=== block 1 ===
[config.mk]
export PLATFORM = sky130hd
export DESIGN_NAME = score_packer_flat
export DESIGN_NICKNAME = d
export VERILOG_FILES = /design/src/rtl/score_packer_if.sv /design/src/rtl/score_packer.sv /design/src/flat_wrapper.sv
export SDC_FILE = /design/constraint.sdc
export NUM_CORES = 1
export LEC_CHECK = 0
export CORE_MARGIN = 5
export CORE_UTILIZATION = 45
export CTS_BUF_LIST = sky130_fd_sc_hd__clkbuf_2
export CTS_CLUSTER_DIAMETER = 100
export DETAILED_ROUTE_END_ITERATION = 16
export PLACE_DENSITY = 0.82
export SYNTH_ARGS = -nofsm -noshare
export SYNTH_HDL_FRONTEND = slang
export SYNTH_SLANG_ARGS = --single-unit
export TNS_END_PERCENT = 10
[constraint.sdc]
create_clock -name clk -period 1.84 [get_ports clk]
set_input_delay 0.368 -clock clk [delete_from_list [all_inputs] [get_ports clk]]
set_output_delay 0.368 -clock clk [all_outputs]
set_load 0.005 [all_outputs]
[src/rtl/score_packer_if.sv]
// Handshake and packed-frame bundle between the score stream, the packer and the argmax stage.
// The packer sits on the slave modport; the master modport is the surrounding environment.
interface score_packer_if #(
  parameter int N_SCORES = 10,
  parameter int SCORE_W  = 8
);
  logic                         s_valid;
  logic                         s_ready;
  logic [SCORE_W-1:0]           s_score;
  logic                         s_last;
  logic [N_SCORES*SCORE_W-1:0]  out_bus;
  logic                         out_valid;
  logic                         out_ready;

  modport master (
    output s_valid, s_score, s_last, out_ready,
    input  s_ready, out_bus, out_valid
  );

  modport slave (
    input  s_valid, s_score, s_last, out_ready,
    output s_ready, out_bus, out_valid
  );
endinterface

[src/rtl/score_packer.sv]
// Collects N_SCORES serial scores into one wide frame and holds it until the argmax stage takes it.
// Framing errors (s_last early or missing) raise a sticky flag; flush aborts the frame in progress.
module score_packer #(
  parameter int N_SCORES = 10,
  parameter int SCORE_W  = 8
) (
  input  logic                clk,
  input  logic                rst_n,
  input  logic                flush,
  score_packer_if.slave       bus,
  output logic [15:0]         frame_cnt,
  output logic                err_len
);

  typedef enum logic {FILL, HOLD} state_t;

  localparam int IDX_W = (N_SCORES > 1) ? $clog2(N_SCORES) : 1;
  localparam logic [IDX_W-1:0] LAST_IDX = IDX_W'(N_SCORES - 1);

  state_t             state;
  state_t             state_nxt;
  logic [IDX_W-1:0]   idx;
  logic [SCORE_W-1:0] lanes [N_SCORES];
  logic               accept;
  logic               handoff;
  logic               at_last;

  // Both handshake outputs depend only on state, gated so they read 0 while reset is held.
  assign bus.s_ready   = rst_n && (state == FILL);
  assign bus.out_valid = rst_n && (state == HOLD);
  assign accept        = bus.s_valid && bus.s_ready;
  assign handoff       = bus.out_valid && bus.out_ready;
  assign at_last       = (idx == LAST_IDX);

  always_ff @(posedge clk or negedge rst_n) begin
    if (!rst_n) begin
      state <= FILL;
    end else begin
      state <= state_nxt;
    end
  end

  always_comb begin
    state_nxt = state;
    if (flush) begin
      state_nxt = FILL;
    end else begin
      case (state)
        FILL:    if (accept && at_last) state_nxt = HOLD;
        HOLD:    if (handoff) state_nxt = FILL;
        default: state_nxt = FILL;
      endcase
    end
  end

  // A beat flagged s_last before the final lane aborts the frame, but the lane is still written.
  always_ff @(posedge clk or negedge rst_n) begin
    if (!rst_n) begin
      idx       <= '0;
      err_len   <= 1'b0;
      frame_cnt <= 16'd0;
      for (int k = 0; k < N_SCORES; k++) begin
        lanes[k] <= '0;
      end
    end else if (flush) begin
      idx <= '0;
    end else begin
      if (accept) begin
        lanes[idx] <= bus.s_score;
        idx        <= (at_last || bus.s_last) ? '0 : idx + 1'b1;
        if (bus.s_last != at_last) begin
          err_len <= 1'b1;
        end
      end
      if (handoff) begin
        frame_cnt <= frame_cnt + 16'd1;
      end
    end
  end

  always_comb begin
    bus.out_bus = '0;
    for (int k = 0; k < N_SCORES; k++) begin
      bus.out_bus[k*SCORE_W +: SCORE_W] = lanes[k];
    end
  end

endmodule

[src/flat_wrapper.sv]
// flat-port wrapper written by rule: the top's interface ports become plain ports
module score_packer_flat 
#(
  parameter int N_SCORES = 10,
  parameter int SCORE_W  = 8
)
  (clk, rst_n, flush, frame_cnt, err_len, bus_s_valid, bus_s_score, bus_s_last, bus_out_ready, bus_s_ready, bus_out_bus, bus_out_valid);
  score_packer_if #(.N_SCORES(N_SCORES), .SCORE_W(SCORE_W)) bus_i ();
  input  logic clk;
  input  logic rst_n;
  input  logic flush;
  output logic [15:0] frame_cnt;
  output logic err_len;
  input wire logic [$bits(bus_i.s_valid)-1:0] bus_s_valid;
  input wire logic [$bits(bus_i.s_score)-1:0] bus_s_score;
  input wire logic [$bits(bus_i.s_last)-1:0] bus_s_last;
  input wire logic [$bits(bus_i.out_ready)-1:0] bus_out_ready;
  output wire logic [$bits(bus_i.s_ready)-1:0] bus_s_ready;
  output wire logic [$bits(bus_i.out_bus)-1:0] bus_out_bus;
  output wire logic [$bits(bus_i.out_valid)-1:0] bus_out_valid;
  assign bus_i.s_valid = bus_s_valid;
  assign bus_i.s_score = bus_s_score;
  assign bus_i.s_last = bus_s_last;
  assign bus_i.out_ready = bus_out_ready;
  assign bus_s_ready = bus_i.s_ready;
  assign bus_out_bus = bus_i.out_bus;
  assign bus_out_valid = bus_i.out_valid;
  score_packer #(.N_SCORES(N_SCORES), .SCORE_W(SCORE_W)) u_core (.clk(clk), .rst_n(rst_n), .flush(flush), .bus(bus_i), .frame_cnt(frame_cnt), .err_len(err_len));
endmodule
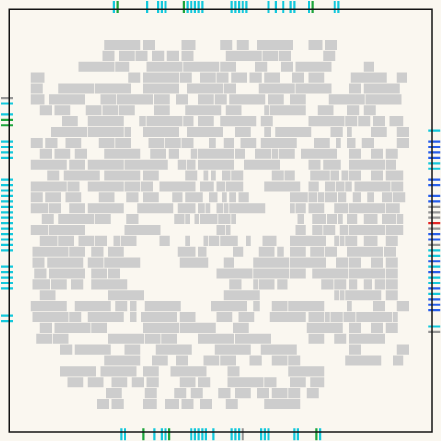
Block 1: I/O pins on the die edge
(4 px per µm) Pins as bars across the die edge, other pins in gray.
Key: blue = frame_cnt [pins 16, direction output, edge right]; red = bus_s_valid [pins 1, direction input, edge right]; green = bus_s_score [pins 8, direction input, edge 3 bottom, 3 top, 2 left]; cyan = bus_out_bus [pins 80, direction output, edge 27 left, 23 top, 20 bottom, 10 right]

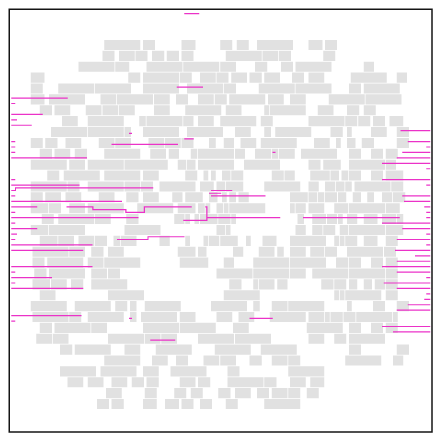
Block 1: metal 3
(4 px per µm)
The longest straight run is 34.3 µm. The layer holds 6.6% of the routed length. The layer carries 638 µm of wire.

==> reports/notes.md <==
The most critical setup path has its endpoint at u_core.bus.out_bus[47]$_DFFE_PN0P_. The number of antenna cells inserted was 0; the number of sequential storage elements was 102. Per the layout report, the design carries 141 non-clock buffers.

Counting every instance in the synthesized netlist gives 281. When the netlist entered floorplanning its net count stood at 301. The number of hold-repair buffers added at the cts stage is 2. The reported leakage power is 3.19 nW, and the die extent in x is 105 µm.

The most frequent logic cell in the layout was sky130_fd_sc_hd__dfrtp_1. The floorplan has 34 rows. The pre-antenna-repair detailed-routing pass consisted of 4 iterations. The clock tree synthesis step divided the H-tree into 3 levels. In this run, the clock network consumes 27.3% of the power.

The part of the total power dissipated in combinational logic is 9.2%. The flow ran to the end, and the final reports show no timing, DRC or antenna violations. The count of cells along the worst register-to-register path was 5. After detailed routing, the total wire length is 9670 µm. The tools report the post-CTS repair timing setup buffer count as 6. The tools report the number of top-level design ports as 113.

=== block 2 ===
$ cat config.mk
export PLATFORM = sky130hd
export DESIGN_NAME = mem_dump_unit
export DESIGN_NICKNAME = d
export VERILOG_FILES = /design/src/rtl/mips_dbg_pkg.sv /design/src/rtl/mem_dump_unit.sv
export SDC_FILE = /design/constraint.sdc
export NUM_CORES = 1
export LEC_CHECK = 0
export CAP_MARGIN = 20
export CORE_UTILIZATION = 48
export DETAILED_ROUTE_END_ITERATION = 7
export PLACE_DENSITY = 0.88
export REMOVE_ABC_BUFFERS = 1
export SETUP_SLACK_MARGIN = 0.3
export SLEW_MARGIN = 20
export SYNTH_ARGS = -nofsm -noshare
export SYNTH_HDL_FRONTEND = slang
export SYNTH_SLANG_ARGS = --single-unit
$ cat constraint.sdc
create_clock -name clk1 -period 3.4 [get_ports clk1]
set_clock_uncertainty 0.05 [all_clocks]
set_input_delay 0.51 -clock clk1 [delete_from_list [all_inputs] [get_ports clk1]]
set_output_delay 0.51 -clock clk1 [all_outputs]
set_load 0.005 [all_outputs]
$ cat src/rtl/mips_dbg_pkg.sv
// Shared definitions for the MIPS debug readback path: memory geometry and the
// dump engine's state encoding.
package mips_dbg_pkg;

    localparam int MEM_ADDR_W = 10;
    localparam int MEM_DATA_W = 32;

    typedef enum logic [2:0] {
        ST_IDLE      = 3'd0,
        ST_WAIT_HALT = 3'd1,
        ST_RD        = 3'd2,
        ST_CAP       = 3'd3,
        ST_SEND      = 3'd4,
        ST_FIN       = 3'd5
    } dump_state_e;

endpackage

$ cat src/rtl/mem_dump_unit.sv
// Walks a data-memory range after the core halts and streams each word out
// with the address it came from.
module mem_dump_unit
    import mips_dbg_pkg::*;
#(
    parameter int ADDR_W = MEM_ADDR_W,
    parameter int DATA_W = MEM_DATA_W,
    parameter int CNT_W  = 11
) (
    input  logic              clk1,
    input  logic              rst,
    input  logic              halted,
    input  logic              start,
    input  logic [ADDR_W-1:0] base_addr,
    input  logic [CNT_W-1:0]  word_count,
    output logic              mem_rd_en,
    output logic [ADDR_W-1:0] mem_addr,
    input  logic [DATA_W-1:0] mem_rd_data,
    output logic              out_valid,
    output logic [DATA_W-1:0] out_data,
    output logic [ADDR_W-1:0] out_addr,
    input  logic              out_ready,
    output logic              busy,
    output logic              done,
    output logic              err,
    output dump_state_e       dbg_state
);

    // Stream handshake: a word transfers on a rising clk1 edge where out_valid
    // and out_ready are both 1; out_valid/out_data/out_addr hold until then.

    dump_state_e       state_q, state_d;
    logic [ADDR_W-1:0] cur_addr_q, cur_addr_d;
    logic [CNT_W-1:0]  remain_q, remain_d;
    logic [DATA_W-1:0] out_data_q, out_data_d;
    logic [ADDR_W-1:0] out_addr_q, out_addr_d;
    logic              out_valid_q, out_valid_d;
    logic              err_q, err_d;
    logic              xfer;

    always_ff @(posedge clk1 or posedge rst) begin
        if (rst) begin
            state_q     <= ST_IDLE;
            cur_addr_q  <= '0;
            remain_q    <= '0;
            out_data_q  <= '0;
            out_addr_q  <= '0;
            out_valid_q <= 1'b0;
            err_q       <= 1'b0;
        end else begin
            state_q     <= state_d;
            cur_addr_q  <= cur_addr_d;
            remain_q    <= remain_d;
            out_data_q  <= out_data_d;
            out_addr_q  <= out_addr_d;
            out_valid_q <= out_valid_d;
            err_q       <= err_d;
        end
    end

    always_comb begin
        state_d     = state_q;
        cur_addr_d  = cur_addr_q;
        remain_d    = remain_q;
        out_data_d  = out_data_q;
        out_addr_d  = out_addr_q;
        out_valid_d = out_valid_q;
        err_d       = err_q;
        mem_rd_en   = 1'b0;
        mem_addr    = '0;
        xfer        = out_valid_q && out_ready;

        case (state_q)
            ST_IDLE: begin
                if (start) begin
                    cur_addr_d = base_addr;
                    remain_d   = word_count;
                    err_d      = 1'b0;
                    if (word_count == '0) begin
                        state_d = ST_FIN;
                    end else begin
                        state_d = ST_WAIT_HALT;
                    end
                end
            end
            ST_WAIT_HALT: begin
                if (halted) begin
                    state_d = ST_RD;
                end
            end
            ST_RD: begin
                // A core that resumed between words must not be read under.
                if (halted) begin
                    mem_rd_en = 1'b1;
                    mem_addr  = cur_addr_q;
                    state_d   = ST_CAP;
                end else begin
                    err_d   = 1'b1;
                    state_d = ST_FIN;
                end
            end
            ST_CAP: begin
                out_data_d  = mem_rd_data;
                out_addr_d  = cur_addr_q;
                out_valid_d = 1'b1;
                state_d     = ST_SEND;
            end
            ST_SEND: begin
                if (xfer) begin
                    out_valid_d = 1'b0;
                    cur_addr_d  = cur_addr_q + ADDR_W'(1);
                    remain_d    = remain_q - CNT_W'(1);
                    if (remain_q == CNT_W'(1)) begin
                        state_d = ST_FIN;
                    end else begin
                        state_d = ST_RD;
                    end
                end
            end
            ST_FIN: begin
                state_d = ST_IDLE;
            end
            default: begin
                state_d = ST_IDLE;
            end
        endcase
    end

    assign out_valid = out_valid_q;
    assign out_data  = out_data_q;
    assign out_addr  = out_addr_q;
    assign busy      = (state_q != ST_IDLE);
    assign done      = (state_q == ST_FIN);
    assign err       = err_q;
    assign dbg_state = state_q;

endmodule

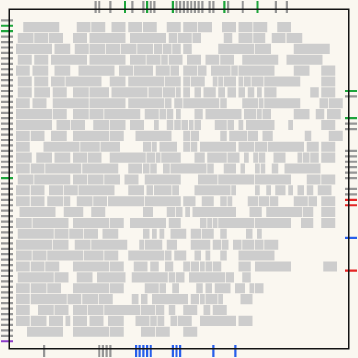
Block 2: I/O pins on the die edge
(4 px per µm) Pins as bars across the die edge, other pins in gray.
Key: blue = word_count [pins 11, direction input, edge 10 bottom, 1 right]; green = out_addr [pins 10, direction output, edge 5 top, 3 left, 2 right]; purple = clk1 [pins 1, direction input, edge left]; red = dbg_state [pins 3, direction output, edge right]

==> reports/notes.md <==
The maximum buffer depth of the clock tree came out at 2. The final reports fail on DRC. The number of top-level design ports came out at 118. In this run the critical register-to-register path is launched from dbg_state[2]$_DFFE_PP0P_. The tools report the clock root buffer as sky130_fd_sc_hd__clkbuf_8.

The most numerous cell on the critical path is sky130_fd_sc_hd__clkdlybuf4s50_1. Detailed placement finished with a half-perimeter wire length of 6030 µm. The tools report the count of unresolved DRC violations after routing as 5.

In this run the most used layer during global routing was met2. The largest combinational cell category by area was simple AND/OR/NAND/NOR gates. For the combinational group, total power comes out at 1.81 mW.

The design area came out at 4720 µm². The flow ran to the end, but the final reports show violations. First element of the critical path: halted. For reference, the most critical setup path is categorized as input port to primary output.

=== block 3 ===
Block 3, close-up of the layout:
Region (155, 156) to (205, 206) µm. Cells in gray, sequential cells in the stronger gray; small squares are vias.
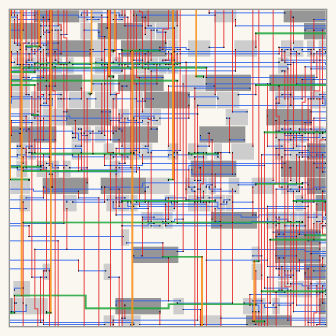
[src/rtl/simd_pkg.sv]
// Shared types and sizing for the SIMD instruction packer.
package simd_pkg;

   localparam int SIMD_NUM = 64;
   localparam int GROUP_W  = 8;
   localparam int ADDR_W   = 6;

   typedef struct packed {
      logic              op;
      logic              tag;
      logic [ADDR_W-1:0] addr;
   } simd_group_t;

   typedef enum logic [1:0] {
      IDLE,
      FILL,
      ISSUE
   } state_t;

endpackage

[src/rtl/popcount64.sv]
// Population count of a bit vector; sized for the 64 tag bits of one word.
module popcount64 #(
   parameter int N  = 64,
   parameter int CW = $clog2(N + 1)
) (
   input  logic [N-1:0]  vec,
   output logic [CW-1:0] count
);

   always_comb begin
      count = '0;
      for (int i = 0; i < N; i++) begin
         count = count + {{(CW-1){1'b0}}, vec[i]};
      end
   end

endmodule

[src/rtl/simd_instr_packer.sv]
// Packs per-core records into a SIMD_NUM-group instruction word and issues it.
// Optional INSTR_TIMEOUT_EN force-issues a partial word after TIMEOUT idle cycles.
module simd_instr_packer
   import simd_pkg::*;
#(
   parameter int TIMEOUT = 16,
   parameter int CNT_W   = 16
) (
   input  logic                        clk,
   input  logic                        rst,
   input  logic                        in_valid,
   output logic                        in_ready,
   input  logic [5:0]                  in_core,
   input  logic                        in_op,
   input  logic                        in_tag,
   input  logic [ADDR_W-1:0]           in_addr,
   input  logic                        in_flush,
   output logic                        instr_valid,
   input  logic                        instr_ready,
   output logic [SIMD_NUM*GROUP_W-1:0] instr,
   output logic [SIMD_NUM-1:0]         instr_mask,
   output logic [CNT_W-1:0]            agg_done_cnt,
   output logic                        busy
);

   localparam int IDX_W = $clog2(SIMD_NUM);
   localparam int PC_W  = $clog2(SIMD_NUM + 1);

   state_t                      state_q, state_d;
   logic [SIMD_NUM-1:0]         mask_q, mask_d, acc_mask, tag_vec;
   simd_group_t [SIMD_NUM-1:0]  grp_q;
   logic [CNT_W-1:0]            cnt_q;
   logic [IDX_W-1:0]            core_idx;
   logic                        core_ok, hit, accept, retire, timeout_hit;
   logic [PC_W-1:0]             tag_cnt;

   function automatic logic [CNT_W-1:0] sat_add(input logic [CNT_W-1:0] a,
                                                input logic [PC_W-1:0]  b);
      logic [CNT_W:0] s;
      s = {1'b0, a} + (CNT_W+1)'(b);
      return s[CNT_W] ? {CNT_W{1'b1}} : s[CNT_W-1:0];
   endfunction

   assign core_idx = in_core[IDX_W-1:0];
   assign core_ok  = (32'(in_core) < SIMD_NUM);
   // A record for an occupied slot stalls the producer and forces the issue.
   assign hit      = in_valid && core_ok && mask_q[core_idx];
   assign in_ready = (state_q != ISSUE) && !hit;
   assign accept   = in_valid && in_ready && core_ok;
   assign retire   = (state_q == ISSUE) && instr_ready;
   assign acc_mask = mask_q | (accept ? ({{(SIMD_NUM-1){1'b0}}, 1'b1} << core_idx) : '0);

   always_comb begin
      state_d = state_q;
      mask_d  = retire ? '0 : acc_mask;
      case (state_q)
         IDLE, FILL: begin
            if ((accept && (&acc_mask)) || hit || (in_flush && (|acc_mask)) || timeout_hit)
               state_d = ISSUE;
            else if (|acc_mask)
               state_d = FILL;
            else
               state_d = IDLE;
         end
         ISSUE:   if (instr_ready) state_d = IDLE;
         default: state_d = IDLE;
      endcase
   end

   always_ff @(posedge clk) begin
      if (rst) begin
         state_q <= IDLE;
         mask_q  <= '0;
         grp_q   <= '0;
         cnt_q   <= '0;
      end else begin
         state_q <= state_d;
         mask_q  <= mask_d;
         if (retire)
            grp_q <= '0;
         else if (accept)
            grp_q[core_idx] <= '{op: in_op, tag: in_tag, addr: in_addr};
         if (retire)
            cnt_q <= sat_add(cnt_q, tag_cnt);
      end
   end

   for (genvar i = 0; i < SIMD_NUM; i++) begin : g_tag
      assign tag_vec[i] = grp_q[i].tag & mask_q[i];
   end

   popcount64 #(.N(SIMD_NUM), .CW(PC_W)) u_popcount (
      .vec   (tag_vec),
      .count (tag_cnt)
   );

`ifdef INSTR_TIMEOUT_EN
   localparam int TO_W = $clog2(TIMEOUT + 1);
   logic [TO_W-1:0] idle_q;

   always_ff @(posedge clk) begin
      if (rst || accept || (state_q != FILL))
         idle_q <= '0;
      else
         idle_q <= idle_q + 1'b1;
   end

   assign timeout_hit = (state_q == FILL) && !accept && (idle_q == TO_W'(TIMEOUT - 1));
`else
   logic unused_timeout;
   assign unused_timeout = (TIMEOUT == 0);
   assign timeout_hit    = 1'b0;
`endif

   assign instr        = grp_q;
   assign instr_mask   = mask_q;
   assign instr_valid  = (state_q == ISSUE);
   assign agg_done_cnt = cnt_q;
   assign busy         = (|mask_q) || instr_valid;

endmodule

[config.mk]
export PLATFORM = sky130hd
export DESIGN_NAME = simd_instr_packer
export DESIGN_NICKNAME = d
export VERILOG_FILES = /design/src/rtl/simd_pkg.sv /design/src/rtl/popcount64.sv /design/src/rtl/simd_instr_packer.sv
export SDC_FILE = /design/constraint.sdc
export NUM_CORES = 1
export LEC_CHECK = 0
export ABC_AREA = 0
export CAP_MARGIN = 10
export CORE_AREA = 2 2 238 240
export CTS_BUF_LIST = sky130_fd_sc_hd__clkbuf_2
export DETAILED_ROUTE_END_ITERATION = 6
export DIE_AREA = 0 0 240 242
export HOLD_SLACK_MARGIN = 0.03
export PLACE_DENSITY = 0.85
export SYNTH_ARGS = -nofsm -noshare
export SYNTH_HDL_FRONTEND = slang
export SYNTH_HIERARCHICAL = 1
export SYNTH_SLANG_ARGS = --single-unit
[constraint.sdc]
create_clock -name clk -period 10.5 [get_ports clk]
set_clock_uncertainty 0.05 [all_clocks]
set_input_delay 2.1 -clock clk [delete_from_list [all_inputs] [get_ports clk]]
set_output_delay 2.1 -clock clk [all_outputs]
set_load 0.01 [all_outputs]
==> reports/notes.md <==
Per the layout area report, the sequential fraction of cell area is 36.2%. Input and output buffers added on the ports amount to 613. The number of nets in the synthesized netlist is 2872. With the buffer count excluding the clock tree in the final layout at 655, the floorplan-stage core utilization is 44.8%. The logs give 39.3% for the met1 capacity usage during global routing and 0 for the count of nets left with antenna violations after detail routing. The most numerous cell on the critical path was sky130_fd_sc_hd__clkdlybuf4s50_1. The run gives 6 as the yosys synthesis warning count. The number of global-route vias before repair came out at 22000. The count of cells in the finished layout, fillers not included, comes to 4226. Sequential power for this build is 2.27 mW.

The worst hold path endpoint was instr[152]$_SDFFE_PP0P_. Summing the areas of all compound-gate instances in the mapped netlist gives 8.33% of the synthesized area. The tightest hold path in the finished design has a slack of 0.404 ns. Summing all multi-input logic gate instances after layout gives 11900 µm². The post-CTS hold buffer count recorded in the log is 0. The run finished with clean final reports. The analysis attributes to net switching a power of 1.20 mW. As reported, the later end of the worst-skew pair has a clock insertion delay of 1.33 ns.
Notes on 'close-up of the layout' of block 3 above:
Key: green = metal 3; red = metal 2; orange = metal 4; blue = metal 1
Most frequent: nand3_1 (36), nand2_1 (29), a21oi_1 (28). 160 logic cells have their middle in the window. Sequential cells in the window: 27. Netlist names of flops here include instr (27).


=== block 4 ===
Block 4, close-up of the layout:
Region (67, 69) to (117, 119) µm. Cells in gray, sequential cells in the stronger gray; small squares are vias.
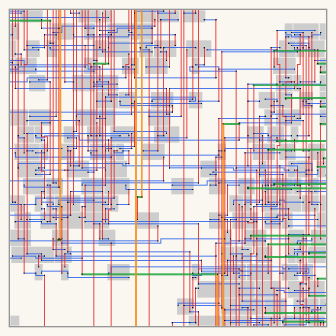
Block 4, metal 3:
(4 px per µm)
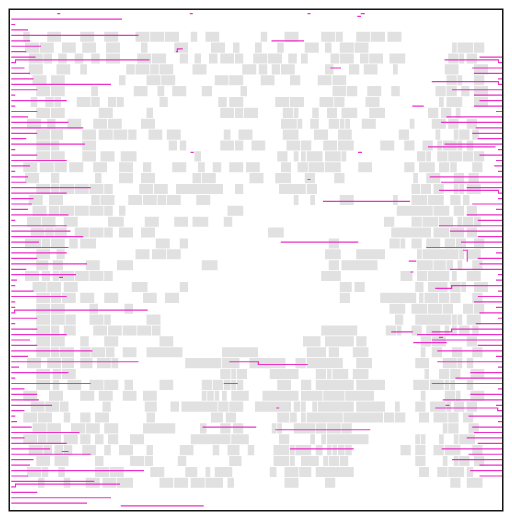
File: src/rtl/wb_arbiter2.sv
// Two-master to one-slave Wishbone classic arbiter with round-robin grants
// and a wait-state watchdog that aborts slave accesses which never ack.
module wb_arbiter2 #(
    parameter int ADDR_W  = 30,
    parameter int DATA_W  = 32,
    parameter int SEL_W   = 4,
    parameter int TIMEOUT = 7
) (
    input  logic              clk,
    input  logic              rst,
    input  logic              m0__cyc,
    input  logic              m0__stb,
    input  logic              m0__we,
    input  logic [ADDR_W-1:0] m0__adr,
    input  logic [SEL_W-1:0]  m0__sel,
    input  logic [DATA_W-1:0] m0__dat_w,
    output logic [DATA_W-1:0] m0__dat_r,
    output logic              m0__ack,
    input  logic              m1__cyc,
    input  logic              m1__stb,
    input  logic              m1__we,
    input  logic [ADDR_W-1:0] m1__adr,
    input  logic [SEL_W-1:0]  m1__sel,
    input  logic [DATA_W-1:0] m1__dat_w,
    output logic [DATA_W-1:0] m1__dat_r,
    output logic              m1__ack,
    output logic              s__cyc,
    output logic              s__stb,
    output logic              s__we,
    output logic [ADDR_W-1:0] s__adr,
    output logic [SEL_W-1:0]  s__sel,
    output logic [DATA_W-1:0] s__dat_w,
    input  logic [DATA_W-1:0] s__dat_r,
    input  logic              s__ack,
    output logic              grant,
    output logic              busy,
    output logic              timeout
);

    localparam int CNT_W = $clog2(TIMEOUT + 1);

    typedef enum logic [1:0] {IDLE, BUSY, ABORT} state_t;

    state_t             state, state_n;
    logic               grant_n;
    logic               last, last_n;
    logic [CNT_W-1:0]   cnt, cnt_n;

    logic               g_cyc, g_stb, g_we;
    logic [ADDR_W-1:0]  g_adr;
    logic [SEL_W-1:0]   g_sel;
    logic [DATA_W-1:0]  g_dat_w;

    assign g_cyc   = grant ? m1__cyc   : m0__cyc;
    assign g_stb   = grant ? m1__stb   : m0__stb;
    assign g_we    = grant ? m1__we    : m0__we;
    assign g_adr   = grant ? m1__adr   : m0__adr;
    assign g_sel   = grant ? m1__sel   : m0__sel;
    assign g_dat_w = grant ? m1__dat_w : m0__dat_w;

    assign busy = (state != IDLE);

    // last starts at 1 so the first contention after reset goes to m0
    always_ff @(posedge clk or posedge rst) begin
        if (rst) begin
            state <= IDLE;
            grant <= 1'b0;
            last  <= 1'b1;
            cnt   <= '0;
        end else begin
            state <= state_n;
            grant <= grant_n;
            last  <= last_n;
            cnt   <= cnt_n;
        end
    end

    always_comb begin
        state_n   = state;
        grant_n   = grant;
        last_n    = last;
        cnt_n     = cnt;
        s__cyc    = 1'b0;
        s__stb    = 1'b0;
        s__we     = 1'b0;
        s__adr    = '0;
        s__sel    = '0;
        s__dat_w  = '0;
        m0__ack   = 1'b0;
        m1__ack   = 1'b0;
        m0__dat_r = '0;
        m1__dat_r = '0;
        timeout   = 1'b0;

        case (state)
            IDLE: begin
                if (m0__cyc && m1__cyc) begin
                    grant_n = ~last;
                    state_n = BUSY;
                end else if (m0__cyc) begin
                    grant_n = 1'b0;
                    state_n = BUSY;
                end else if (m1__cyc) begin
                    grant_n = 1'b1;
                    state_n = BUSY;
                end
            end

            BUSY: begin
                s__cyc   = g_cyc;
                s__stb   = g_stb;
                s__we    = g_we;
                s__adr   = g_adr;
                s__sel   = g_sel;
                s__dat_w = g_dat_w;
                if (grant) begin
                    m1__ack   = s__ack;
                    m1__dat_r = s__dat_r;
                end else begin
                    m0__ack   = s__ack;
                    m0__dat_r = s__dat_r;
                end

                // An ack on the TIMEOUT cycle completes normally, so it is tested first
                if (!g_cyc) begin
                    state_n = IDLE;
                    last_n  = grant;
                    cnt_n   = '0;
                end else if (s__ack) begin
                    cnt_n = '0;
                end else if (g_stb && cnt == CNT_W'(TIMEOUT)) begin
                    state_n = ABORT;
                    cnt_n   = '0;
                end else if (g_stb) begin
                    cnt_n = cnt + CNT_W'(1);
                end
            end

            ABORT: begin
                timeout = 1'b1;
                if (grant) begin
                    m1__ack   = 1'b1;
                    m1__dat_r = '1;
                end else begin
                    m0__ack   = 1'b1;
                    m0__dat_r = '1;
                end
                cnt_n = '0;
                if (g_cyc) begin
                    state_n = BUSY;
                end else begin
                    state_n = IDLE;
                    last_n  = grant;
                end
            end

            default: begin
                state_n = IDLE;
            end
        endcase
    end

endmodule

File: config.mk
export PLATFORM = sky130hd
export DESIGN_NAME = wb_arbiter2
export DESIGN_NICKNAME = d
export VERILOG_FILES = /design/src/rtl/wb_arbiter2.sv
export SDC_FILE = /design/constraint.sdc
export NUM_CORES = 1
export LEC_CHECK = 0
export CORE_AREA = 3 3 120 122
export DETAILED_ROUTE_END_ITERATION = 10
export DIE_AREA = 0 0 123 125
export GPL_TIMING_DRIVEN = 0
export PLACE_DENSITY_LB_ADDON = 0.1
export REMOVE_ABC_BUFFERS = 1
export SLEW_MARGIN = 20
export SYNTH_ARGS = -nofsm -noshare
export SYNTH_HDL_FRONTEND = slang
export SYNTH_SLANG_ARGS = --single-unit
File: constraint.sdc
create_clock -name clk -period 2.5 [get_ports clk]
set_clock_uncertainty 0.15 [all_clocks]
set_input_delay 0.625 -clock clk [delete_from_list [all_inputs] [get_ports clk]]
set_output_delay 0.625 -clock clk [all_outputs]
set_load 0.02 [all_outputs]
==> reports/notes.md <==
The final reports fail on setup timing. The startpoint of the most critical register-to-register path is grant$_DFFE_PP0P_. The post-synth count of flops with an enable pin is 0. The area taken by sequential standard cells is reported as 181 µm². Summing over every cut layer, the via total after detailed routing is 3948. The HPWL after detailed placement is 11700 µm. The wire length of the first global-routing pass is 22200 µm, and the buffering overhead is 54.3%.

The run gives 1 for the worst hold path depth. The flow ran to the end, but the final reports show violations. Kind of path behind the tightest hold check: flip-flop to flip-flop.

The worst-case setup margin in the final layout is -0.0750 ns, and the portion of the layout cell area used by clock cells is 1.25%. The number of global-route vias before repair is 3730, and the part of the total power dissipated in combinational logic is 92.3%. The number of cells upsized or downsized after cts is 451, and the part of the cycle the worst path needs is 103%.

The skew report gives the latency at the later pin of the worst-skew pair as 0.23 ns. Setup repair after global routing could not meet its margin everywhere. The dominant cell by count in the synthesized netlist is sky130_fd_sc_hd__nand2_1. The run gives 12 as the number of endpoints failing setup at the final stage. The final layout contains 869 nets. The number of cells reported by Yosys stat comes to 360. The mapped netlist covers 2510 µm².
Notes on 'close-up of the layout' of block 4 above:
Key: red = metal 2; orange = metal 4; green = metal 3; blue = metal 1
Sequential cells in the window: 0. 146 logic cells have their middle in the window. Most frequent: clkdlybuf4s50_1 (30), nand2_1 (26), a21boi_1 (23).

Notes on 'metal 3' of block 4 above:
The layer holds 10% of the routed length. The wires run mostly horizontal. The layer carries 1720 µm of wire. The longest straight run is 33.4 µm. 187 nets have wire on it.


=== block 5 ===
File: src/rtl/l2tol1_responder.sv
// l2tol1_responder: queued L2 lookup model answering L1 requests with ack snacks and tracking sharers.
// Define L2RESP_EXCL_GRANT_EN to grant exclusive (ACK_E) on shared requests when no sharers exist.
`ifndef SC_CMD_REQ_S
`define SC_CMD_REQ_S 3'b001
`endif
`ifndef SC_CMD_REQ_M
`define SC_CMD_REQ_M 3'b010
`endif
`ifndef SC_SCMD_ACK_S
`define SC_SCMD_ACK_S 5'd1
`endif
`ifndef SC_SCMD_ACK_M
`define SC_SCMD_ACK_M 5'd2
`endif
`ifndef SC_SCMD_ACK_E
`define SC_SCMD_ACK_E 5'd3
`endif
module l2tol1_responder #(
  parameter int LATENCY     = 3,
  parameter int FIFO_DEPTH  = 4,
  parameter int SHARER_BITS = 4
) (
  input  logic                   clk,
  input  logic                   reset,
  input  logic                   l1tol2_req_valid,
  output logic                   l1tol2_req_retry,
  input  logic [2:0]             l1tol2_req,
  input  logic                   l1tol2_disp_valid,
  input  logic [2:0]             l1tol2_disp,
  output logic                   l2tol1_snack_valid,
  output logic [4:0]             l2tol1_snack,
  output logic [SHARER_BITS-1:0] sharer_cnt,
  output logic                   bad_cmd
);
  localparam int AW = $clog2(FIFO_DEPTH);
  typedef enum logic [1:0] {IDLE, WAIT, RESP} state_t;
  state_t state_q, state_d;
  logic [2:0] mem_q [FIFO_DEPTH];
  logic [AW:0] wr_q, rd_q;
  logic [3:0] lat_q, lat_d;
  logic [2:0] cmd_q, cmd_d, head;
  logic [SHARER_BITS-1:0] sharer_q, sharer_d;
  logic [4:0] snack_q, snack_d;
  logic bad_q, bad_d, vld_q, vld_d;
  logic full, empty, push, pop, head_ok, inc, excl, unused;
  assign unused = ^l1tol2_disp;
  // extra wrap bit tells full from empty when the indices match
  assign full    = (wr_q[AW] != rd_q[AW]) && (wr_q[AW-1:0] == rd_q[AW-1:0]);
  assign empty   = wr_q == rd_q;
  assign push    = l1tol2_req_valid && !full;
  assign pop     = state_q == IDLE && !empty;
  assign head    = mem_q[rd_q[AW-1:0]];
  assign head_ok = head == `SC_CMD_REQ_S || head == `SC_CMD_REQ_M;
  assign inc     = state_q == RESP;
  always_comb begin
    state_d = state_q == IDLE ? (pop && head_ok ? WAIT : IDLE)
            : state_q == WAIT ? (lat_q == 4'd1 ? RESP : WAIT)
            : IDLE;
  end
  always_comb begin
    lat_d    = pop ? 4'(LATENCY) : state_q == WAIT ? lat_q - 4'd1 : lat_q;
    cmd_d    = pop ? head : cmd_q;
    bad_d    = bad_q | (pop & !head_ok);
    sharer_d = inc && !l1tol2_disp_valid && sharer_q != '1 ? sharer_q + SHARER_BITS'(1)
             : !inc && l1tol2_disp_valid && sharer_q != '0 ? sharer_q - SHARER_BITS'(1)
             : sharer_q;
`ifdef L2RESP_EXCL_GRANT_EN
    excl     = cmd_q == `SC_CMD_REQ_S && sharer_d == '0;
`else
    excl     = 1'b0;
`endif
    vld_d    = state_d == RESP;
    snack_d  = state_d != RESP ? 5'd0
             : excl ? `SC_SCMD_ACK_E
             : cmd_q == `SC_CMD_REQ_M ? `SC_SCMD_ACK_M : `SC_SCMD_ACK_S;
  end
  always_ff @(posedge clk) begin
    if (push) mem_q[wr_q[AW-1:0]] <= l1tol2_req;
  end
  always_ff @(posedge clk) begin
    if (!reset) begin
      state_q  <= IDLE;
      wr_q     <= '0;
      rd_q     <= '0;
      lat_q    <= '0;
      cmd_q    <= '0;
      sharer_q <= '0;
      bad_q    <= 1'b0;
      vld_q    <= 1'b0;
      snack_q  <= '0;
    end else begin
      state_q  <= state_d;
      wr_q     <= wr_q + {{AW{1'b0}}, push};
      rd_q     <= rd_q + {{AW{1'b0}}, pop};
      lat_q    <= lat_d;
      cmd_q    <= cmd_d;
      sharer_q <= sharer_d;
      bad_q    <= bad_d;
      vld_q    <= vld_d;
      snack_q  <= snack_d;
    end
  end
  assign l1tol2_req_retry   = full;
  assign l2tol1_snack_valid = vld_q;
  assign l2tol1_snack       = snack_q;
  assign sharer_cnt         = sharer_q;
  assign bad_cmd            = bad_q;
endmodule

File: config.mk
export PLATFORM = sky130hd
export DESIGN_NAME = l2tol1_responder
export DESIGN_NICKNAME = d
export VERILOG_FILES = /design/src/rtl/l2tol1_responder.sv
export SDC_FILE = /design/constraint.sdc
export NUM_CORES = 1
export LEC_CHECK = 0
export ABC_AREA = 1
export CORE_MARGIN = 2
export CORE_UTILIZATION = 49
export DETAILED_ROUTE_END_ITERATION = 10
export PLACE_DENSITY_LB_ADDON = 0.25
export SLEW_MARGIN = 20
export SYNTH_ARGS = -nofsm -noshare
export SYNTH_HDL_FRONTEND = slang
export SYNTH_SLANG_ARGS = --single-unit
File: constraint.sdc
create_clock -name clk -period 1.95 [get_ports clk]
set_clock_uncertainty 0.05 [all_clocks]
set_input_delay 0.2925 -clock clk [delete_from_list [all_inputs] [get_ports clk]]
set_output_delay 0.2925 -clock clk [all_outputs]
set_load 0.01 [all_outputs]
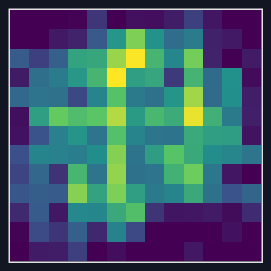
Block 5: signal metal coverage by tile
(4 px per µm) The die is cut into 13 by 13 equal tiles; dark purple is low, yellow is high, scaled to the fullest tile. Values are wire area over tile area, all layers added.
15% of the tiles are nearly empty. 29% of the tiles are over half the peak. The fullest tile reaches 0.32.

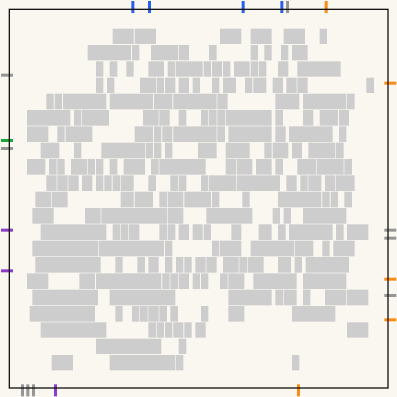
Block 5: I/O pins on the die edge
(6 px per µm) Pins as bars across the die edge, other pins in gray.
Key: blue = sharer_cnt [pins 4, direction output, edge top]; green = l1tol2_req_retry [pins 1, direction output, edge left]; purple = l1tol2_req [pins 3, direction input, edge 2 left, 1 bottom]; orange = l2tol1_snack [pins 5, direction output, edge 3 right, 1 top, 1 bottom]
All pins by edge: 6 right, 6 top, 5 left, 5 bottom.

==> reports/notes.md <==
The run finished with clean final reports. Data on the critical path arrives at its endpoint at 1.41 ns. The cell type taking the most area was sequential cells. Proportion of register bits with asynchronous set or reset after synthesis: 0%. For this run, global-route usage on met3 was measured as 5.41%. The floorplan report lists the tap cell count as 46. By area the synthesized netlist is led by sky130_fd_sc_hd__dfxtp_1, sky130_fd_sc_hd__edfxtp_1, sky130_fd_sc_hd__nand2_1.

On the final layout, the worst hold slack is 0.378 ns. Pin placement for this block handled 22 I/O pins. The post-synth tally of flip-flops with integrated enable was 12; the power in combinational cells was 1.19 mW. The run gives 20.6% as the met2 layer usage reported by global route.

For this design, the slowest cell found on the critical path is sky130_fd_sc_hd__dfxtp_1. In the synthesized netlist, the dominant kind of combinational cell is simple AND/OR/NAND/NOR gates. Among all flip-flop cells after synthesis, the most frequent one is sky130_fd_sc_hd__dfxtp_1.

=== block 6 ===
File: src/rtl/textcon_term_ctrl.sv
`default_nettype none
// ============================================================================
// Module      : textcon_term_ctrl
// Description : Terminal-style write sequencer for the text-console character
//               buffer. Interprets a byte stream (printables and a small set
//               of control codes), tracks the cursor, and scrolls by moving a
//               hardware row offset instead of copying buffer contents.
// Revision    : 1.0 - initial release
// ============================================================================
module textcon_term_ctrl #(
    parameter int COLS    = 80,
    parameter int ROWS    = 30,
    parameter int ADDR_W  = 12,
    parameter int BLINK_W = 24
) (
    input  logic              clk,
    input  logic              rst_n,
    input  logic [7:0]        in_data,
    input  logic              in_valid,
    output logic              in_ready,
    output logic              wr_en,
    output logic [ADDR_W-1:0] wr_addr,
    output logic [7:0]        wr_data,
    output logic [4:0]        scroll_row,
    output logic [6:0]        cursor_col,
    output logic [4:0]        cursor_row,
    output logic              cursor_on,
    output logic              busy
);

    typedef enum logic [1:0] {
        ST_CLEAR  = 2'd0,
        ST_IDLE   = 2'd1,
        ST_CLRROW = 2'd2
    } state_t;

    localparam logic [ADDR_W-1:0] c_LAST_CELL    = ADDR_W'(COLS * ROWS - 1);
    localparam logic [ADDR_W-1:0] c_LAST_COL_A   = ADDR_W'(COLS - 1);
    localparam logic [ADDR_W-1:0] c_COLS_A       = ADDR_W'(COLS);
    localparam logic [6:0]        c_LAST_COL     = 7'(COLS - 1);
    localparam logic [4:0]        c_LAST_ROW     = 5'(ROWS - 1);
    localparam logic [5:0]        c_ROWS6        = 6'(ROWS);
    localparam logic [7:0]        c_SPACE        = 8'h20;

    state_t              r_state;
    logic [ADDR_W-1:0]   r_clr_cnt;
    logic [ADDR_W-1:0]   r_clr_base;
    logic [6:0]          r_col;
    logic [4:0]          r_row;
    logic [4:0]          r_scroll;
    logic                r_wr_en;
    logic [ADDR_W-1:0]   r_wr_addr;
    logic [7:0]          r_wr_data;
    logic [BLINK_W-1:0]  r_blink_cnt;
    logic                r_cursor_on;

    logic [5:0]          w_row_sum;
    logic [5:0]          w_phys_row;
    logic [ADDR_W-1:0]   w_cell_addr;
    logic [4:0]          w_scroll_next;
    logic                w_accept;
    logic                w_printable;
    logic                w_newline;

    // Logical row to physical buffer row: at most one wrap, so one subtract.
    assign w_row_sum     = {1'b0, r_row} + {1'b0, r_scroll};
    assign w_phys_row    = (w_row_sum >= c_ROWS6) ? (w_row_sum - c_ROWS6) : w_row_sum;
    assign w_cell_addr   = ADDR_W'(w_phys_row) * c_COLS_A + ADDR_W'(r_col);
    assign w_scroll_next = (r_scroll == c_LAST_ROW) ? 5'd0 : (r_scroll + 5'd1);

    assign w_accept    = in_valid && (r_state == ST_IDLE);
    assign w_printable = (in_data >= 8'h20) && (in_data <= 8'h7E);
    // Line feed, or a printable landing in the last column, advances the line.
    assign w_newline   = w_accept &&
                         ((w_printable && (r_col == c_LAST_COL)) || (in_data == 8'h0A));

    // Free-running blink divider; the cursor phase flips on every wrap.
    always_ff @(posedge clk) begin
        if (!rst_n) begin
            r_blink_cnt <= '0;
            r_cursor_on <= 1'b0;
        end else begin
            r_blink_cnt <= r_blink_cnt + 1'b1;
            if (&r_blink_cnt) begin
                r_cursor_on <= ~r_cursor_on;
            end
        end
    end

    // Control FSM: screen clear, byte interpretation and exposed-row clear.
    always_ff @(posedge clk) begin
        if (!rst_n) begin
            r_state    <= ST_CLEAR;
            r_clr_cnt  <= '0;
            r_clr_base <= '0;
            r_col      <= '0;
            r_row      <= '0;
            r_scroll   <= '0;
            r_wr_en    <= 1'b0;
            r_wr_addr  <= '0;
            r_wr_data  <= '0;
        end else begin
            r_wr_en <= 1'b0;
            case (r_state)
                ST_CLEAR: begin
                    r_wr_en   <= 1'b1;
                    r_wr_addr <= r_clr_cnt;
                    r_wr_data <= c_SPACE;
                    if (r_clr_cnt == c_LAST_CELL) begin
                        r_clr_cnt <= '0;
                        r_state   <= ST_IDLE;
                    end else begin
                        r_clr_cnt <= r_clr_cnt + 1'b1;
                    end
                end

                ST_CLRROW: begin
                    r_wr_en   <= 1'b1;
                    r_wr_addr <= r_clr_base + r_clr_cnt;
                    r_wr_data <= c_SPACE;
                    if (r_clr_cnt == c_LAST_COL_A) begin
                        r_clr_cnt <= '0;
                        r_state   <= ST_IDLE;
                    end else begin
                        r_clr_cnt <= r_clr_cnt + 1'b1;
                    end
                end

                ST_IDLE: begin
                    if (w_accept) begin
                        if (w_printable) begin
                            r_wr_en   <= 1'b1;
                            r_wr_addr <= w_cell_addr;
                            r_wr_data <= in_data;
                            r_col     <= (r_col == c_LAST_COL) ? 7'd0 : (r_col + 7'd1);
                        end else begin
                            case (in_data)
                                8'h0D: r_col <= '0;
                                8'h08: if (r_col != 7'd0) r_col <= r_col - 7'd1;
                                8'h0C: begin
                                    r_col     <= '0;
                                    r_row     <= '0;
                                    r_scroll  <= '0;
                                    r_clr_cnt <= '0;
                                    r_state   <= ST_CLEAR;
                                end
                                default: ;
                            endcase
                        end
                    end
                    // The row to blank is the one that was at the top before
                    // the scroll offset advanced.
                    if (w_newline) begin
                        if (r_row != c_LAST_ROW) begin
                            r_row <= r_row + 5'd1;
                        end else begin
                            r_scroll   <= w_scroll_next;
                            r_clr_base <= ADDR_W'(r_scroll) * c_COLS_A;
                            r_clr_cnt  <= '0;
                            r_state    <= ST_CLRROW;
                        end
                    end
                end

                default: begin
                    r_clr_cnt <= '0;
                    r_state   <= ST_CLEAR;
                end
            endcase
        end
    end

    assign in_ready   = (r_state == ST_IDLE);
    assign busy       = (r_state != ST_IDLE);
    assign wr_en      = r_wr_en;
    assign wr_addr    = r_wr_addr;
    assign wr_data    = r_wr_data;
    assign scroll_row = r_scroll;
    assign cursor_col = r_col;
    assign cursor_row = r_row;
    assign cursor_on  = r_cursor_on;

endmodule
`default_nettype wire

File: config.mk
export PLATFORM = sky130hd
export DESIGN_NAME = textcon_term_ctrl
export DESIGN_NICKNAME = d
export VERILOG_FILES = /design/src/rtl/textcon_term_ctrl.sv
export SDC_FILE = /design/constraint.sdc
export NUM_CORES = 1
export LEC_CHECK = 0
export ABC_AREA = 1
export CAP_MARGIN = 0
export CELL_PAD_IN_SITES_DETAIL_PLACEMENT = 0
export CELL_PAD_IN_SITES_GLOBAL_PLACEMENT = 1
export CORE_MARGIN = 5
export CORE_UTILIZATION = 38
export DETAILED_ROUTE_END_ITERATION = 8
export HOLD_SLACK_MARGIN = 0.12
export PLACE_DENSITY = 0.77
export REMOVE_ABC_BUFFERS = 1
export SLEW_MARGIN = 20
export SYNTH_ARGS = -nofsm -noshare
export SYNTH_HDL_FRONTEND = slang
export SYNTH_SLANG_ARGS = --single-unit
export TNS_END_PERCENT = 20
File: constraint.sdc
create_clock -name clk -period 4.1 [get_ports clk]
set_input_delay 0.82 -clock clk [delete_from_list [all_inputs] [get_ports clk]]
set_output_delay 0.82 -clock clk [all_outputs]
set_load 0.01 [all_outputs]
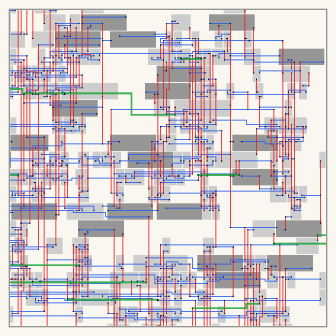
Block 6: close-up of the layout
Region (73, 73) to (123, 123) µm. Cells in gray, sequential cells in the stronger gray; small squares are vias.
Key: green = metal 3; red = metal 2; blue = metal 1
Sequential cells in the window: 21. 166 logic cells have their middle in the window. Most frequent: nor2_1 (22), inv_1 (21), dfxtp_1 (21). Netlist names of flops here include r_blink_cnt (15), cursor_col (4).

==> reports/notes.md <==
Buffering overhead: 9.52%. Family with the most delay on the worst path: adder cells. The congestion estimate from routability-driven global placement came to 0.909. The run gives 0.59 ns for the longest individual stage delay on the worst path. The synthesis run shows the most used standard cells to be sky130_fd_sc_hd__nand2_1, sky130_fd_sc_hd__dfxtp_1, sky130_fd_sc_hd__a21oi_1, sky130_fd_sc_hd__inv_1, sky130_fd_sc_hd__nor2_1.

Once detail routing completed, the nets flagged for antenna violations numbered 0. The slowest stage of the critical path belongs to the cell sky130_fd_sc_hd__fa_2. TritonRoute output was used to compute an average wire per cell of 14.7 µm. Per the synthesis report, the AND-OR/OR-AND share of the synthesized area is 16.9%.

Count of cells along the worst register-to-register path: 23. The run finished with clean final reports. The portion of the layout cell area used by clock cells works out to 4.70%. Busiest layer in global routing: met2. In this run the maximum-capacitance check reported violations numbering 0.

The run gives 30.7% as the share of the yosys chip area belonging to registers. The tools report the design area as 6700 µm². The synthesized area per cell came out at 7.15 µm². The post-placement cell area was 6260 µm²; the later-pin clock latency in the skew report was 0.35 ns. The worst setup path is captured at a flip-flop. The global routing met3 resource utilization is 4.02%.
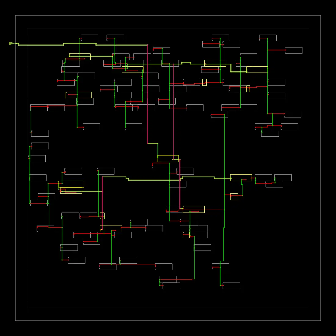
Block 6: clock wiring as the flow saved it
clock skew after layout: 0.00757 ns
Seq cells: 85
clk pwr: 0.886 mW


=== block 7 ===
<file path="config.mk">
export PLATFORM = sky130hd
export DESIGN_NAME = i2c_slave_regmap_ctrl
export DESIGN_NICKNAME = d
export VERILOG_FILES = /design/src/rtl/i2c_slave_regmap_ctrl.sv
export SDC_FILE = /design/constraint.sdc
export NUM_CORES = 1
export LEC_CHECK = 0
export ABC_AREA = 1
export CORE_UTILIZATION = 44
export DETAILED_ROUTE_END_ITERATION = 10
export HOLD_SLACK_MARGIN = 0.02
export PLACE_DENSITY = 0.81
export REMOVE_ABC_BUFFERS = 1
export SYNTH_ARGS = -nofsm -noshare
export SYNTH_HDL_FRONTEND = slang
export SYNTH_SLANG_ARGS = --single-unit
</file>
<file path="constraint.sdc">
create_clock -name CLK -period 1.59 [get_ports CLK]
set_clock_uncertainty 0.2 [all_clocks]
set_input_delay 0.2385 -clock CLK [delete_from_list [all_inputs] [get_ports CLK]]
set_output_delay 0.2385 -clock CLK [all_outputs]
set_load 0.02 [all_outputs]
</file>
<file path="src/rtl/i2c_slave_regmap_ctrl.sv">
// Sequences the i2c_slave address/data handshakes on the system clock and maps bus bytes onto
// a register-file port with an auto-incrementing pointer loaded by the first written byte.
module i2c_slave_regmap_ctrl #(
  parameter logic [6:0]  DEV_ADDR = 7'h42,
  parameter int unsigned PTR_W    = 4,
  parameter logic [7:0]  RD_MISS  = 8'hFF
) (
  input  logic             CLK,
  input  logic             NRST,
  input  logic [6:0]       SLV_ADDR,
  input  logic             SLV_RW,
  input  logic             SLV_ARDY,
  input  logic             SLV_DRDY,
  input  logic [7:0]       SLV_ODATA,
  output logic [7:0]       SLV_IDATA,
  output logic             SLV_ACKA_RDY,
  output logic             SLV_ACKD_RDY,
  output logic             REG_WE,
  output logic             REG_RE,
  output logic [PTR_W-1:0] REG_ADDR,
  output logic [7:0]       REG_WDATA,
  input  logic [7:0]       REG_RDATA,
  output logic [PTR_W-1:0] PTR,
  output logic             ADDR_HIT
);

  typedef enum logic [2:0] {
    StIdle, StAFetch, StALoad, StAckA, StDEval, StDFetch, StDLoad, StAckD
  } state_e;

  localparam logic [PTR_W-1:0] PtrOne = {{(PTR_W-1){1'b0}}, 1'b1};

  state_e           state_q, state_d;
  logic             ardy_m_q, ardy_s_q, ardy_p_q;
  logic             drdy_m_q, drdy_s_q, drdy_p_q;
  logic             rw_q, rw_d;
  logic             hit_q, hit_d;
  logic             first_q, first_d;
  logic [7:0]       odata_q, odata_d;
  logic [PTR_W-1:0] ptr_q, ptr_d;
  logic [7:0]       idata_q, idata_d;
  logic             acka_q, acka_d;
  logic             ackd_q, ackd_d;
  logic             we_q, we_d;
  logic             re_q, re_d;
  logic [PTR_W-1:0] raddr_q, raddr_d;
  logic [7:0]       wdata_q, wdata_d;
  logic             ev_a, ev_d;

  assign ev_a = ardy_s_q & ~ardy_p_q;
  // Address phase takes priority if both edges ever coincide.
  assign ev_d = drdy_s_q & ~drdy_p_q & ~ev_a;

  always_comb begin
    state_d = state_q;
    rw_d    = rw_q;
    hit_d   = hit_q;
    first_d = first_q;
    odata_d = odata_q;
    ptr_d   = ptr_q;
    idata_d = idata_q;
    acka_d  = acka_q;
    ackd_d  = ackd_q;
    we_d    = 1'b0;
    re_d    = 1'b0;
    raddr_d = raddr_q;
    wdata_d = wdata_q;
    unique case (state_q)
      StIdle: begin
        if (ev_a) begin
          rw_d  = SLV_RW;
          hit_d = (SLV_ADDR == DEV_ADDR);
          if (!SLV_RW) begin
            first_d = 1'b1;
            state_d = StAckA;
          end else if (SLV_ADDR == DEV_ADDR) begin
            re_d    = 1'b1;
            raddr_d = ptr_q;
            state_d = StAFetch;
          end else begin
            idata_d = RD_MISS;
            state_d = StAckA;
          end
        end else if (ev_d) begin
          odata_d = SLV_ODATA;
          state_d = StDEval;
        end
      end
      StAFetch: state_d = StALoad;
      StALoad: begin
        idata_d = REG_RDATA;
        ptr_d   = ptr_q + PtrOne;
        state_d = StAckA;
      end
      StAckA: begin
        acka_d = ardy_s_q;
        if (!ardy_s_q) state_d = StIdle;
      end
      StDEval: begin
        state_d = StAckD;
        if (!rw_q) begin
          if (hit_q && first_q) begin
            ptr_d   = odata_q[PTR_W-1:0];
            first_d = 1'b0;
          end else if (hit_q) begin
            we_d    = 1'b1;
            raddr_d = ptr_q;
            wdata_d = odata_q;
            ptr_d   = ptr_q + PtrOne;
          end
        end else if (hit_q) begin
          // Prefetch the byte for the next read data phase.
          re_d    = 1'b1;
          raddr_d = ptr_q;
          state_d = StDFetch;
        end else begin
          idata_d = RD_MISS;
        end
      end
      StDFetch: state_d = StDLoad;
      StDLoad: begin
        idata_d = REG_RDATA;
        ptr_d   = ptr_q + PtrOne;
        state_d = StAckD;
      end
      StAckD: begin
        ackd_d = drdy_s_q;
        if (!drdy_s_q) state_d = StIdle;
      end
      default: state_d = StIdle;
    endcase
  end

  always_ff @(posedge CLK or negedge NRST) begin
    if (!NRST) begin
      state_q  <= StIdle;
      ardy_m_q <= 1'b0;
      ardy_s_q <= 1'b0;
      ardy_p_q <= 1'b0;
      drdy_m_q <= 1'b0;
      drdy_s_q <= 1'b0;
      drdy_p_q <= 1'b0;
      rw_q     <= 1'b0;
      hit_q    <= 1'b0;
      first_q  <= 1'b0;
      odata_q  <= '0;
      ptr_q    <= '0;
      idata_q  <= '0;
      acka_q   <= 1'b0;
      ackd_q   <= 1'b0;
      we_q     <= 1'b0;
      re_q     <= 1'b0;
      raddr_q  <= '0;
      wdata_q  <= '0;
    end else begin
      state_q  <= state_d;
      ardy_m_q <= SLV_ARDY;
      ardy_s_q <= ardy_m_q;
      ardy_p_q <= ardy_s_q;
      drdy_m_q <= SLV_DRDY;
      drdy_s_q <= drdy_m_q;
      drdy_p_q <= drdy_s_q;
      rw_q     <= rw_d;
      hit_q    <= hit_d;
      first_q  <= first_d;
      odata_q  <= odata_d;
      ptr_q    <= ptr_d;
      idata_q  <= idata_d;
      acka_q   <= acka_d;
      ackd_q   <= ackd_d;
      we_q     <= we_d;
      re_q     <= re_d;
      raddr_q  <= raddr_d;
      wdata_q  <= wdata_d;
    end
  end

  assign SLV_IDATA    = idata_q;
  assign SLV_ACKA_RDY = acka_q;
  assign SLV_ACKD_RDY = ackd_q;
  assign REG_WE       = we_q;
  assign REG_RE       = re_q;
  assign REG_ADDR     = raddr_q;
  assign REG_WDATA    = wdata_q;
  assign PTR          = ptr_q;
  assign ADDR_HIT     = hit_q;

endmodule

</file>
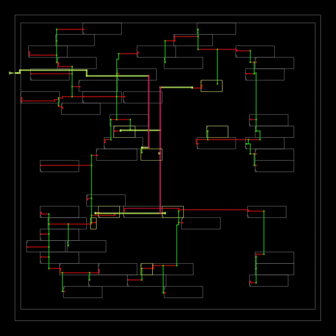
Block 7: clock wiring as the flow saved it
number of sinks driven by the clock tree: 48
clock buffer count from CTS: 5
Seq cells: 48

==> reports/notes.md <==
The flow ran to the end, but the final reports show violations. The checks that failed: setup timing. After synthesis, the cell types taking the most area are sky130_fd_sc_hd__dfrtp_1, sky130_fd_sc_hd__nand2_1, sky130_fd_sc_hd__inv_1.

The area taken by multi-input logic gates was 978 µm²; the post-CTS repair timing setup buffer count was 2. The layout report gives the register share of total cell area as 37.0%. The tools report the number of endpoints failing setup at the final stage as 1.

The detailed placer reported the number of placed instances as 388. The post-placement cell area was 2990 µm². The number of cells upsized or downsized after cts is 34, and the total number of multi-input combinational cells is 171. For the global routing met3 resource utilization, the log shows 4.83%.

The cell type taking the most area was sequential cells. Post-synthesis mux area share: 0%. The run gives -0.196 ns as the post-place setup slack. For the worst-case setup margin in the final layout, the log shows -0.00459 ns. Broken down by cell family, the worst path's largest delay share belongs to simple AND/OR/NAND/NOR gates.
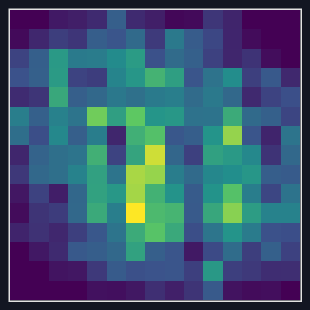
Block 7: signal metal coverage by tile
(4 px per µm) The die is cut into 15 by 15 equal tiles; dark purple is low, yellow is high, scaled to the fullest tile. Values are wire area over tile area, all layers added.
The densest ninth of the die: center. The emptiest ninth of the die: lower left. 20% of the tiles are over half the peak. 7.6% of the tiles are nearly empty. The fullest tile reaches 0.49. The mean over all tiles is 0.15.


=== block 8 ===
===== src/rtl/and_priority_encoder_pkg.sv =====
// rtl/and_priority_encoder_pkg.sv - shared sizing for the sparse-match engine
package and_priority_encoder_pkg;

  // Bitmap width of one prefix-sum chunk.
  localparam int PREFIX_SUM_SIZE = 32;

  // Width of a match index within one chunk.
  localparam int PSUM_AW = $clog2(PREFIX_SUM_SIZE);

endpackage


===== src/rtl/and_priority_encoder_prio_enc_lsb.sv =====
// rtl/and_priority_encoder_prio_enc_lsb.sv - log-depth lowest-set-bit encoder
module prio_enc_lsb
  import and_priority_encoder_pkg::*;
#(
  parameter int N = PREFIX_SUM_SIZE
) (
  input  logic [N-1:0]         cand_i,
  output logic [$clog2(N):0]   enc_o
);

  localparam int AW = $clog2(N);

  // Level l holds N>>l nodes; each node reports whether any bit in its
  // 2^l-bit span is set and the offset of the lowest one within that span.
  // Pairs are merged upward, preferring the lower-index child.
  for (genvar l = 0; l <= AW; l++) begin : gen_lvl
    localparam int W = N >> l;
    logic [W-1:0]  v;
    logic [AW-1:0] ix [W];

    if (l == 0) begin : g_leaf
      assign v = cand_i;
      for (genvar k = 0; k < W; k++) begin : g_bit
        assign ix[k] = '0;
      end
    end else begin : g_node
      // Offset of the upper child's span inside the merged span.
      localparam logic [AW-1:0] OFF = AW'(1) << (l - 1);
      for (genvar k = 0; k < W; k++) begin : g_pair
        assign v[k]  = gen_lvl[l-1].v[2*k] | gen_lvl[l-1].v[2*k+1];
        assign ix[k] = gen_lvl[l-1].v[2*k] ? gen_lvl[l-1].ix[2*k]
                                           : (gen_lvl[l-1].ix[2*k+1] | OFF);
      end
    end
  end

  // An empty vector encodes as N, i.e. only the top bit set.
  assign enc_o = gen_lvl[AW].v[0] ? {1'b0, gen_lvl[AW].ix[0]} : (AW + 1)'(N);

endmodule


===== src/rtl/and_priority_encoder.sv =====
// rtl/and_priority_encoder.sv - AND two bitmaps and emit matches lowest-first
module and_priority_encoder
  import and_priority_encoder_pkg::*;
#(
  parameter int N = PREFIX_SUM_SIZE
) (
  input  logic                 clk_i,
  input  logic                 rst_i,
  input  logic                 valid_i,
  input  logic                 chunk_start_i,
  input  logic [N-1:0]         in1_i,
  input  logic [N-1:0]         in2_i,
  output logic                 valid_o,
  output logic [$clog2(N)-1:0] match_addr_o,
  output logic                 pri_enc_last_o
);

  localparam int AW = $clog2(N);

  logic [N-1:0] pend_q;
  logic [N-1:0] pend_d;
  logic [N-1:0] and_w;
  logic [N-1:0] cand_w;
  logic [N-1:0] clr_w;
  logic [AW:0]  enc_w;
  logic         empty_w;

  assign and_w  = in1_i & in2_i;
  assign cand_w = chunk_start_i ? and_w : pend_q;

  prio_enc_lsb #(
    .N (N)
  ) u_enc (
    .cand_i (cand_w),
    .enc_o  (enc_w)
  );

  // enc_w == N exactly when its top bit is set, since N is a power of two.
  assign empty_w = enc_w[AW];

  // Strip the bit being reported this cycle; an empty candidate stays empty.
  always_comb begin
    clr_w  = empty_w ? '0 : (N'(1) << enc_w[AW-1:0]);
    pend_d = cand_w & ~clr_w;
  end

  assign match_addr_o   = enc_w[AW-1:0];
  assign valid_o        = valid_i & ~empty_w;
  assign pri_enc_last_o = valid_i & (pend_d == '0);

  // Pending matches advance only on qualified cycles; reset drops them.
  always_ff @(posedge clk_i or negedge rst_i) begin
    if (!rst_i) begin
      pend_q <= '0;
    end else if (valid_i) begin
      pend_q <= pend_d;
    end
  end

endmodule


===== config.mk =====
export PLATFORM = sky130hd
export DESIGN_NAME = and_priority_encoder
export DESIGN_NICKNAME = d
export VERILOG_FILES = /design/src/rtl/and_priority_encoder_pkg.sv /design/src/rtl/and_priority_encoder_prio_enc_lsb.sv /design/src/rtl/and_priority_encoder.sv
export SDC_FILE = /design/constraint.sdc
export NUM_CORES = 1
export LEC_CHECK = 0
export ABC_AREA = 1
export CORE_ASPECT_RATIO = 0.9
export CORE_UTILIZATION = 50
export CTS_CLUSTER_SIZE = 40
export DETAILED_ROUTE_END_ITERATION = 8
export HOLD_SLACK_MARGIN = 0.08
export PLACE_DENSITY = 0.86
export SETUP_SLACK_MARGIN = 0.3
export SYNTH_ARGS = -nofsm -noshare
export SYNTH_HDL_FRONTEND = slang
export SYNTH_HIERARCHICAL = 1
export SYNTH_SLANG_ARGS = --single-unit

===== constraint.sdc =====
create_clock -name clk_i -period 8.2 [get_ports clk_i]
set_input_delay 1.64 -clock clk_i [delete_from_list [all_inputs] [get_ports clk_i]]
set_output_delay 1.64 -clock clk_i [all_outputs]
set_load 0.02 [all_outputs]

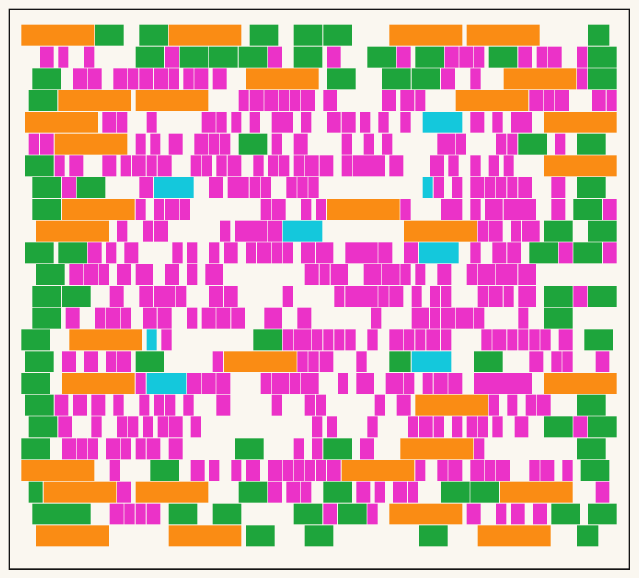
Block 8: cell classes on the final placement
(8 px per µm)
Key: green = remaining buffers and delay cells [cells 78, share of their area 23%]; magenta = combinational and other logic [cells 361, share of their area 50%]; orange = sequential cells [cells 32, share of their area 24%]; cyan = clock drivers and dummy loads [cells 8, share of their area 2.7%]

==> reports/notes.md <==
The flow ran to the end, and the final reports show no timing, DRC or antenna violations. Among all flip-flop cells after synthesis, the most frequent one is sky130_fd_sc_hd__dfrtp_1. Per STA, the library cell used most along the worst path is sky130_fd_sc_hd__nand2_1. Counting every net in the synthesized netlist gives 478. The wire length of the first global-routing pass was 13200 µm. Clock cells make up 2.64% of the layout cell area. Buffer count excluding the clock tree in the final layout: 78. The routed design shows a via density per instance of 5.39.

The run gives 0 for the post-synth tally of flip-flops with integrated enable. The critical path goes through buf_2 > buf_12 > o21ai_0 > inv_2 > nand2_2 > nor2_4 > nand2_2 > inv_2 > nand2_1 > nor2_4 > nor2_1 > inv_1 > nor2_1 > nand2_1 > nand2_1 > nand2_1 > nor2_1 > nand2_1 > nor2_1 > nand2_1 > nor2_1 > clkdlybuf4s50_1. The most frequent logic cell in the layout is sky130_fd_sc_hd__nand2_1. The core region is 4860 µm².

The transition time recorded at the tightest slew-check pin is 0.726 ns. Per the cell usage report, the commonest logic cells after layout are sky130_fd_sc_hd__nand2_1, sky130_fd_sc_hd__o21ai_0, sky130_fd_sc_hd__clkdlybuf4s50_1. The tools report the startpoint of the worst hold path as pend_q[11]$_DFFE_PN0P_.

The run gives 3320 µm² as the post-placement cell area. Measured against its own limit, the worst slew margin works out to 51.4%. In this run, the synthesized area fraction spent on xor and xnor cells is recorded as 0%. The logs give 443 for the count of fill cells added during filler insertion and 3750 µm for the routed length on met2.

The count of input and output buffers is 74. The cell sitting at the root of the clock tree is a sky130_fd_sc_hd__clkbuf_8. Counting every sink on the clock net gives 32. The number of hold-repair buffers added at the cts stage was 0.

The number of antenna diodes in the final layout is 0. The floorplan step set the die width to 77.3 µm. The run gives 104 µV as the highest ir drop seen on vdd.

=== block 9 ===
Block 9, close-up of the layout:
Region (96, 96) to (146, 146) µm. Cells in gray, sequential cells in the stronger gray; small squares are vias.
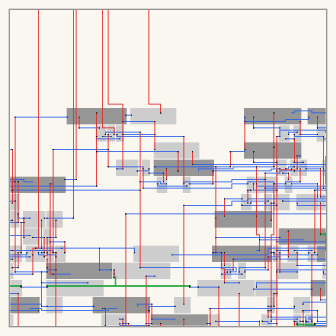
Block 9, clock wiring as the flow saved it:
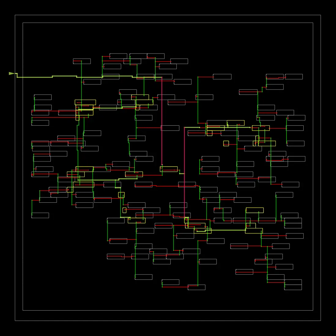
Block 9, I/O pins on the die edge:
(2 px per µm) Pins as bars across the die edge, other pins in gray.
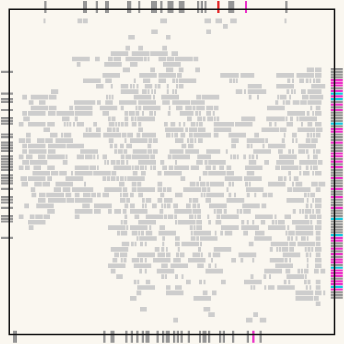
File: src/rtl/riscv_pkg.sv
`default_nettype none
// ============================================================================
// Package : riscv_pkg
// Brief   : Opcodes, NOP encoding and fetch-state enum shared by the front end.
//           The HALT state exists only when FETCH_MISALIGN_EN is defined.
// Rev     : 1.0  initial release
// ============================================================================
package riscv_pkg;

    localparam logic [6:0]  OPC_RTYPE  = 7'b0110011;
    localparam logic [6:0]  OPC_LOAD   = 7'b0000011;
    localparam logic [6:0]  OPC_STORE  = 7'b0100011;
    localparam logic [6:0]  OPC_BRANCH = 7'b1100011;

    // addi x0, x0, 0
    localparam logic [31:0] NOP_INSTR  = 32'h0000_0013;

    typedef enum logic [2:0] {
        FS_IDLE = 3'd0,
        FS_WAIT = 3'd1,
        FS_HOLD = 3'd2,
        FS_DROP = 3'd3
`ifdef FETCH_MISALIGN_EN
        ,
        FS_HALT = 3'd4
`endif
    } fetch_state_t;

    function automatic logic [6:0] opcode_of(input logic [31:0] instr);
        return instr[6:0];
    endfunction

endpackage

`default_nettype wire

File: src/rtl/if_id_reg.sv
`default_nettype none
// ============================================================================
// Module : if_id_reg
// Brief  : IF/ID pipeline register (instr, pc, valid). Flush beats load beats
//          consume; a flush replaces the instruction with a NOP.
// Rev    : 1.0  initial release
// ============================================================================
module if_id_reg
    import riscv_pkg::*;
#(
    parameter int XLEN = 32
) (
    input  logic            clk,
    input  logic            rst_n,
    input  logic            load,
    input  logic            flush,
    input  logic            consume,
    input  logic [XLEN-1:0] d_instr,
    input  logic [XLEN-1:0] d_pc,
    output logic            valid,
    output logic [XLEN-1:0] instr,
    output logic [XLEN-1:0] pc
);

    localparam logic [XLEN-1:0] c_nop = XLEN'(NOP_INSTR);

    logic            r_valid;
    logic [XLEN-1:0] r_instr;
    logic [XLEN-1:0] r_pc;

    always_ff @(posedge clk or negedge rst_n) begin
        if (!rst_n) begin
            r_valid <= 1'b0;
            r_instr <= c_nop;
            r_pc    <= '0;
        end else if (flush) begin
            // id_pc is left alone; only the instruction is squashed
            r_valid <= 1'b0;
            r_instr <= c_nop;
        end else if (load) begin
            r_valid <= 1'b1;
            r_instr <= d_instr;
            r_pc    <= d_pc;
        end else if (consume) begin
            r_valid <= 1'b0;
        end
    end

    assign valid = r_valid;
    assign instr = r_instr;
    assign pc    = r_pc;

endmodule

`default_nettype wire

File: src/rtl/instr_fetch.sv
`default_nettype none
// ============================================================================
// Module : instr_fetch
// Brief  : RV32I fetch stage: one outstanding imem request, IF/ID register with
//          valid/ready to decode, branch redirect with wrong-path discard.
// Config : FETCH_MISALIGN_EN - misaligned redirect sets a sticky flag and halts.
// Rev    : 1.0  initial release
// ============================================================================
module instr_fetch
    import riscv_pkg::*;
#(
    parameter int              XLEN     = 32,
    parameter logic [XLEN-1:0] RESET_PC = '0
) (
    input  logic            clk,
    input  logic            rst_n,
    output logic            imem_req,
    output logic [XLEN-1:0] imem_addr,
    input  logic            imem_rvalid,
    input  logic [XLEN-1:0] imem_rdata,
    output logic            id_valid,
    input  logic            id_ready,
    output logic [XLEN-1:0] id_instr,
    output logic [XLEN-1:0] id_pc,
    output logic [6:0]      id_opcode,
    input  logic            branch_taken,
    input  logic [XLEN-1:0] branch_target,
    output logic            fetch_misalign
);

    localparam logic [XLEN-1:0] c_pc_step = XLEN'(4);

    fetch_state_t    r_state;
    logic [XLEN-1:0] r_pc;
    logic            r_imem_req;
    logic [XLEN-1:0] r_imem_addr;

    logic            w_id_valid;
    logic [XLEN-1:0] w_id_instr;
    logic [XLEN-1:0] w_id_pc;
    logic            w_load;
    logic            w_flush;
    logic            w_consume;
    logic            w_halted;
    logic            w_bad_target;
    logic [XLEN-1:0] w_target;

`ifdef FETCH_MISALIGN_EN
    logic            r_misalign;

    assign w_target       = branch_target;
    assign w_bad_target   = (branch_target[1:0] != 2'b00);
    assign w_halted       = (r_state == FS_HALT);
    assign fetch_misalign = r_misalign;
`else
    logic            w_unused_tgt_lo;

    assign w_unused_tgt_lo = ^branch_target[1:0];
    assign w_target        = {branch_target[XLEN-1:2], 2'b00};
    assign w_bad_target    = 1'b0;
    assign w_halted        = 1'b0;
    assign fetch_misalign  = 1'b0;
`endif

    always_comb begin
        w_flush   = 1'b0;
        w_load    = 1'b0;
        w_consume = 1'b0;
        if (!w_halted) begin
            if (branch_taken) begin
                w_flush = 1'b1;
            end else begin
                w_load    = (r_state == FS_WAIT) && imem_rvalid;
                w_consume = (r_state == FS_HOLD) && w_id_valid && id_ready;
            end
        end
    end

    always_ff @(posedge clk or negedge rst_n) begin
        if (!rst_n) begin
            r_state     <= FS_IDLE;
            r_pc        <= RESET_PC;
            r_imem_req  <= 1'b0;
            r_imem_addr <= '0;
`ifdef FETCH_MISALIGN_EN
            r_misalign  <= 1'b0;
`endif
        end else begin
            r_imem_req <= 1'b0;
            if (w_halted) begin
                // HALT swallows everything, including late responses
            end else if (branch_taken && w_bad_target) begin
                r_pc <= w_target;
`ifdef FETCH_MISALIGN_EN
                r_misalign <= 1'b1;
                r_state    <= FS_HALT;
`endif
            end else if (branch_taken) begin
                r_pc <= w_target;
                // A still-outstanding response must drain before the next request
                if (!imem_rvalid && (r_state == FS_WAIT || r_state == FS_DROP)) begin
                    r_state <= FS_DROP;
                end else begin
                    r_imem_req  <= 1'b1;
                    r_imem_addr <= w_target;
                    r_state     <= FS_WAIT;
                end
            end else begin
                case (r_state)
                    FS_IDLE: begin
                        r_imem_req  <= 1'b1;
                        r_imem_addr <= r_pc;
                        r_state     <= FS_WAIT;
                    end
                    FS_WAIT: begin
                        if (imem_rvalid) begin
                            r_pc    <= r_pc + c_pc_step;
                            r_state <= FS_HOLD;
                        end
                    end
                    FS_HOLD: begin
                        if (w_consume) begin
                            r_imem_req  <= 1'b1;
                            r_imem_addr <= r_pc;
                            r_state     <= FS_WAIT;
                        end
                    end
                    FS_DROP: begin
                        if (imem_rvalid) begin
                            r_imem_req  <= 1'b1;
                            r_imem_addr <= r_pc;
                            r_state     <= FS_WAIT;
                        end
                    end
                    default: r_state <= FS_IDLE;
                endcase
            end
        end
    end

    if_id_reg #(
        .XLEN    (XLEN)
    ) u_if_id (
        .clk     (clk),
        .rst_n   (rst_n),
        .load    (w_load),
        .flush   (w_flush),
        .consume (w_consume),
        .d_instr (imem_rdata),
        .d_pc    (r_pc),
        .valid   (w_id_valid),
        .instr   (w_id_instr),
        .pc      (w_id_pc)
    );

    assign imem_req  = r_imem_req;
    assign imem_addr = r_imem_addr;
    assign id_valid  = w_id_valid;
    assign id_instr  = w_id_instr;
    assign id_pc     = w_id_pc;
    assign id_opcode = opcode_of(w_id_instr);

endmodule

`default_nettype wire
File: config.mk
export PLATFORM = sky130hd
export DESIGN_NAME = instr_fetch
export DESIGN_NICKNAME = d
export VERILOG_FILES = /design/src/rtl/riscv_pkg.sv /design/src/rtl/if_id_reg.sv /design/src/rtl/instr_fetch.sv
export SDC_FILE = /design/constraint.sdc
export NUM_CORES = 1
export LEC_CHECK = 0
export ABC_AREA = 0
export CAP_MARGIN = 20
export CORE_MARGIN = 4
export CORE_UTILIZATION = 25
export DETAILED_ROUTE_END_ITERATION = 10
export GPL_TIMING_DRIVEN = 1
export SLEW_MARGIN = 30
export SYNTH_ARGS = -nofsm -noshare
export SYNTH_HDL_FRONTEND = slang
export SYNTH_SLANG_ARGS = --single-unit
File: constraint.sdc
create_clock -name clk -period 2.1 [get_ports clk]
set_input_delay 0.525 -clock clk [delete_from_list [all_inputs] [get_ports clk]]
set_output_delay 0.525 -clock clk [all_outputs]
set_load 0.1 [all_outputs]
==> reports/notes.md <==
The run finished with clean final reports. The total of flip-flops plus latches after synthesis came out at 127. For the worst-case setup margin in the final layout, the log shows 0.0710 ns. The cell count listed in synth_stat.txt is 593. The aggregate negative setup slack was 0 ns. The plain and repair buffers instantiated in the layout total 224. Number of violations reported at the end of detailed-routing iteration 0: 345. For the worst setup path, the data required time is 2.44 ns. 0 antenna diodes ended up in the layout.

Uppermost layer routed: met4. The total wire length after detailed routing was 18400 µm. Type of origin of the critical path: an input port. The clock slew seen by the registers of the worst setup and hold paths came out at 0.06 ns. The cell type taking the most area is sequential cells.

The final critical delay including setup and external delays came out at 2.03 ns.
## Picture notes: 'close-up of the layout' of block 9
Key: blue = metal 1; red = metal 2; green = metal 3
Most frequent: nand2_1 (17), dfrtp_1 (8), a21oi_1 (7). Sequential cells in the window: 12. Netlist names of flops here include u_if_id.instr (7). 62 logic cells have their middle in the window.

## Picture notes: 'clock wiring as the flow saved it' of block 9
clock buf count: 20

## Picture notes: 'I/O pins on the die edge' of block 9
Key: cyan = id_opcode [pins 7, direction output, edge right]; magenta = id_instr [pins 32, direction output, edge 30 right, 1 top, 1 bottom]; red = id_ready [pins 1, direction input, edge top]
All pins by edge: 85 right, 33 left, 29 bottom, 28 top.


=== block 10 ===
`src/rtl/grayscale_stream_gen.sv`:
```
// Grayscale raster source with HDMI-style sync/porch timing, fed by a valid/ready pixel stream.
// Optional build macro TEST_PATTERN_EN adds pattern_sel and an internal diagonal-ramp generator.
module grayscale_stream_gen #(
   parameter int HR     = 800,
   parameter int VR     = 300,
   parameter int H_SYNC = 40,
   parameter int H_BP   = 20,
   parameter int H_FP   = 20,
   parameter int V_SYNC = 2,
   parameter int V_BP   = 5,
   parameter int V_FP   = 5
) (
   input  logic       hdmi_clk,
   input  logic       rst_n,
   input  logic       enable,
   input  logic [7:0] pix_data,
   input  logic       pix_valid,
`ifdef TEST_PATTERN_EN
   input  logic       pattern_sel,
`endif
   output logic       pix_ready,
   output logic       hdmi_vs,
   output logic       hdmi_hs,
   output logic       hdmi_de,
   output logic [7:0] grayscale_data,
   output logic       frame_start,
   output logic       underrun,
   output logic [7:0] frame_count
);

   localparam int H_TOTAL = H_SYNC + H_BP + HR + H_FP;
   localparam int V_TOTAL = V_SYNC + V_BP + VR + V_FP;
   localparam int HW = $clog2(H_TOTAL);
   localparam int VW = $clog2(V_TOTAL);

   localparam logic [HW-1:0] H_LAST     = HW'(H_TOTAL - 1);
   localparam logic [HW-1:0] H_SYNC_END = HW'(H_SYNC);
   localparam logic [HW-1:0] H_ACT_BEG  = HW'(H_SYNC + H_BP);
   localparam logic [HW-1:0] H_ACT_LAST = HW'(H_SYNC + H_BP + HR - 1);
   localparam logic [VW-1:0] V_LAST     = VW'(V_TOTAL - 1);
   localparam logic [VW-1:0] V_SYNC_END = VW'(V_SYNC);
   localparam logic [VW-1:0] V_ACT_BEG  = VW'(V_SYNC + V_BP);
   localparam logic [VW-1:0] V_ACT_LAST = VW'(V_SYNC + V_BP + VR - 1);

   typedef enum logic {IDLE, RUN} state_t;

   state_t        state, state_next;
   logic [HW-1:0] h, h_next;
   logic [VW-1:0] v, v_next;
   logic          running, active, frame_top, frame_end;
   logic [7:0]    pixel;

   assign running   = (state == RUN);
   assign active    = running && (h >= H_ACT_BEG) && (h <= H_ACT_LAST)
                              && (v >= V_ACT_BEG) && (v <= V_ACT_LAST);
   assign frame_top = running && (h == '0) && (v == '0);
   assign frame_end = (state == IDLE) || ((h == H_LAST) && (v == V_LAST));

   always_ff @(posedge hdmi_clk or negedge rst_n) begin
      if (!rst_n) begin
         state <= IDLE;
         h     <= '0;
         v     <= '0;
      end else begin
         state <= state_next;
         h     <= h_next;
         v     <= v_next;
      end
   end

   // enable is only consulted while idle or on the last clock of a frame
   always_comb begin
      state_next = state;
      h_next     = h;
      v_next     = v;
      case (state)
         IDLE: begin
            if (enable) state_next = RUN;
         end
         RUN: begin
            if (h == H_LAST) begin
               h_next = '0;
               if (v == V_LAST) begin
                  v_next = '0;
                  if (!enable) state_next = IDLE;
               end else begin
                  v_next = v + 1'b1;
               end
            end else begin
               h_next = h + 1'b1;
            end
         end
         default: state_next = IDLE;
      endcase
   end

`ifdef TEST_PATTERN_EN
   logic       pattern_mode;
   logic [7:0] x, y;

   assign x = 8'(h - H_ACT_BEG);
   assign y = 8'(v - V_ACT_BEG);

   always_ff @(posedge hdmi_clk or negedge rst_n) begin
      if (!rst_n) pattern_mode <= 1'b0;
      else if (frame_end) pattern_mode <= pattern_sel;
   end

   assign pix_ready = active && !pattern_mode;

   always_comb begin
      pixel = pix_valid ? pix_data : 8'h00;
      if (pattern_mode) pixel = x + y + frame_count;
   end
`else
   assign pix_ready = active;

   always_comb begin
      pixel = pix_valid ? pix_data : 8'h00;
   end
`endif

   // Timing never stalls: a missing pixel is shown as black and flagged
   always_ff @(posedge hdmi_clk or negedge rst_n) begin
      if (!rst_n) begin
         hdmi_hs        <= 1'b0;
         hdmi_vs        <= 1'b0;
         hdmi_de        <= 1'b0;
         grayscale_data <= 8'h00;
         frame_start    <= 1'b0;
         frame_count    <= 8'h00;
         underrun       <= 1'b0;
      end else begin
         hdmi_hs        <= running && (h < H_SYNC_END);
         hdmi_vs        <= running && (v < V_SYNC_END);
         hdmi_de        <= active;
         grayscale_data <= active ? pixel : 8'h00;
         frame_start    <= frame_top;
         if (frame_top) frame_count <= frame_count + 8'd1;
         if (pix_ready && !pix_valid) underrun <= 1'b1;
      end
   end

endmodule
```
`config.mk`:
```
export PLATFORM = sky130hd
export DESIGN_NAME = grayscale_stream_gen
export DESIGN_NICKNAME = d
export VERILOG_FILES = /design/src/rtl/grayscale_stream_gen.sv
export SDC_FILE = /design/constraint.sdc
export NUM_CORES = 1
export LEC_CHECK = 0
export CELL_PAD_IN_SITES_DETAIL_PLACEMENT = 1
export CELL_PAD_IN_SITES_GLOBAL_PLACEMENT = 2
export CORE_MARGIN = 5
export CORE_UTILIZATION = 36
export DETAILED_ROUTE_END_ITERATION = 7
export GPL_TIMING_DRIVEN = 0
export PLACE_DENSITY_LB_ADDON = 0.3
export SYNTH_ARGS = -nofsm -noshare
export SYNTH_HDL_FRONTEND = slang
export SYNTH_SLANG_ARGS = --single-unit
```
`constraint.sdc`:
```
create_clock -name hdmi_clk -period 4.4 [get_ports hdmi_clk]
set_input_delay 1.32 -clock hdmi_clk [delete_from_list [all_inputs] [get_ports hdmi_clk]]
set_output_delay 1.32 -clock hdmi_clk [all_outputs]
set_load 0.01 [all_outputs]
```
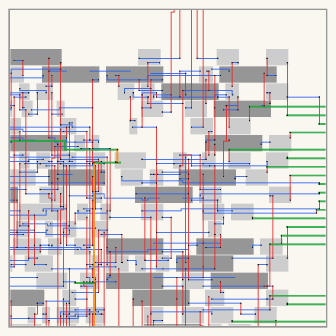
Block 10: close-up of the layout
Region (35, 35) to (85, 85) µm. Cells in gray, sequential cells in the stronger gray; small squares are vias.
Key: green = metal 3; orange = metal 4; red = metal 2; blue = metal 1
Netlist names of flops here include grayscale_data (8), v (4). 93 logic cells have their middle in the window. Sequential cells in the window: 18. Most frequent: clkdlybuf4s50_1 (25), dfrtp_1 (18), and3_1 (9).

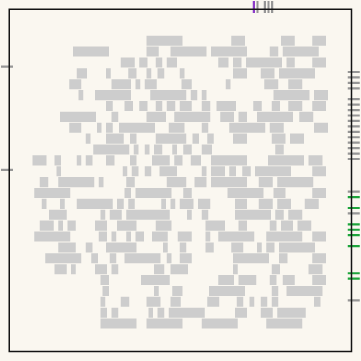
Block 10: I/O pins on the die edge
(4 px per µm) Pins as bars across the die edge, other pins in gray.
Key: purple = underrun [pins 1, direction output, edge top]; green = frame_count [pins 8, direction output, edge right]

==> reports/notes.md <==
The count of maximum capacitance violations came out at 0. With the area taken by multi-input logic gates at 927 µm², the post-synthesis share of cell area spent on and-or and or-and gates is 9.77%. After synthesis, flip-flops and latches occupy 50.4% of the total area. TritonCTS built the clock tree. Looking at the power breakdown, combinational cells take 2.7% of the total. Relative slew slack: 60.5%. The clock slew seen by the registers of the worst setup and hold paths works out to 0.08 ns. In this run the layout overhead on the synthesized area is reported as 27.1%. In the final routed layout, each cell accounts on average for 15.7 µm.

The run finished with clean final reports. Setup repair after global routing left no endpoint under its margin. The busiest layer in global routing was met2. The number of global-route vias before repair is 1685. Across all hold checks on the routed design, the worst slack comes to 0.463 ns. The post-CTS repair timing setup buffer count came out at 0. The worst hold path endpoint was underrun$_DFFE_PN0P_.

=== block 11 ===
Block 11, close-up of the layout:
Region (85, 42) to (135, 92) µm. Cells in gray, sequential cells in the stronger gray; small squares are vias.
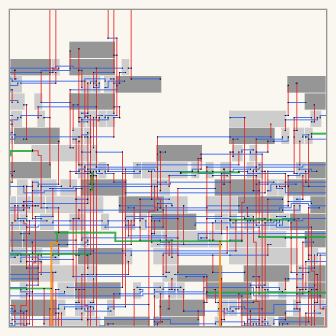
Block 11, clock wiring as the flow saved it:
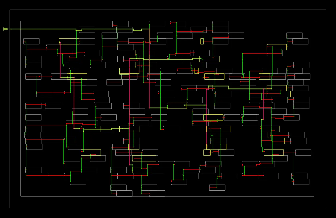
<file path="config.mk">
export PLATFORM = sky130hd
export DESIGN_NAME = period_meter
export DESIGN_NICKNAME = d
export VERILOG_FILES = /design/src/rtl/period_meter.sv
export SDC_FILE = /design/constraint.sdc
export NUM_CORES = 1
export LEC_CHECK = 0
export ABC_CLOCK_PERIOD_IN_PS = 2210
export CAP_MARGIN = 20
export CORE_ASPECT_RATIO = 0.6
export CORE_MARGIN = 5
export CORE_UTILIZATION = 45
export CTS_CLUSTER_DIAMETER = 120
export DETAILED_ROUTE_END_ITERATION = 6
export DONT_BUFFER_PORTS = 1
export SYNTH_ARGS = -nofsm -noshare
export SYNTH_HDL_FRONTEND = slang
export SYNTH_SLANG_ARGS = --single-unit
export TNS_END_PERCENT = 1
</file>
<file path="constraint.sdc">
create_clock -name i_clk_100MHz -period 2.21 [get_ports i_clk_100MHz]
set_clock_uncertainty 0.05 [all_clocks]
set_input_delay 0.442 -clock i_clk_100MHz [delete_from_list [all_inputs] [get_ports i_clk_100MHz]]
set_output_delay 0.442 -clock i_clk_100MHz [all_outputs]
set_load 0.03 [all_outputs]
</file>
<file path="src/rtl/period_meter.sv">
// -----------------------------------------------------------------------------
// period_meter
//   Measures the period and high time of a slow square wave that is
//   asynchronous to the 100 MHz system clock. Both are reported as clock-cycle
//   counts through a valid/ready output register.
//
// Ports
//   i_clk_100MHz  system clock; all logic runs on its rising edge
//   i_rst         synchronous, active-high reset
//   i_sig         signal under measurement (asynchronous)
//   o_period      cycles between two successive rising edges of i_sig
//   o_high_time   cycles from rising to falling edge within that period
//   o_valid       o_period / o_high_time hold an unconsumed result
//   i_ready       consumer accepts the result when o_valid & i_ready
//   o_timeout     level; no rising edge seen within TIMEOUT_CYCLES
//   o_overrun     sticky; a completed result was dropped (output still full)
// -----------------------------------------------------------------------------
module period_meter #(
  parameter int unsigned CNT_W          = 32,
  parameter int unsigned TIMEOUT_CYCLES = 200_000_000
) (
  input  logic             i_clk_100MHz,
  input  logic             i_rst,
  input  logic             i_sig,
  output logic [CNT_W-1:0] o_period,
  output logic [CNT_W-1:0] o_high_time,
  output logic             o_valid,
  input  logic             i_ready,
  output logic             o_timeout,
  output logic             o_overrun
);

  localparam logic [CNT_W-1:0] TIMEOUT_VAL = CNT_W'(TIMEOUT_CYCLES);

  typedef enum logic [0:0] {
    ST_IDLE    = 1'b0,
    ST_MEASURE = 1'b1
  } state_t;

  state_t           r_state;
  state_t           w_state_nxt;

  logic             r_sig_p0;
  logic             r_sig_p1;
  logic             r_sig_p2;
  logic             w_rise;
  logic             w_fall;

  logic [CNT_W-1:0] r_cnt;
  logic [CNT_W-1:0] r_high_tmp;

  logic             w_arm;
  logic             w_cpl;
  logic             w_fall_cap;
  logic             w_tmo;
  logic             w_load;
  logic             w_drop;
  logic             w_accept;

  // Stage p0/p1: two-flop synchronizer; p2 is the edge-detect history.
  // All three reset to 0, so a signal already high at reset release yields
  // one rise, which only arms the measurement.
  always_ff @(posedge i_clk_100MHz) begin
    if (i_rst) begin
      r_sig_p0 <= 1'b0;
      r_sig_p1 <= 1'b0;
      r_sig_p2 <= 1'b0;
    end else begin
      r_sig_p0 <= i_sig;
      r_sig_p1 <= r_sig_p0;
      r_sig_p2 <= r_sig_p1;
    end
  end

  assign w_rise = r_sig_p1 & ~r_sig_p2;
  assign w_fall = ~r_sig_p1 & r_sig_p2;

  // State register
  always_ff @(posedge i_clk_100MHz) begin
    if (i_rst) r_state <= ST_IDLE;
    else       r_state <= w_state_nxt;
  end

  // Next-state logic. A rise in MEASURE ends one period and starts the next,
  // so the FSM stays put; only a timeout falls back to IDLE.
  always_comb begin
    w_state_nxt = r_state;
    case (r_state)
      ST_IDLE:    if (w_rise) w_state_nxt = ST_MEASURE;
      ST_MEASURE: if (!w_rise && (r_cnt == TIMEOUT_VAL)) w_state_nxt = ST_IDLE;
      default:    w_state_nxt = ST_IDLE;
    endcase
  end

  // Action decode. A rise that completes a period takes priority over the
  // timeout, which is why w_tmo excludes w_rise.
  always_comb begin
    w_arm      = (r_state == ST_IDLE) && w_rise;
    w_cpl      = (r_state == ST_MEASURE) && w_rise;
    w_fall_cap = (r_state == ST_MEASURE) && w_fall;
    w_tmo      = (r_state == ST_MEASURE) && !w_rise && (r_cnt == TIMEOUT_VAL);
    w_load     = w_cpl && (!o_valid || i_ready);
    w_drop     = w_cpl && o_valid && !i_ready;
    w_accept   = o_valid && i_ready;
  end

  // Counter: restarts at 1 on every rise so that the pre-update value seen on
  // the next rise (or fall) is the exact cycle count since this rise.
  always_ff @(posedge i_clk_100MHz) begin
    if (i_rst) begin
      r_cnt <= '0;
    end else if (w_rise) begin
      r_cnt <= CNT_W'(1);
    end else if ((r_state == ST_MEASURE) && !w_tmo) begin
      r_cnt <= r_cnt + CNT_W'(1);
    end else begin
      r_cnt <= '0;
    end
  end

  always_ff @(posedge i_clk_100MHz) begin
    if (i_rst) begin
      r_high_tmp <= '0;
    end else if (w_arm) begin
      r_high_tmp <= '0;
    end else if (w_fall_cap) begin
      r_high_tmp <= r_cnt;
    end
  end

  // Result register: loads only when empty or being drained this same cycle;
  // otherwise the held result wins and the overrun flag records the loss.
  always_ff @(posedge i_clk_100MHz) begin
    if (i_rst) begin
      o_period    <= '0;
      o_high_time <= '0;
      o_valid     <= 1'b0;
      o_overrun   <= 1'b0;
      o_timeout   <= 1'b0;
    end else begin
      if (w_load) begin
        o_period    <= r_cnt;
        o_high_time <= r_high_tmp;
        o_valid     <= 1'b1;
      end else if (w_accept) begin
        o_valid     <= 1'b0;
      end

      if (w_drop) o_overrun <= 1'b1;

      if (w_arm)      o_timeout <= 1'b0;
      else if (w_tmo) o_timeout <= 1'b1;
    end
  end

endmodule

</file>
==> reports/notes.md <==
The design draws 5.49 mW. After detailed placement, the design holds a cell count of 734. The final layout report lists a non-clock buffer count of 15.

The transition time of the tightest slew-check pin is 0.629 ns, and the sequential power share is 44.5%. The run finished with clean final reports. With the XOR/XNOR share of the synthesized area at 5.00%, the routed length on met2 is 5640 µm.

The tools report the design area as 5830 µm². Global routing used 18.3% of the available tracks across all layers. The layout has 23 clock buffers. In this run the post-CTS setup repair buffer count came out at 0. The final timing report derives a shortest allowable period of 1.96 ns. With the internal cell power at 4.45 mW, the die area is 13600 µm².

The destination of the critical timing path was r_cnt[19]$_SDFF_PP0_. Looking at the area split, the leading class of cells is sequential cells. The synthesized netlist devotes 10.4% of its cell area to compound gates.

In this run the biggest area consumer among cell types represents 53.2% of the synthesized area. In this build the clock could be raised as far as 509 MHz. The power report lists the combinational group at 0.0525 mW. After synthesis, the design contains 621 cells according to Yosys.

Setup total negative slack on the finished layout was measured at 0 ns. Of all flip-flops after synthesis, the portion carrying an async set or reset was 0%. Setup repair after global routing left no endpoint under its margin.

The count of fill cells added during filler insertion was 1060; the highest net fanout along the worst path was 31. Startpoint of the most critical register-to-register path: r_cnt[1]$_SDFF_PP0_. The global routing met3 resource utilization was 5.78%; the cell row count was 30.
Notes on 'close-up of the layout' of block 11 above:
Key: blue = metal 1; orange = metal 4; green = metal 3; red = metal 2
Sequential cells in the window: 30. Netlist names of flops here include r_high_tmp (12), o_high_time (9), r_cnt (3). 132 logic cells have their middle in the window. Most frequent: nand2_1 (44), dfxtp_1 (30), a21oi_1 (28).

Notes on 'clock wiring as the flow saved it' of block 11 above:
number of sinks driven by the clock tree: 135
Seq cells: 135


=== block 12 ===
Block 12, clock wiring as the flow saved it:
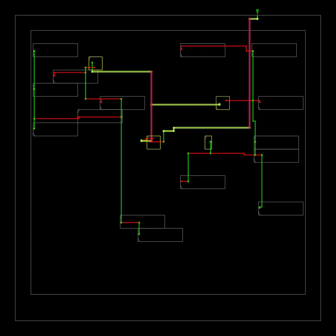
Block 12, sub-block map:
(4 px per µm)
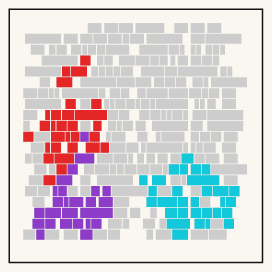
===== src/rtl/prefix_pkg.sv =====
// Shared constants, encodings and helpers for the x86 prefix scanner.
package prefix_pkg;

  localparam logic [7:0] PFX_ES     = 8'h26;
  localparam logic [7:0] PFX_CS     = 8'h2E;
  localparam logic [7:0] PFX_SS     = 8'h36;
  localparam logic [7:0] PFX_DS     = 8'h3E;
  localparam logic [7:0] PFX_FS     = 8'h64;
  localparam logic [7:0] PFX_GS     = 8'h65;
  localparam logic [7:0] PFX_OPSIZE = 8'h66;
  localparam logic [7:0] PFX_LOCK   = 8'hF0;
  localparam logic [7:0] PFX_REPNE  = 8'hF2;
  localparam logic [7:0] PFX_REP    = 8'hF3;

  typedef enum logic [2:0] {
    SEG_ES = 3'd0,
    SEG_CS = 3'd1,
    SEG_SS = 3'd2,
    SEG_DS = 3'd3,
    SEG_FS = 3'd4,
    SEG_GS = 3'd5
  } seg_e;

  typedef enum logic [1:0] {
    REP_NONE = 2'b00,
    REP_NE   = 2'b10,
    REP_E    = 2'b11
  } rep_e;

  typedef enum logic {
    ST_SCAN = 1'b0,
    ST_HOLD = 1'b1
  } state_e;

  localparam int unsigned LEN_W = 4;
  localparam logic [LEN_W-1:0] LEN_MAX = 4'hF;

  // Width needed to hold a byte count of 0..w.
  function automatic int unsigned cnt_width(input int unsigned w);
    return $clog2(w + 1);
  endfunction

endpackage


===== src/rtl/prefix_byte_classify.sv =====
// Decodes one instruction byte into its prefix class and payload.
module prefix_byte_classify
  import prefix_pkg::*;
(
  input  logic [7:0] in_byte,
  output logic       is_prefix,
  output logic       is_seg,
  output logic [2:0] seg,
  output logic       is_opsize,
  output logic       is_lock,
  output logic       is_rep,
  output logic [1:0] rep
);

  always_comb begin
    is_seg    = 1'b0;
    seg       = SEG_ES;
    is_opsize = 1'b0;
    is_lock   = 1'b0;
    is_rep    = 1'b0;
    rep       = REP_NONE;
    case (in_byte)
      PFX_ES:     begin is_seg = 1'b1; seg = SEG_ES; end
      PFX_CS:     begin is_seg = 1'b1; seg = SEG_CS; end
      PFX_SS:     begin is_seg = 1'b1; seg = SEG_SS; end
      PFX_DS:     begin is_seg = 1'b1; seg = SEG_DS; end
      PFX_FS:     begin is_seg = 1'b1; seg = SEG_FS; end
      PFX_GS:     begin is_seg = 1'b1; seg = SEG_GS; end
      PFX_OPSIZE: is_opsize = 1'b1;
      PFX_LOCK:   is_lock = 1'b1;
      PFX_REPNE:  begin is_rep = 1'b1; rep = REP_NE; end
      PFX_REP:    begin is_rep = 1'b1; rep = REP_E; end
      default:    ;
    endcase
    is_prefix = is_seg | is_opsize | is_lock | is_rep;
  end

endmodule


===== src/rtl/prefix_scan_unit.sv =====
// Windowed prefix scanner: accumulates leading prefix bytes across windows
// and hands one registered prefix record per instruction downstream.
module prefix_scan_unit
  import prefix_pkg::*;
#(
  parameter int unsigned W          = 3,
  parameter int unsigned MAX_PREFIX = 4
) (
  input  logic                      clk,
  input  logic                      reset,
  input  logic                      flush,
  input  logic                      in_valid,
  input  logic [8*W-1:0]            in_bytes,
  output logic                      in_ready,
  output logic [cnt_width(W)-1:0]   in_consume,
  output logic                      out_valid,
  input  logic                      out_ready,
  output logic                      out_seg_valid,
  output logic [2:0]                out_seg,
  output logic                      out_opsize,
  output logic                      out_lock,
  output logic [1:0]                out_rep,
  output logic [3:0]                out_len,
  output logic                      out_err
);

  localparam int unsigned CW    = cnt_width(W);
  localparam int unsigned SUM_W = LEN_W + 1;

  logic [W-1:0] lane_prefix, lane_is_seg, lane_opsize, lane_lock, lane_is_rep;
  logic [2:0]   lane_seg [W];
  logic [1:0]   lane_rep [W];

  for (genvar g = 0; g < W; g++) begin : g_lane
    prefix_byte_classify u_cls (
      .in_byte   (in_bytes[8*g +: 8]),
      .is_prefix (lane_prefix[g]),
      .is_seg    (lane_is_seg[g]),
      .seg       (lane_seg[g]),
      .is_opsize (lane_opsize[g]),
      .is_lock   (lane_lock[g]),
      .is_rep    (lane_is_rep[g]),
      .rep       (lane_rep[g])
    );
  end

  state_e           state_q;
  logic             valid_q, seg_valid_q, opsize_q, lock_q, err_q;
  logic [2:0]       seg_q;
  logic [1:0]       rep_q;
  logic [LEN_W-1:0] len_q;

  logic             run;
  logic [CW-1:0]    k;
  logic             mrg_seg_valid, mrg_opsize, mrg_lock;
  logic [2:0]       mrg_seg;
  logic [1:0]       mrg_rep;
  logic [SUM_W-1:0] len_sum;
  logic [LEN_W-1:0] len_sat;
  logic             over, full_win, accept;

  // Leading-prefix count and merge onto the accumulators; newer lanes win.
  always_comb begin
    run           = 1'b1;
    k             = '0;
    mrg_seg_valid = seg_valid_q;
    mrg_seg       = seg_q;
    mrg_opsize    = opsize_q;
    mrg_lock      = lock_q;
    mrg_rep       = rep_q;
    for (int unsigned i = 0; i < W; i++) begin
      run = run & lane_prefix[i];
      if (run) begin
        k = k + CW'(1);
        if (lane_is_seg[i]) begin
          mrg_seg_valid = 1'b1;
          mrg_seg       = lane_seg[i];
        end
        if (lane_is_rep[i]) mrg_rep = lane_rep[i];
        mrg_opsize = mrg_opsize | lane_opsize[i];
        mrg_lock   = mrg_lock | lane_lock[i];
      end
    end
  end

  always_comb begin
    len_sum  = {1'b0, len_q} + SUM_W'(k);
    len_sat  = (len_sum > {1'b0, LEN_MAX}) ? LEN_MAX : len_sum[LEN_W-1:0];
    over     = (len_sum > SUM_W'(MAX_PREFIX));
    full_win = (k == CW'(W));
  end

  assign in_ready   = (state_q == ST_SCAN);
  assign accept     = in_valid & in_ready;
  assign in_consume = accept ? k : '0;

  always_ff @(posedge clk or negedge reset) begin
    if (!reset) begin
      state_q     <= ST_SCAN;
      valid_q     <= 1'b0;
      seg_valid_q <= 1'b0;
      seg_q       <= SEG_ES;
      opsize_q    <= 1'b0;
      lock_q      <= 1'b0;
      rep_q       <= REP_NONE;
      len_q       <= '0;
      err_q       <= 1'b0;
    end else if (flush) begin
      state_q     <= ST_SCAN;
      valid_q     <= 1'b0;
      seg_valid_q <= 1'b0;
      seg_q       <= SEG_ES;
      opsize_q    <= 1'b0;
      lock_q      <= 1'b0;
      rep_q       <= REP_NONE;
      len_q       <= '0;
      err_q       <= 1'b0;
    end else begin
      case (state_q)
        ST_SCAN: begin
          if (accept) begin
            seg_valid_q <= mrg_seg_valid;
            seg_q       <= mrg_seg;
            opsize_q    <= mrg_opsize;
            lock_q      <= mrg_lock;
            rep_q       <= mrg_rep;
            len_q       <= len_sat;
            // A run ends on a short window or when it overruns the limit.
            if (!full_win || over) begin
              err_q   <= over;
              valid_q <= 1'b1;
              state_q <= ST_HOLD;
            end
          end
        end
        ST_HOLD: begin
          if (out_ready) begin
            state_q     <= ST_SCAN;
            valid_q     <= 1'b0;
            seg_valid_q <= 1'b0;
            seg_q       <= SEG_ES;
            opsize_q    <= 1'b0;
            lock_q      <= 1'b0;
            rep_q       <= REP_NONE;
            len_q       <= '0;
            err_q       <= 1'b0;
          end
        end
        default: state_q <= ST_SCAN;
      endcase
    end
  end

  assign out_valid     = valid_q;
  assign out_seg_valid = seg_valid_q;
  assign out_seg       = seg_q;
  assign out_opsize    = opsize_q;
  assign out_lock      = lock_q;
  assign out_rep       = rep_q;
  assign out_len       = len_q;
  assign out_err       = err_q;

endmodule


===== config.mk =====
export PLATFORM = sky130hd
export DESIGN_NAME = prefix_scan_unit
export DESIGN_NICKNAME = d
export VERILOG_FILES = /design/src/rtl/prefix_pkg.sv /design/src/rtl/prefix_byte_classify.sv /design/src/rtl/prefix_scan_unit.sv
export SDC_FILE = /design/constraint.sdc
export NUM_CORES = 1
export LEC_CHECK = 0
export ABC_AREA = 0
export ABC_CLOCK_PERIOD_IN_PS = 2950
export CAP_MARGIN = 10
export CORE_MARGIN = 3
export CORE_UTILIZATION = 45
export DETAILED_ROUTE_END_ITERATION = 8
export PLACE_DENSITY = 0.75
export SYNTH_ARGS = -nofsm -noshare
export SYNTH_HDL_FRONTEND = slang
export SYNTH_HIERARCHICAL = 1
export SYNTH_SLANG_ARGS = --single-unit

===== constraint.sdc =====
create_clock -name clk -period 2.95 [get_ports clk]
set_input_delay 0.4425 -clock clk [delete_from_list [all_inputs] [get_ports clk]]
set_output_delay 0.4425 -clock clk [all_outputs]
set_load 0.05 [all_outputs]

==> reports/notes.md <==
The tools report the type of origin of the critical path as an input port. Summing every instance area after synthesis gives 1460 µm². The flow ran to the end, and the final reports show no timing, DRC or antenna violations.

The count of cells along the worst register-to-register path is 7, and the number of max-slew violations in the final report is 0. The clock network power reported by the tool is 0.130 mW. The final layout reports a setup TNS of 0 ns. After synthesis, the largest family of logic cells by area is simple AND/OR/NAND/NOR gates. The cell type taking the most area is multi-input combinational cells. The count of different cell masters after synthesis was 52. Portion of the layout cell area used by clock cells: 1.04%. The routed design shows a via density per instance of 5.69.

The cell count listed in synth_stat.txt is 178, and the number of antenna violations at the first check in global routing is 0. The total of flip-flops plus latches after synthesis is 15, and the routed length on met2 is 2700 µm.
About 'clock wiring as the flow saved it' of block 12:
clock buf count: 4
Seq cells: 15

About 'sub-block map' of block 12:
Key: cyan = g_lane[2].u_cls [cells 30, where lower right]; red = g_lane[0].u_cls [cells 29, where middle left]; purple = g_lane[1].u_cls [cells 25, where lower left]
Another 191 cells are not colored.


=== block 13 ===
### src/rtl/ntt_pkg.sv
// Shared NTT datapath constants and types. DATA_WIDTH and Q come from the
// `DATA_WIDTH / `Q macros when defined, else default to Kyber-style 12 / 3329.
`ifndef DATA_WIDTH
`define DATA_WIDTH 12
`endif
`ifndef Q
`define Q 3329
`endif

package ntt_pkg;

    localparam int DATA_WIDTH = `DATA_WIDTH;
    localparam int Q          = `Q;

    typedef logic [DATA_WIDTH-1:0] coef_t;

    typedef enum logic {
        BF_NTT  = 1'b0,
        BF_INTT = 1'b1
    } bf_mode_t;

endpackage

### src/rtl/add_sub_array_if.sv
// Valid/ready bus of the butterfly add/sub array: the input transaction and
// the result channel. The master side is upstream+downstream, the slave side the array.
interface add_sub_array_if
    import ntt_pkg::*;
#(
    parameter int LANES      = 4,
    parameter int DATA_WIDTH = ntt_pkg::DATA_WIDTH
);

    logic                             in_valid;
    logic                             in_ready;
    bf_mode_t                         in_mode;
    logic [LANES-1:0][DATA_WIDTH-1:0] in_a;
    logic [LANES-1:0][DATA_WIDTH-1:0] in_b;

    logic                             out_valid;
    logic                             out_ready;
    logic [LANES-1:0][DATA_WIDTH-1:0] out_sum;
    logic [LANES-1:0][DATA_WIDTH-1:0] out_diff;

    modport master (
        output in_valid, in_mode, in_a, in_b, out_ready,
        input  in_ready, out_valid, out_sum, out_diff
    );

    modport slave (
        input  in_valid, in_mode, in_a, in_b, out_ready,
        output in_ready, out_valid, out_sum, out_diff
    );

endinterface

### src/rtl/add_sub_lane.sv
// One butterfly lane: S1 computes (a+b) mod Q and (a-b) mod Q, S2 optionally
// halves both mod Q for INTT. Pure datapath; the array owns the handshake.
module add_sub_lane
    import ntt_pkg::*;
#(
    parameter int DATA_WIDTH = ntt_pkg::DATA_WIDTH,
    parameter int Q          = ntt_pkg::Q
) (
    input  logic                  clk,
    input  logic                  rst,
    input  logic                  i_en,
    input  bf_mode_t              i_mode,
    input  logic [DATA_WIDTH-1:0] i_a,
    input  logic [DATA_WIDTH-1:0] i_b,
    output logic [DATA_WIDTH-1:0] o_sum,
    output logic [DATA_WIDTH-1:0] o_diff
);

    localparam logic [DATA_WIDTH-1:0] Q_W       = DATA_WIDTH'(Q);
    localparam logic [DATA_WIDTH-1:0] Q_HALF_UP = DATA_WIDTH'((Q + 1) / 2);

    // For odd x and odd Q, (x+Q)/2 == (x-1)/2 + (Q+1)/2, which never leaves
    // DATA_WIDTH bits; even x is simply shifted.
    function automatic logic [DATA_WIDTH-1:0] half_mod(input logic [DATA_WIDTH-1:0] x);
        return {1'b0, x[DATA_WIDTH-1:1]} + (x[0] ? Q_HALF_UP : '0);
    endfunction

    logic                  w_sum_carry;
    logic [DATA_WIDTH-1:0] w_sum_lo;
    logic [DATA_WIDTH-1:0] w_s1_sum;
    logic                  w_diff_borrow;
    logic [DATA_WIDTH-1:0] w_diff_lo;
    logic [DATA_WIDTH-1:0] w_s1_diff;
    logic [DATA_WIDTH-1:0] w_s2_sum;
    logic [DATA_WIDTH-1:0] w_s2_diff;

    logic [DATA_WIDTH-1:0] r_s;
    logic [DATA_WIDTH-1:0] r_d;
    bf_mode_t              r_mode;
    logic [DATA_WIDTH-1:0] r_sum;
    logic [DATA_WIDTH-1:0] r_diff;

    // DATA_WIDTH+1-bit sum/difference; the extra bit only steers the
    // correction, since the corrected result always fits DATA_WIDTH bits.
    assign {w_sum_carry, w_sum_lo}    = {1'b0, i_a} + {1'b0, i_b};
    assign {w_diff_borrow, w_diff_lo} = {1'b0, i_a} - {1'b0, i_b};

    assign w_s1_sum  = (w_sum_carry || (w_sum_lo >= Q_W)) ? w_sum_lo - Q_W : w_sum_lo;
    assign w_s1_diff = w_diff_borrow ? w_diff_lo + Q_W : w_diff_lo;

    assign w_s2_sum  = (r_mode == BF_INTT) ? half_mod(r_s) : r_s;
    assign w_s2_diff = (r_mode == BF_INTT) ? half_mod(r_d) : r_d;

    // NOTE: data registers are reset as well because the result ports must
    // read 0 after reset; stage contents otherwise only matter behind a valid.
    always_ff @(posedge clk) begin
        if (rst) begin
            r_s    <= '0;
            r_d    <= '0;
            r_mode <= BF_NTT;
            r_sum  <= '0;
            r_diff <= '0;
        end else if (i_en) begin
            r_s    <= w_s1_sum;
            r_d    <= w_s1_diff;
            r_mode <= i_mode;
            r_sum  <= w_s2_sum;
            r_diff <= w_s2_diff;
        end
    end

    assign o_sum  = r_sum;
    assign o_diff = r_diff;

endmodule

### src/rtl/add_sub_array.sv
// LANES-wide two-stage modular butterfly add/sub with valid/ready backpressure.
// Optional sticky input range error port under macro ADD_SUB_RANGE_CHECK_EN.
module add_sub_array
    import ntt_pkg::*;
#(
    parameter int LANES      = 4,
    parameter int DATA_WIDTH = ntt_pkg::DATA_WIDTH,
    parameter int Q          = ntt_pkg::Q
) (
    input  logic               clk,
    input  logic               rst,
    add_sub_array_if.slave     bus
`ifdef ADD_SUB_RANGE_CHECK_EN
    ,
    output logic               err
`endif
);

    logic w_en;
    logic r_s1_valid;
    logic r_out_valid;

    // The whole pipe moves as one; a stalled output freezes every stage.
    assign w_en         = !r_out_valid || bus.out_ready;
    assign bus.in_ready = w_en;
    assign bus.out_valid = r_out_valid;

    // NOTE: sequential state uses non-blocking assignments so every register
    // samples pre-edge values regardless of process ordering.
    always_ff @(posedge clk) begin
        if (rst) begin
            r_s1_valid  <= 1'b0;
            r_out_valid <= 1'b0;
        end else if (w_en) begin
            r_s1_valid  <= bus.in_valid;
            r_out_valid <= r_s1_valid;
        end
    end

    for (genvar g = 0; g < LANES; g++) begin : g_lane
        add_sub_lane #(
            .DATA_WIDTH (DATA_WIDTH),
            .Q          (Q)
        ) u_lane (
            .clk    (clk),
            .rst    (rst),
            .i_en   (w_en),
            .i_mode (bus.in_mode),
            .i_a    (bus.in_a[g]),
            .i_b    (bus.in_b[g]),
            .o_sum  (bus.out_sum[g]),
            .o_diff (bus.out_diff[g])
        );
    end

`ifdef ADD_SUB_RANGE_CHECK_EN
    localparam logic [DATA_WIDTH-1:0] Q_W = DATA_WIDTH'(Q);

    logic w_range_bad;
    logic r_err;

    // NOTE: a combinational block assigns its outputs a default first so no
    // path through it leaves them unassigned and infers a latch.
    always_comb begin
        w_range_bad = 1'b0;
        for (int i = 0; i < LANES; i++) begin
            if ((bus.in_a[i] >= Q_W) || (bus.in_b[i] >= Q_W)) begin
                w_range_bad = 1'b1;
            end
        end
    end

    always_ff @(posedge clk) begin
        if (rst) begin
            r_err <= 1'b0;
        end else if (bus.in_valid && w_en && w_range_bad) begin
            r_err <= 1'b1;
        end
    end

    assign err = r_err;
`endif

endmodule

### src/flat_wrapper.sv
// flat-port wrapper written by rule: the top's interface ports become plain ports
module add_sub_array_flat import ntt_pkg::*;
#(
    parameter int LANES      = 4,
    parameter int DATA_WIDTH = ntt_pkg::DATA_WIDTH,
    parameter int Q          = ntt_pkg::Q
)
  (clk, rst, bus_in_valid, bus_in_mode, bus_in_a, bus_in_b, bus_out_ready, bus_in_ready, bus_out_valid, bus_out_sum, bus_out_diff);
  add_sub_array_if #(.LANES(LANES), .DATA_WIDTH(DATA_WIDTH)) bus_i ();
  input  logic clk;
  input  logic rst;
  input wire logic [$bits(bus_i.in_valid)-1:0] bus_in_valid;
  input wire logic [$bits(bus_i.in_mode)-1:0] bus_in_mode;
  input wire logic [$bits(bus_i.in_a)-1:0] bus_in_a;
  input wire logic [$bits(bus_i.in_b)-1:0] bus_in_b;
  input wire logic [$bits(bus_i.out_ready)-1:0] bus_out_ready;
  output wire logic [$bits(bus_i.in_ready)-1:0] bus_in_ready;
  output wire logic [$bits(bus_i.out_valid)-1:0] bus_out_valid;
  output wire logic [$bits(bus_i.out_sum)-1:0] bus_out_sum;
  output wire logic [$bits(bus_i.out_diff)-1:0] bus_out_diff;
  assign bus_i.in_valid = bus_in_valid;
  assign bus_i.in_mode = bus_in_mode;
  assign bus_i.in_a = bus_in_a;
  assign bus_i.in_b = bus_in_b;
  assign bus_i.out_ready = bus_out_ready;
  assign bus_in_ready = bus_i.in_ready;
  assign bus_out_valid = bus_i.out_valid;
  assign bus_out_sum = bus_i.out_sum;
  assign bus_out_diff = bus_i.out_diff;
  add_sub_array #(.LANES(LANES), .DATA_WIDTH(DATA_WIDTH), .Q(Q)) u_core (.clk(clk), .rst(rst), .bus(bus_i));
endmodule
### config.mk
export PLATFORM = sky130hd
export DESIGN_NAME = add_sub_array_flat
export DESIGN_NICKNAME = d
export VERILOG_FILES = /design/src/rtl/ntt_pkg.sv /design/src/rtl/add_sub_array_if.sv /design/src/rtl/add_sub_lane.sv /design/src/rtl/add_sub_array.sv /design/src/flat_wrapper.sv
export SDC_FILE = /design/constraint.sdc
export NUM_CORES = 1
export LEC_CHECK = 0
export CAP_MARGIN = 20
export CORE_ASPECT_RATIO = 1.5
export CORE_MARGIN = 10
export CORE_UTILIZATION = 60
export CTS_CLUSTER_DIAMETER = 120
export DETAILED_ROUTE_END_ITERATION = 16
export PLACE_DENSITY = 0.85
export SLEW_MARGIN = 20
export SYNTH_ARGS = -nofsm -noshare
export SYNTH_HDL_FRONTEND = slang
export SYNTH_SLANG_ARGS = --single-unit
### constraint.sdc
create_clock -name clk -period 9.7 [get_ports clk]
set_input_delay 1.94 -clock clk [delete_from_list [all_inputs] [get_ports clk]]
set_output_delay 1.94 -clock clk [all_outputs]
set_load 0.01 [all_outputs]
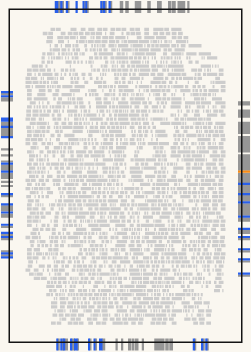
Block 13: I/O pins on the die edge
(1.5 px per µm) Pins as bars across the die edge, other pins in gray.
Key: orange = bus_in_ready [pins 1, direction output, edge right]; blue = bus_in_a [pins 48, direction input, edge 16 left, 13 bottom, 10 top, 9 right]
All pins by edge: 64 right, 47 left, 46 bottom, 42 top.

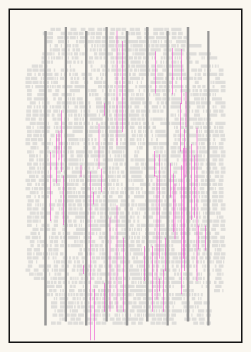
Block 13: the metal 4 layer
(1.5 px per µm) Supply wires on this layer in gray.
38 nets have wire on it. The longest straight run is 112 µm. The layer holds 4.0% of the routed length.

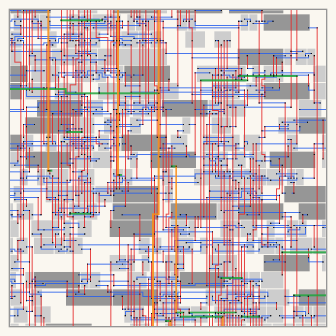
Block 13: close-up of the layout
Region (91, 141) to (141, 191) µm. Cells in gray, sequential cells in the stronger gray; small squares are vias.
Key: orange = metal 4; red = metal 2; green = metal 3; blue = metal 1
Netlist names of flops here include u_core.g_lane.u_lane.o_diff (13), u_core.g_lane.u_lane.r_d (10). 198 logic cells have their middle in the window. Sequential cells in the window: 25. Most frequent: nor2_1 (38), a21oi_1 (31), dfxtp_1 (25).

==> reports/notes.md <==
The routed layout has 15500 vias. The area fraction of the largest cell type after synthesis is 24.1%. The library cell used most frequently in the layout, excluding fill and tap cells, is sky130_fd_sc_hd__nor2_1. The routed design uses 22500 µm of met2 wire. The number of global-route vias before repair is 14700, and the total wire length after detailed routing is 44400 µm. 199 I/O pins were placed.

The OpenROAD report gives the critical path a required time of 7.76 ns. The worst register-to-register path depth is 6. Of all the cell area in the finished design, non-clock buffers hold 10.9%. The run finished with clean final reports. The family with the most delay on the worst path is buffers and inverters. The critical path in this run is classified as input port to primary output.

The tools report the post-place setup slack as 3.72 ns. The flow measured a signed area growth from synthesis to layout of 16.2%. The flow reports that sequential cells draw 35.5% of the design power.

The run gives 34300 µm as the estimated wirelength of the detail-placed design. For the number of H-tree levels, the log shows 4.

=== block 14 ===
Block 14, I/O pins on the die edge:
(4 px per µm) Pins as bars across the die edge, other pins in gray.
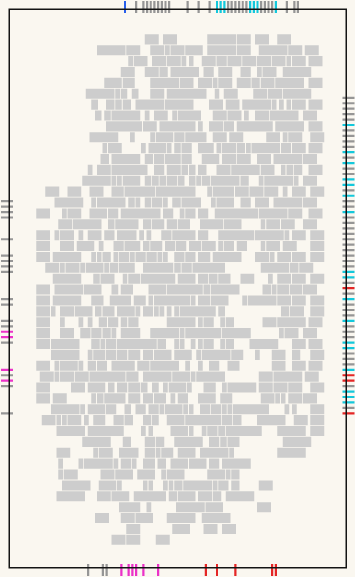
### src/rtl/fball_pkg.sv
// Shared constants and types for the fireball sprite fetch path.
package fball_pkg;
   localparam int SPR_W  = 21;
   localparam int SPR_H  = 21;
   localparam int ADDR_W = 9;

   typedef logic [23:0] rgb_t;

   localparam rgb_t KEY_COLOR = 24'h800080;

   typedef enum logic {ANIM_DOWN = 1'b0, ANIM_UP = 1'b1} anim_e;
endpackage

### src/rtl/fball_anim_ctr.sv
// Frame-paced animation toggle: flips anim_sel every FRAMES_PER_STEP frame_start pulses.
import fball_pkg::*;

module fball_anim_ctr #(
   parameter int FRAMES_PER_STEP = 4
) (
   input  logic  clk,
   input  logic  reset,
   input  logic  frame_start,
   input  logic  en,
   output anim_e anim_sel
);
   // A one-frame step still needs a 1-bit counter so the vector is legal.
   localparam int CNT_W = (FRAMES_PER_STEP > 1) ? $clog2(FRAMES_PER_STEP) : 1;
   localparam logic [CNT_W-1:0] CNT_LAST = CNT_W'(FRAMES_PER_STEP - 1);

   logic [CNT_W-1:0] frame_cnt;

   // Count frame_start pulses while the sprite is alive; a dead sprite restarts the count and freezes the frame.
   always_ff @(posedge clk) begin
      if (reset) begin
         frame_cnt <= '0;
         anim_sel  <= ANIM_DOWN;
      end else if (frame_start) begin
         if (!en) begin
            frame_cnt <= '0;
         end else if (frame_cnt == CNT_LAST) begin
            frame_cnt <= '0;
            anim_sel  <= anim_e'(~anim_sel);
         end else begin
            frame_cnt <= frame_cnt + 1'b1;
         end
      end
   end
endmodule

### src/rtl/fball_sprite_fetch.sv
// Fireball layer fetch: box hit-test, ROM addressing, frame select and key-colour masking, 2-cycle latency.
import fball_pkg::*;

module fball_sprite_fetch #(
   parameter int FRAMES_PER_STEP = 4
) (
   input  logic              Clk,
   input  logic              Reset,
   input  logic              frame_start,
   input  logic [9:0]        DrawX,
   input  logic [9:0]        DrawY,
   input  logic [9:0]        FballX,
   input  logic [9:0]        FballY,
   input  logic              fball_en,
   output logic [ADDR_W-1:0] rom_addr,
   input  rgb_t              rom_color_down,
   input  rgb_t              rom_color_up,
   output logic              anim_sel,
   output logic              pix_valid,
   output rgb_t              pix_color
);
   logic [9:0]        sx, sy;
   logic              sen;
   logic signed [10:0] dx, dy;
   logic              hit0;
   logic [ADDR_W-1:0] addr0;
   logic              hit1;
   anim_e             sel1;
   anim_e             anim_st;
   rgb_t              c;
   logic              pv_next;

   fball_anim_ctr #(.FRAMES_PER_STEP(FRAMES_PER_STEP)) u_anim (
      .clk         (Clk),
      .reset       (Reset),
      .frame_start (frame_start),
      .en          (fball_en),
      .anim_sel    (anim_st)
   );

   assign anim_sel = anim_st;

   // Position/enable only move on frame_start so the sprite never tears mid-frame.
   always_ff @(posedge Clk) begin
      if (Reset) begin
         sx  <= '0;
         sy  <= '0;
         sen <= 1'b0;
      end else if (frame_start) begin
         sx  <= FballX;
         sy  <= FballY;
         sen <= fball_en;
      end
   end

   // Stage 0: signed offsets into the box; negative offsets are misses, so no wrap at the screen edge.
   always_comb begin
      dx    = $signed({1'b0, DrawX}) - $signed({1'b0, sx});
      dy    = $signed({1'b0, DrawY}) - $signed({1'b0, sy});
      hit0  = sen && !dx[10] && (dx[9:0] < 10'(SPR_W)) && !dy[10] && (dy[9:0] < 10'(SPR_H));
      addr0 = ADDR_W'(dy[9:0]) * ADDR_W'(SPR_W) + ADDR_W'(dx[9:0]);
   end

   // Stage 1: present the ROM address; misses park the ROM at 0.
   always_ff @(posedge Clk) begin
      if (Reset) begin
         rom_addr <= '0;
         hit1     <= 1'b0;
         sel1     <= ANIM_DOWN;
      end else begin
         rom_addr <= hit0 ? addr0 : '0;
         hit1     <= hit0;
         sel1     <= anim_st;
      end
   end

   // Stage 2 select: pick the frame that was current when the pixel entered, drop key-colour texels.
   always_comb begin
      c       = (sel1 == ANIM_UP) ? rom_color_up : rom_color_down;
      pv_next = hit1 && (c != KEY_COLOR);
   end

   // Stage 2 register: colour is forced to 0 whenever the pixel is not drawn.
   always_ff @(posedge Clk) begin
      if (Reset) begin
         pix_valid <= 1'b0;
         pix_color <= '0;
      end else begin
         pix_valid <= pv_next;
         pix_color <= pv_next ? c : '0;
      end
   end
endmodule
### config.mk
export PLATFORM = sky130hd
export DESIGN_NAME = fball_sprite_fetch
export DESIGN_NICKNAME = d
export VERILOG_FILES = /design/src/rtl/fball_pkg.sv /design/src/rtl/fball_anim_ctr.sv /design/src/rtl/fball_sprite_fetch.sv
export SDC_FILE = /design/constraint.sdc
export NUM_CORES = 1
export LEC_CHECK = 0
export CORE_ASPECT_RATIO = 1.75
export CORE_MARGIN = 5
export CORE_UTILIZATION = 43
export CTS_BUF_LIST = sky130_fd_sc_hd__clkbuf_4 sky130_fd_sc_hd__clkbuf_8 sky130_fd_sc_hd__clkbuf_16
export CTS_CLUSTER_DIAMETER = 60
export CTS_CLUSTER_SIZE = 8
export DETAILED_ROUTE_END_ITERATION = 12
export PLACE_DENSITY = 0.85
export SYNTH_ARGS = -nofsm -noshare
export SYNTH_HDL_FRONTEND = slang
export SYNTH_SLANG_ARGS = --single-unit
### constraint.sdc
create_clock -name Clk -period 4.95 [get_ports Clk]
set_input_delay 0.99 -clock Clk [delete_from_list [all_inputs] [get_ports Clk]]
set_output_delay 0.99 -clock Clk [all_outputs]
set_load 0.01 [all_outputs]
==> reports/notes.md <==
The flow ran to the end, and the final reports show no timing, DRC or antenna violations. The tools report the startpoint of the most critical register-to-register path as sy[0]$_SDFFE_PP0P_. Destination of the critical timing path: rom_addr[8]$_SDFF_PP0_. The layout report lists the multi-input gate area as 2820 µm². The die extent in x works out to 83.9 µm. The chip area from the yosys synthesis statistics was 4110 µm². The detailed router used layers up to and including met4. Power attributed to combinational cells is 1.35 mW. Global routing used 19.5% of the available tracks. The placer congestion estimate was 0.927; the detailed-route via count was 3841. For the sequential group, total power comes out at 0.501 mW. Switching power as a fraction of the total was reported as 35.4%.

With the post-synthesis mux area share at 12.2%, the number of H-tree levels is 3. The synthesized design spends more area on one cell type than any other, namely sky130_fd_sc_hd__dfxtp_1. The detail route stage leaves a number of antenna-violating nets equal to 0. The run gives 5.22 ns as the required time reported for the critical path endpoint. The script logs the mean routed wire length per placed instance as 15.6 µm. The count of input and output buffers was 126; the worst clock skew was 0.00332 ns. The cell at the slowest stage of the critical path was sky130_fd_sc_hd__fa_1.
Notes on 'I/O pins on the die edge' of block 14 above:
Key: magenta = DrawX [pins 10, direction input, edge 6 bottom, 4 left]; red = rom_addr [pins 9, direction output, edge 5 bottom, 4 right]; blue = fball_en [pins 1, direction input, edge top]; cyan = rom_color_down [pins 24, direction input, edge 17 right, 7 top]
All pins by edge: 59 right, 33 top, 21 left, 14 bottom.



==> layout pictures side by side <==
Close-up of the layout.
image #1
Region (54, 54) to (104, 104) µm. Cells in gray, sequential cells in the stronger gray; small squares are vias.
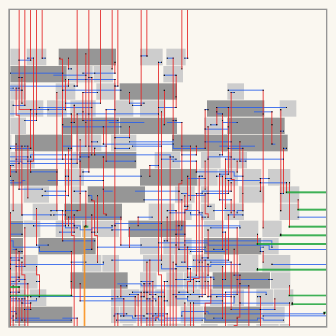
image #2
Region (35, 35) to (85, 85) µm. Cells in gray, sequential cells in the stronger gray; small squares are vias.
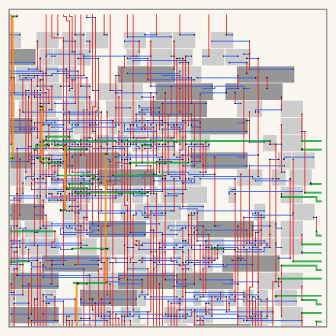
image #3
Region (34, 79) to (84, 129) µm. Cells in gray, sequential cells in the stronger gray; small squares are vias.
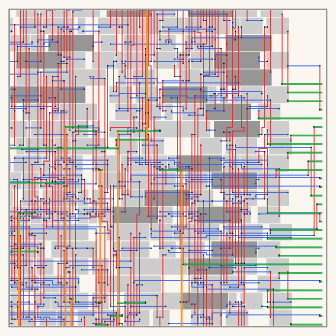
block 1 -> image #1
block 14 -> image #3
block 2 -> image #2

Key to image #2:
Key: red = metal 2; blue = metal 1; orange = metal 4; green = metal 3
Netlist names of flops here include cur_addr_q (9), out_addr (4), remain_q (2). Most frequent: clkdlybuf4s50_1 (33), dfrtp_1 (19), a21oi_1 (17). 168 logic cells have their middle in the window. Sequential cells in the window: 19.


==> screenshots <==
Metal 3.
panel A
(2 px per µm)
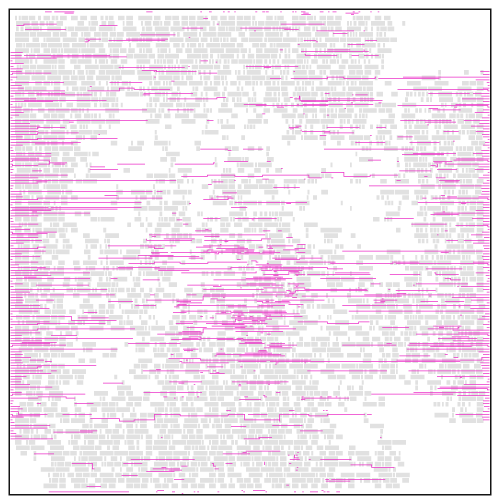
panel B
(6 px per µm)
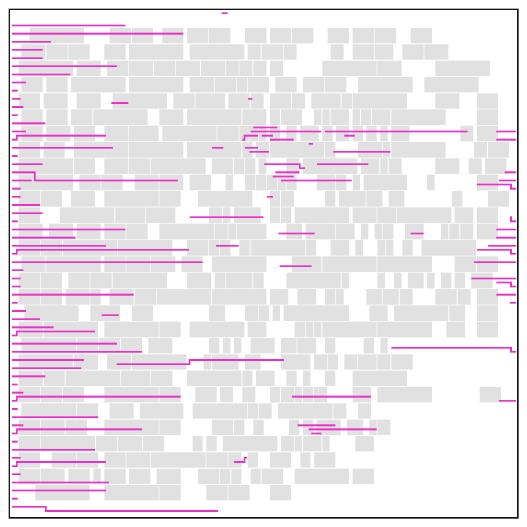
panel C
(8 px per µm)
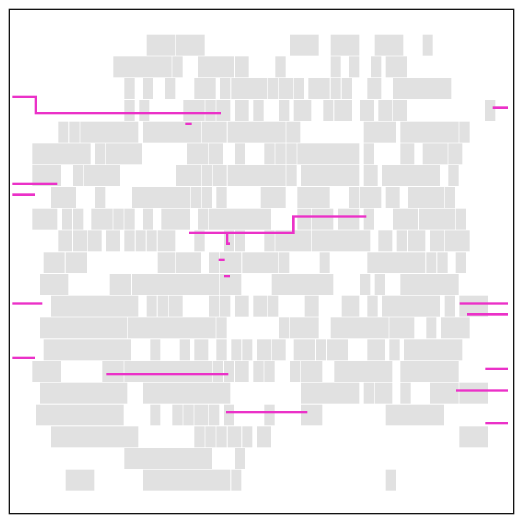
panel D
(6 px per µm)
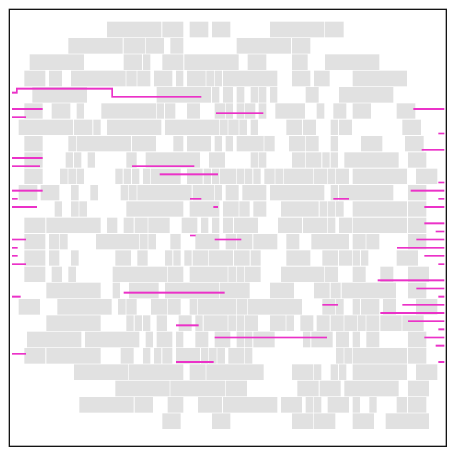
panel E
(3 px per µm)
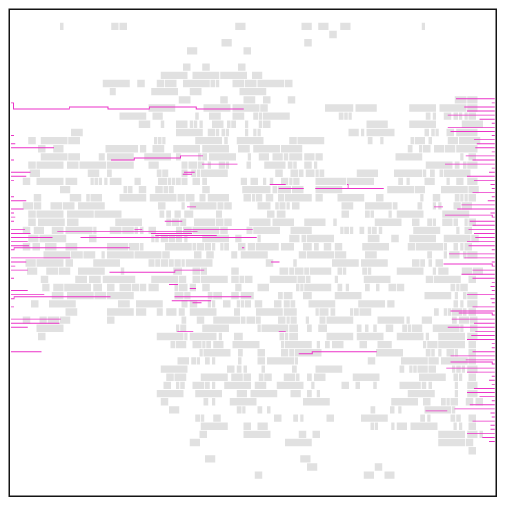
panel F
(6 px per µm)
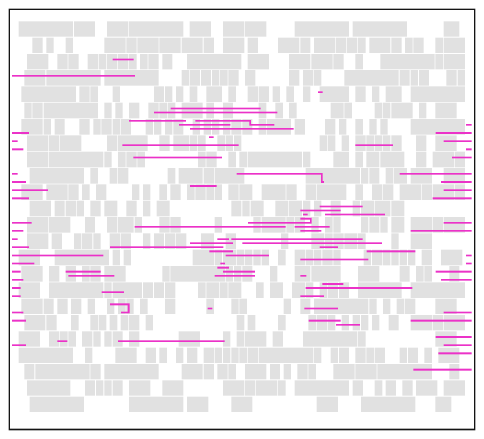
Panel A is block 3.
Panel C is block 5.
Panel E is block 9.
Panel F is block 8.
Panel D is block 7.
Panel B is block 2.
- largest die: panel A
- smallest die: panel C

Key to panel E:
The layer carries 1290 µm of wire. The wires run mostly horizontal. The layer holds 7.0% of the routed length. The longest straight run is 58.4 µm.

Power is estimated from default activity; no workload was simulated.
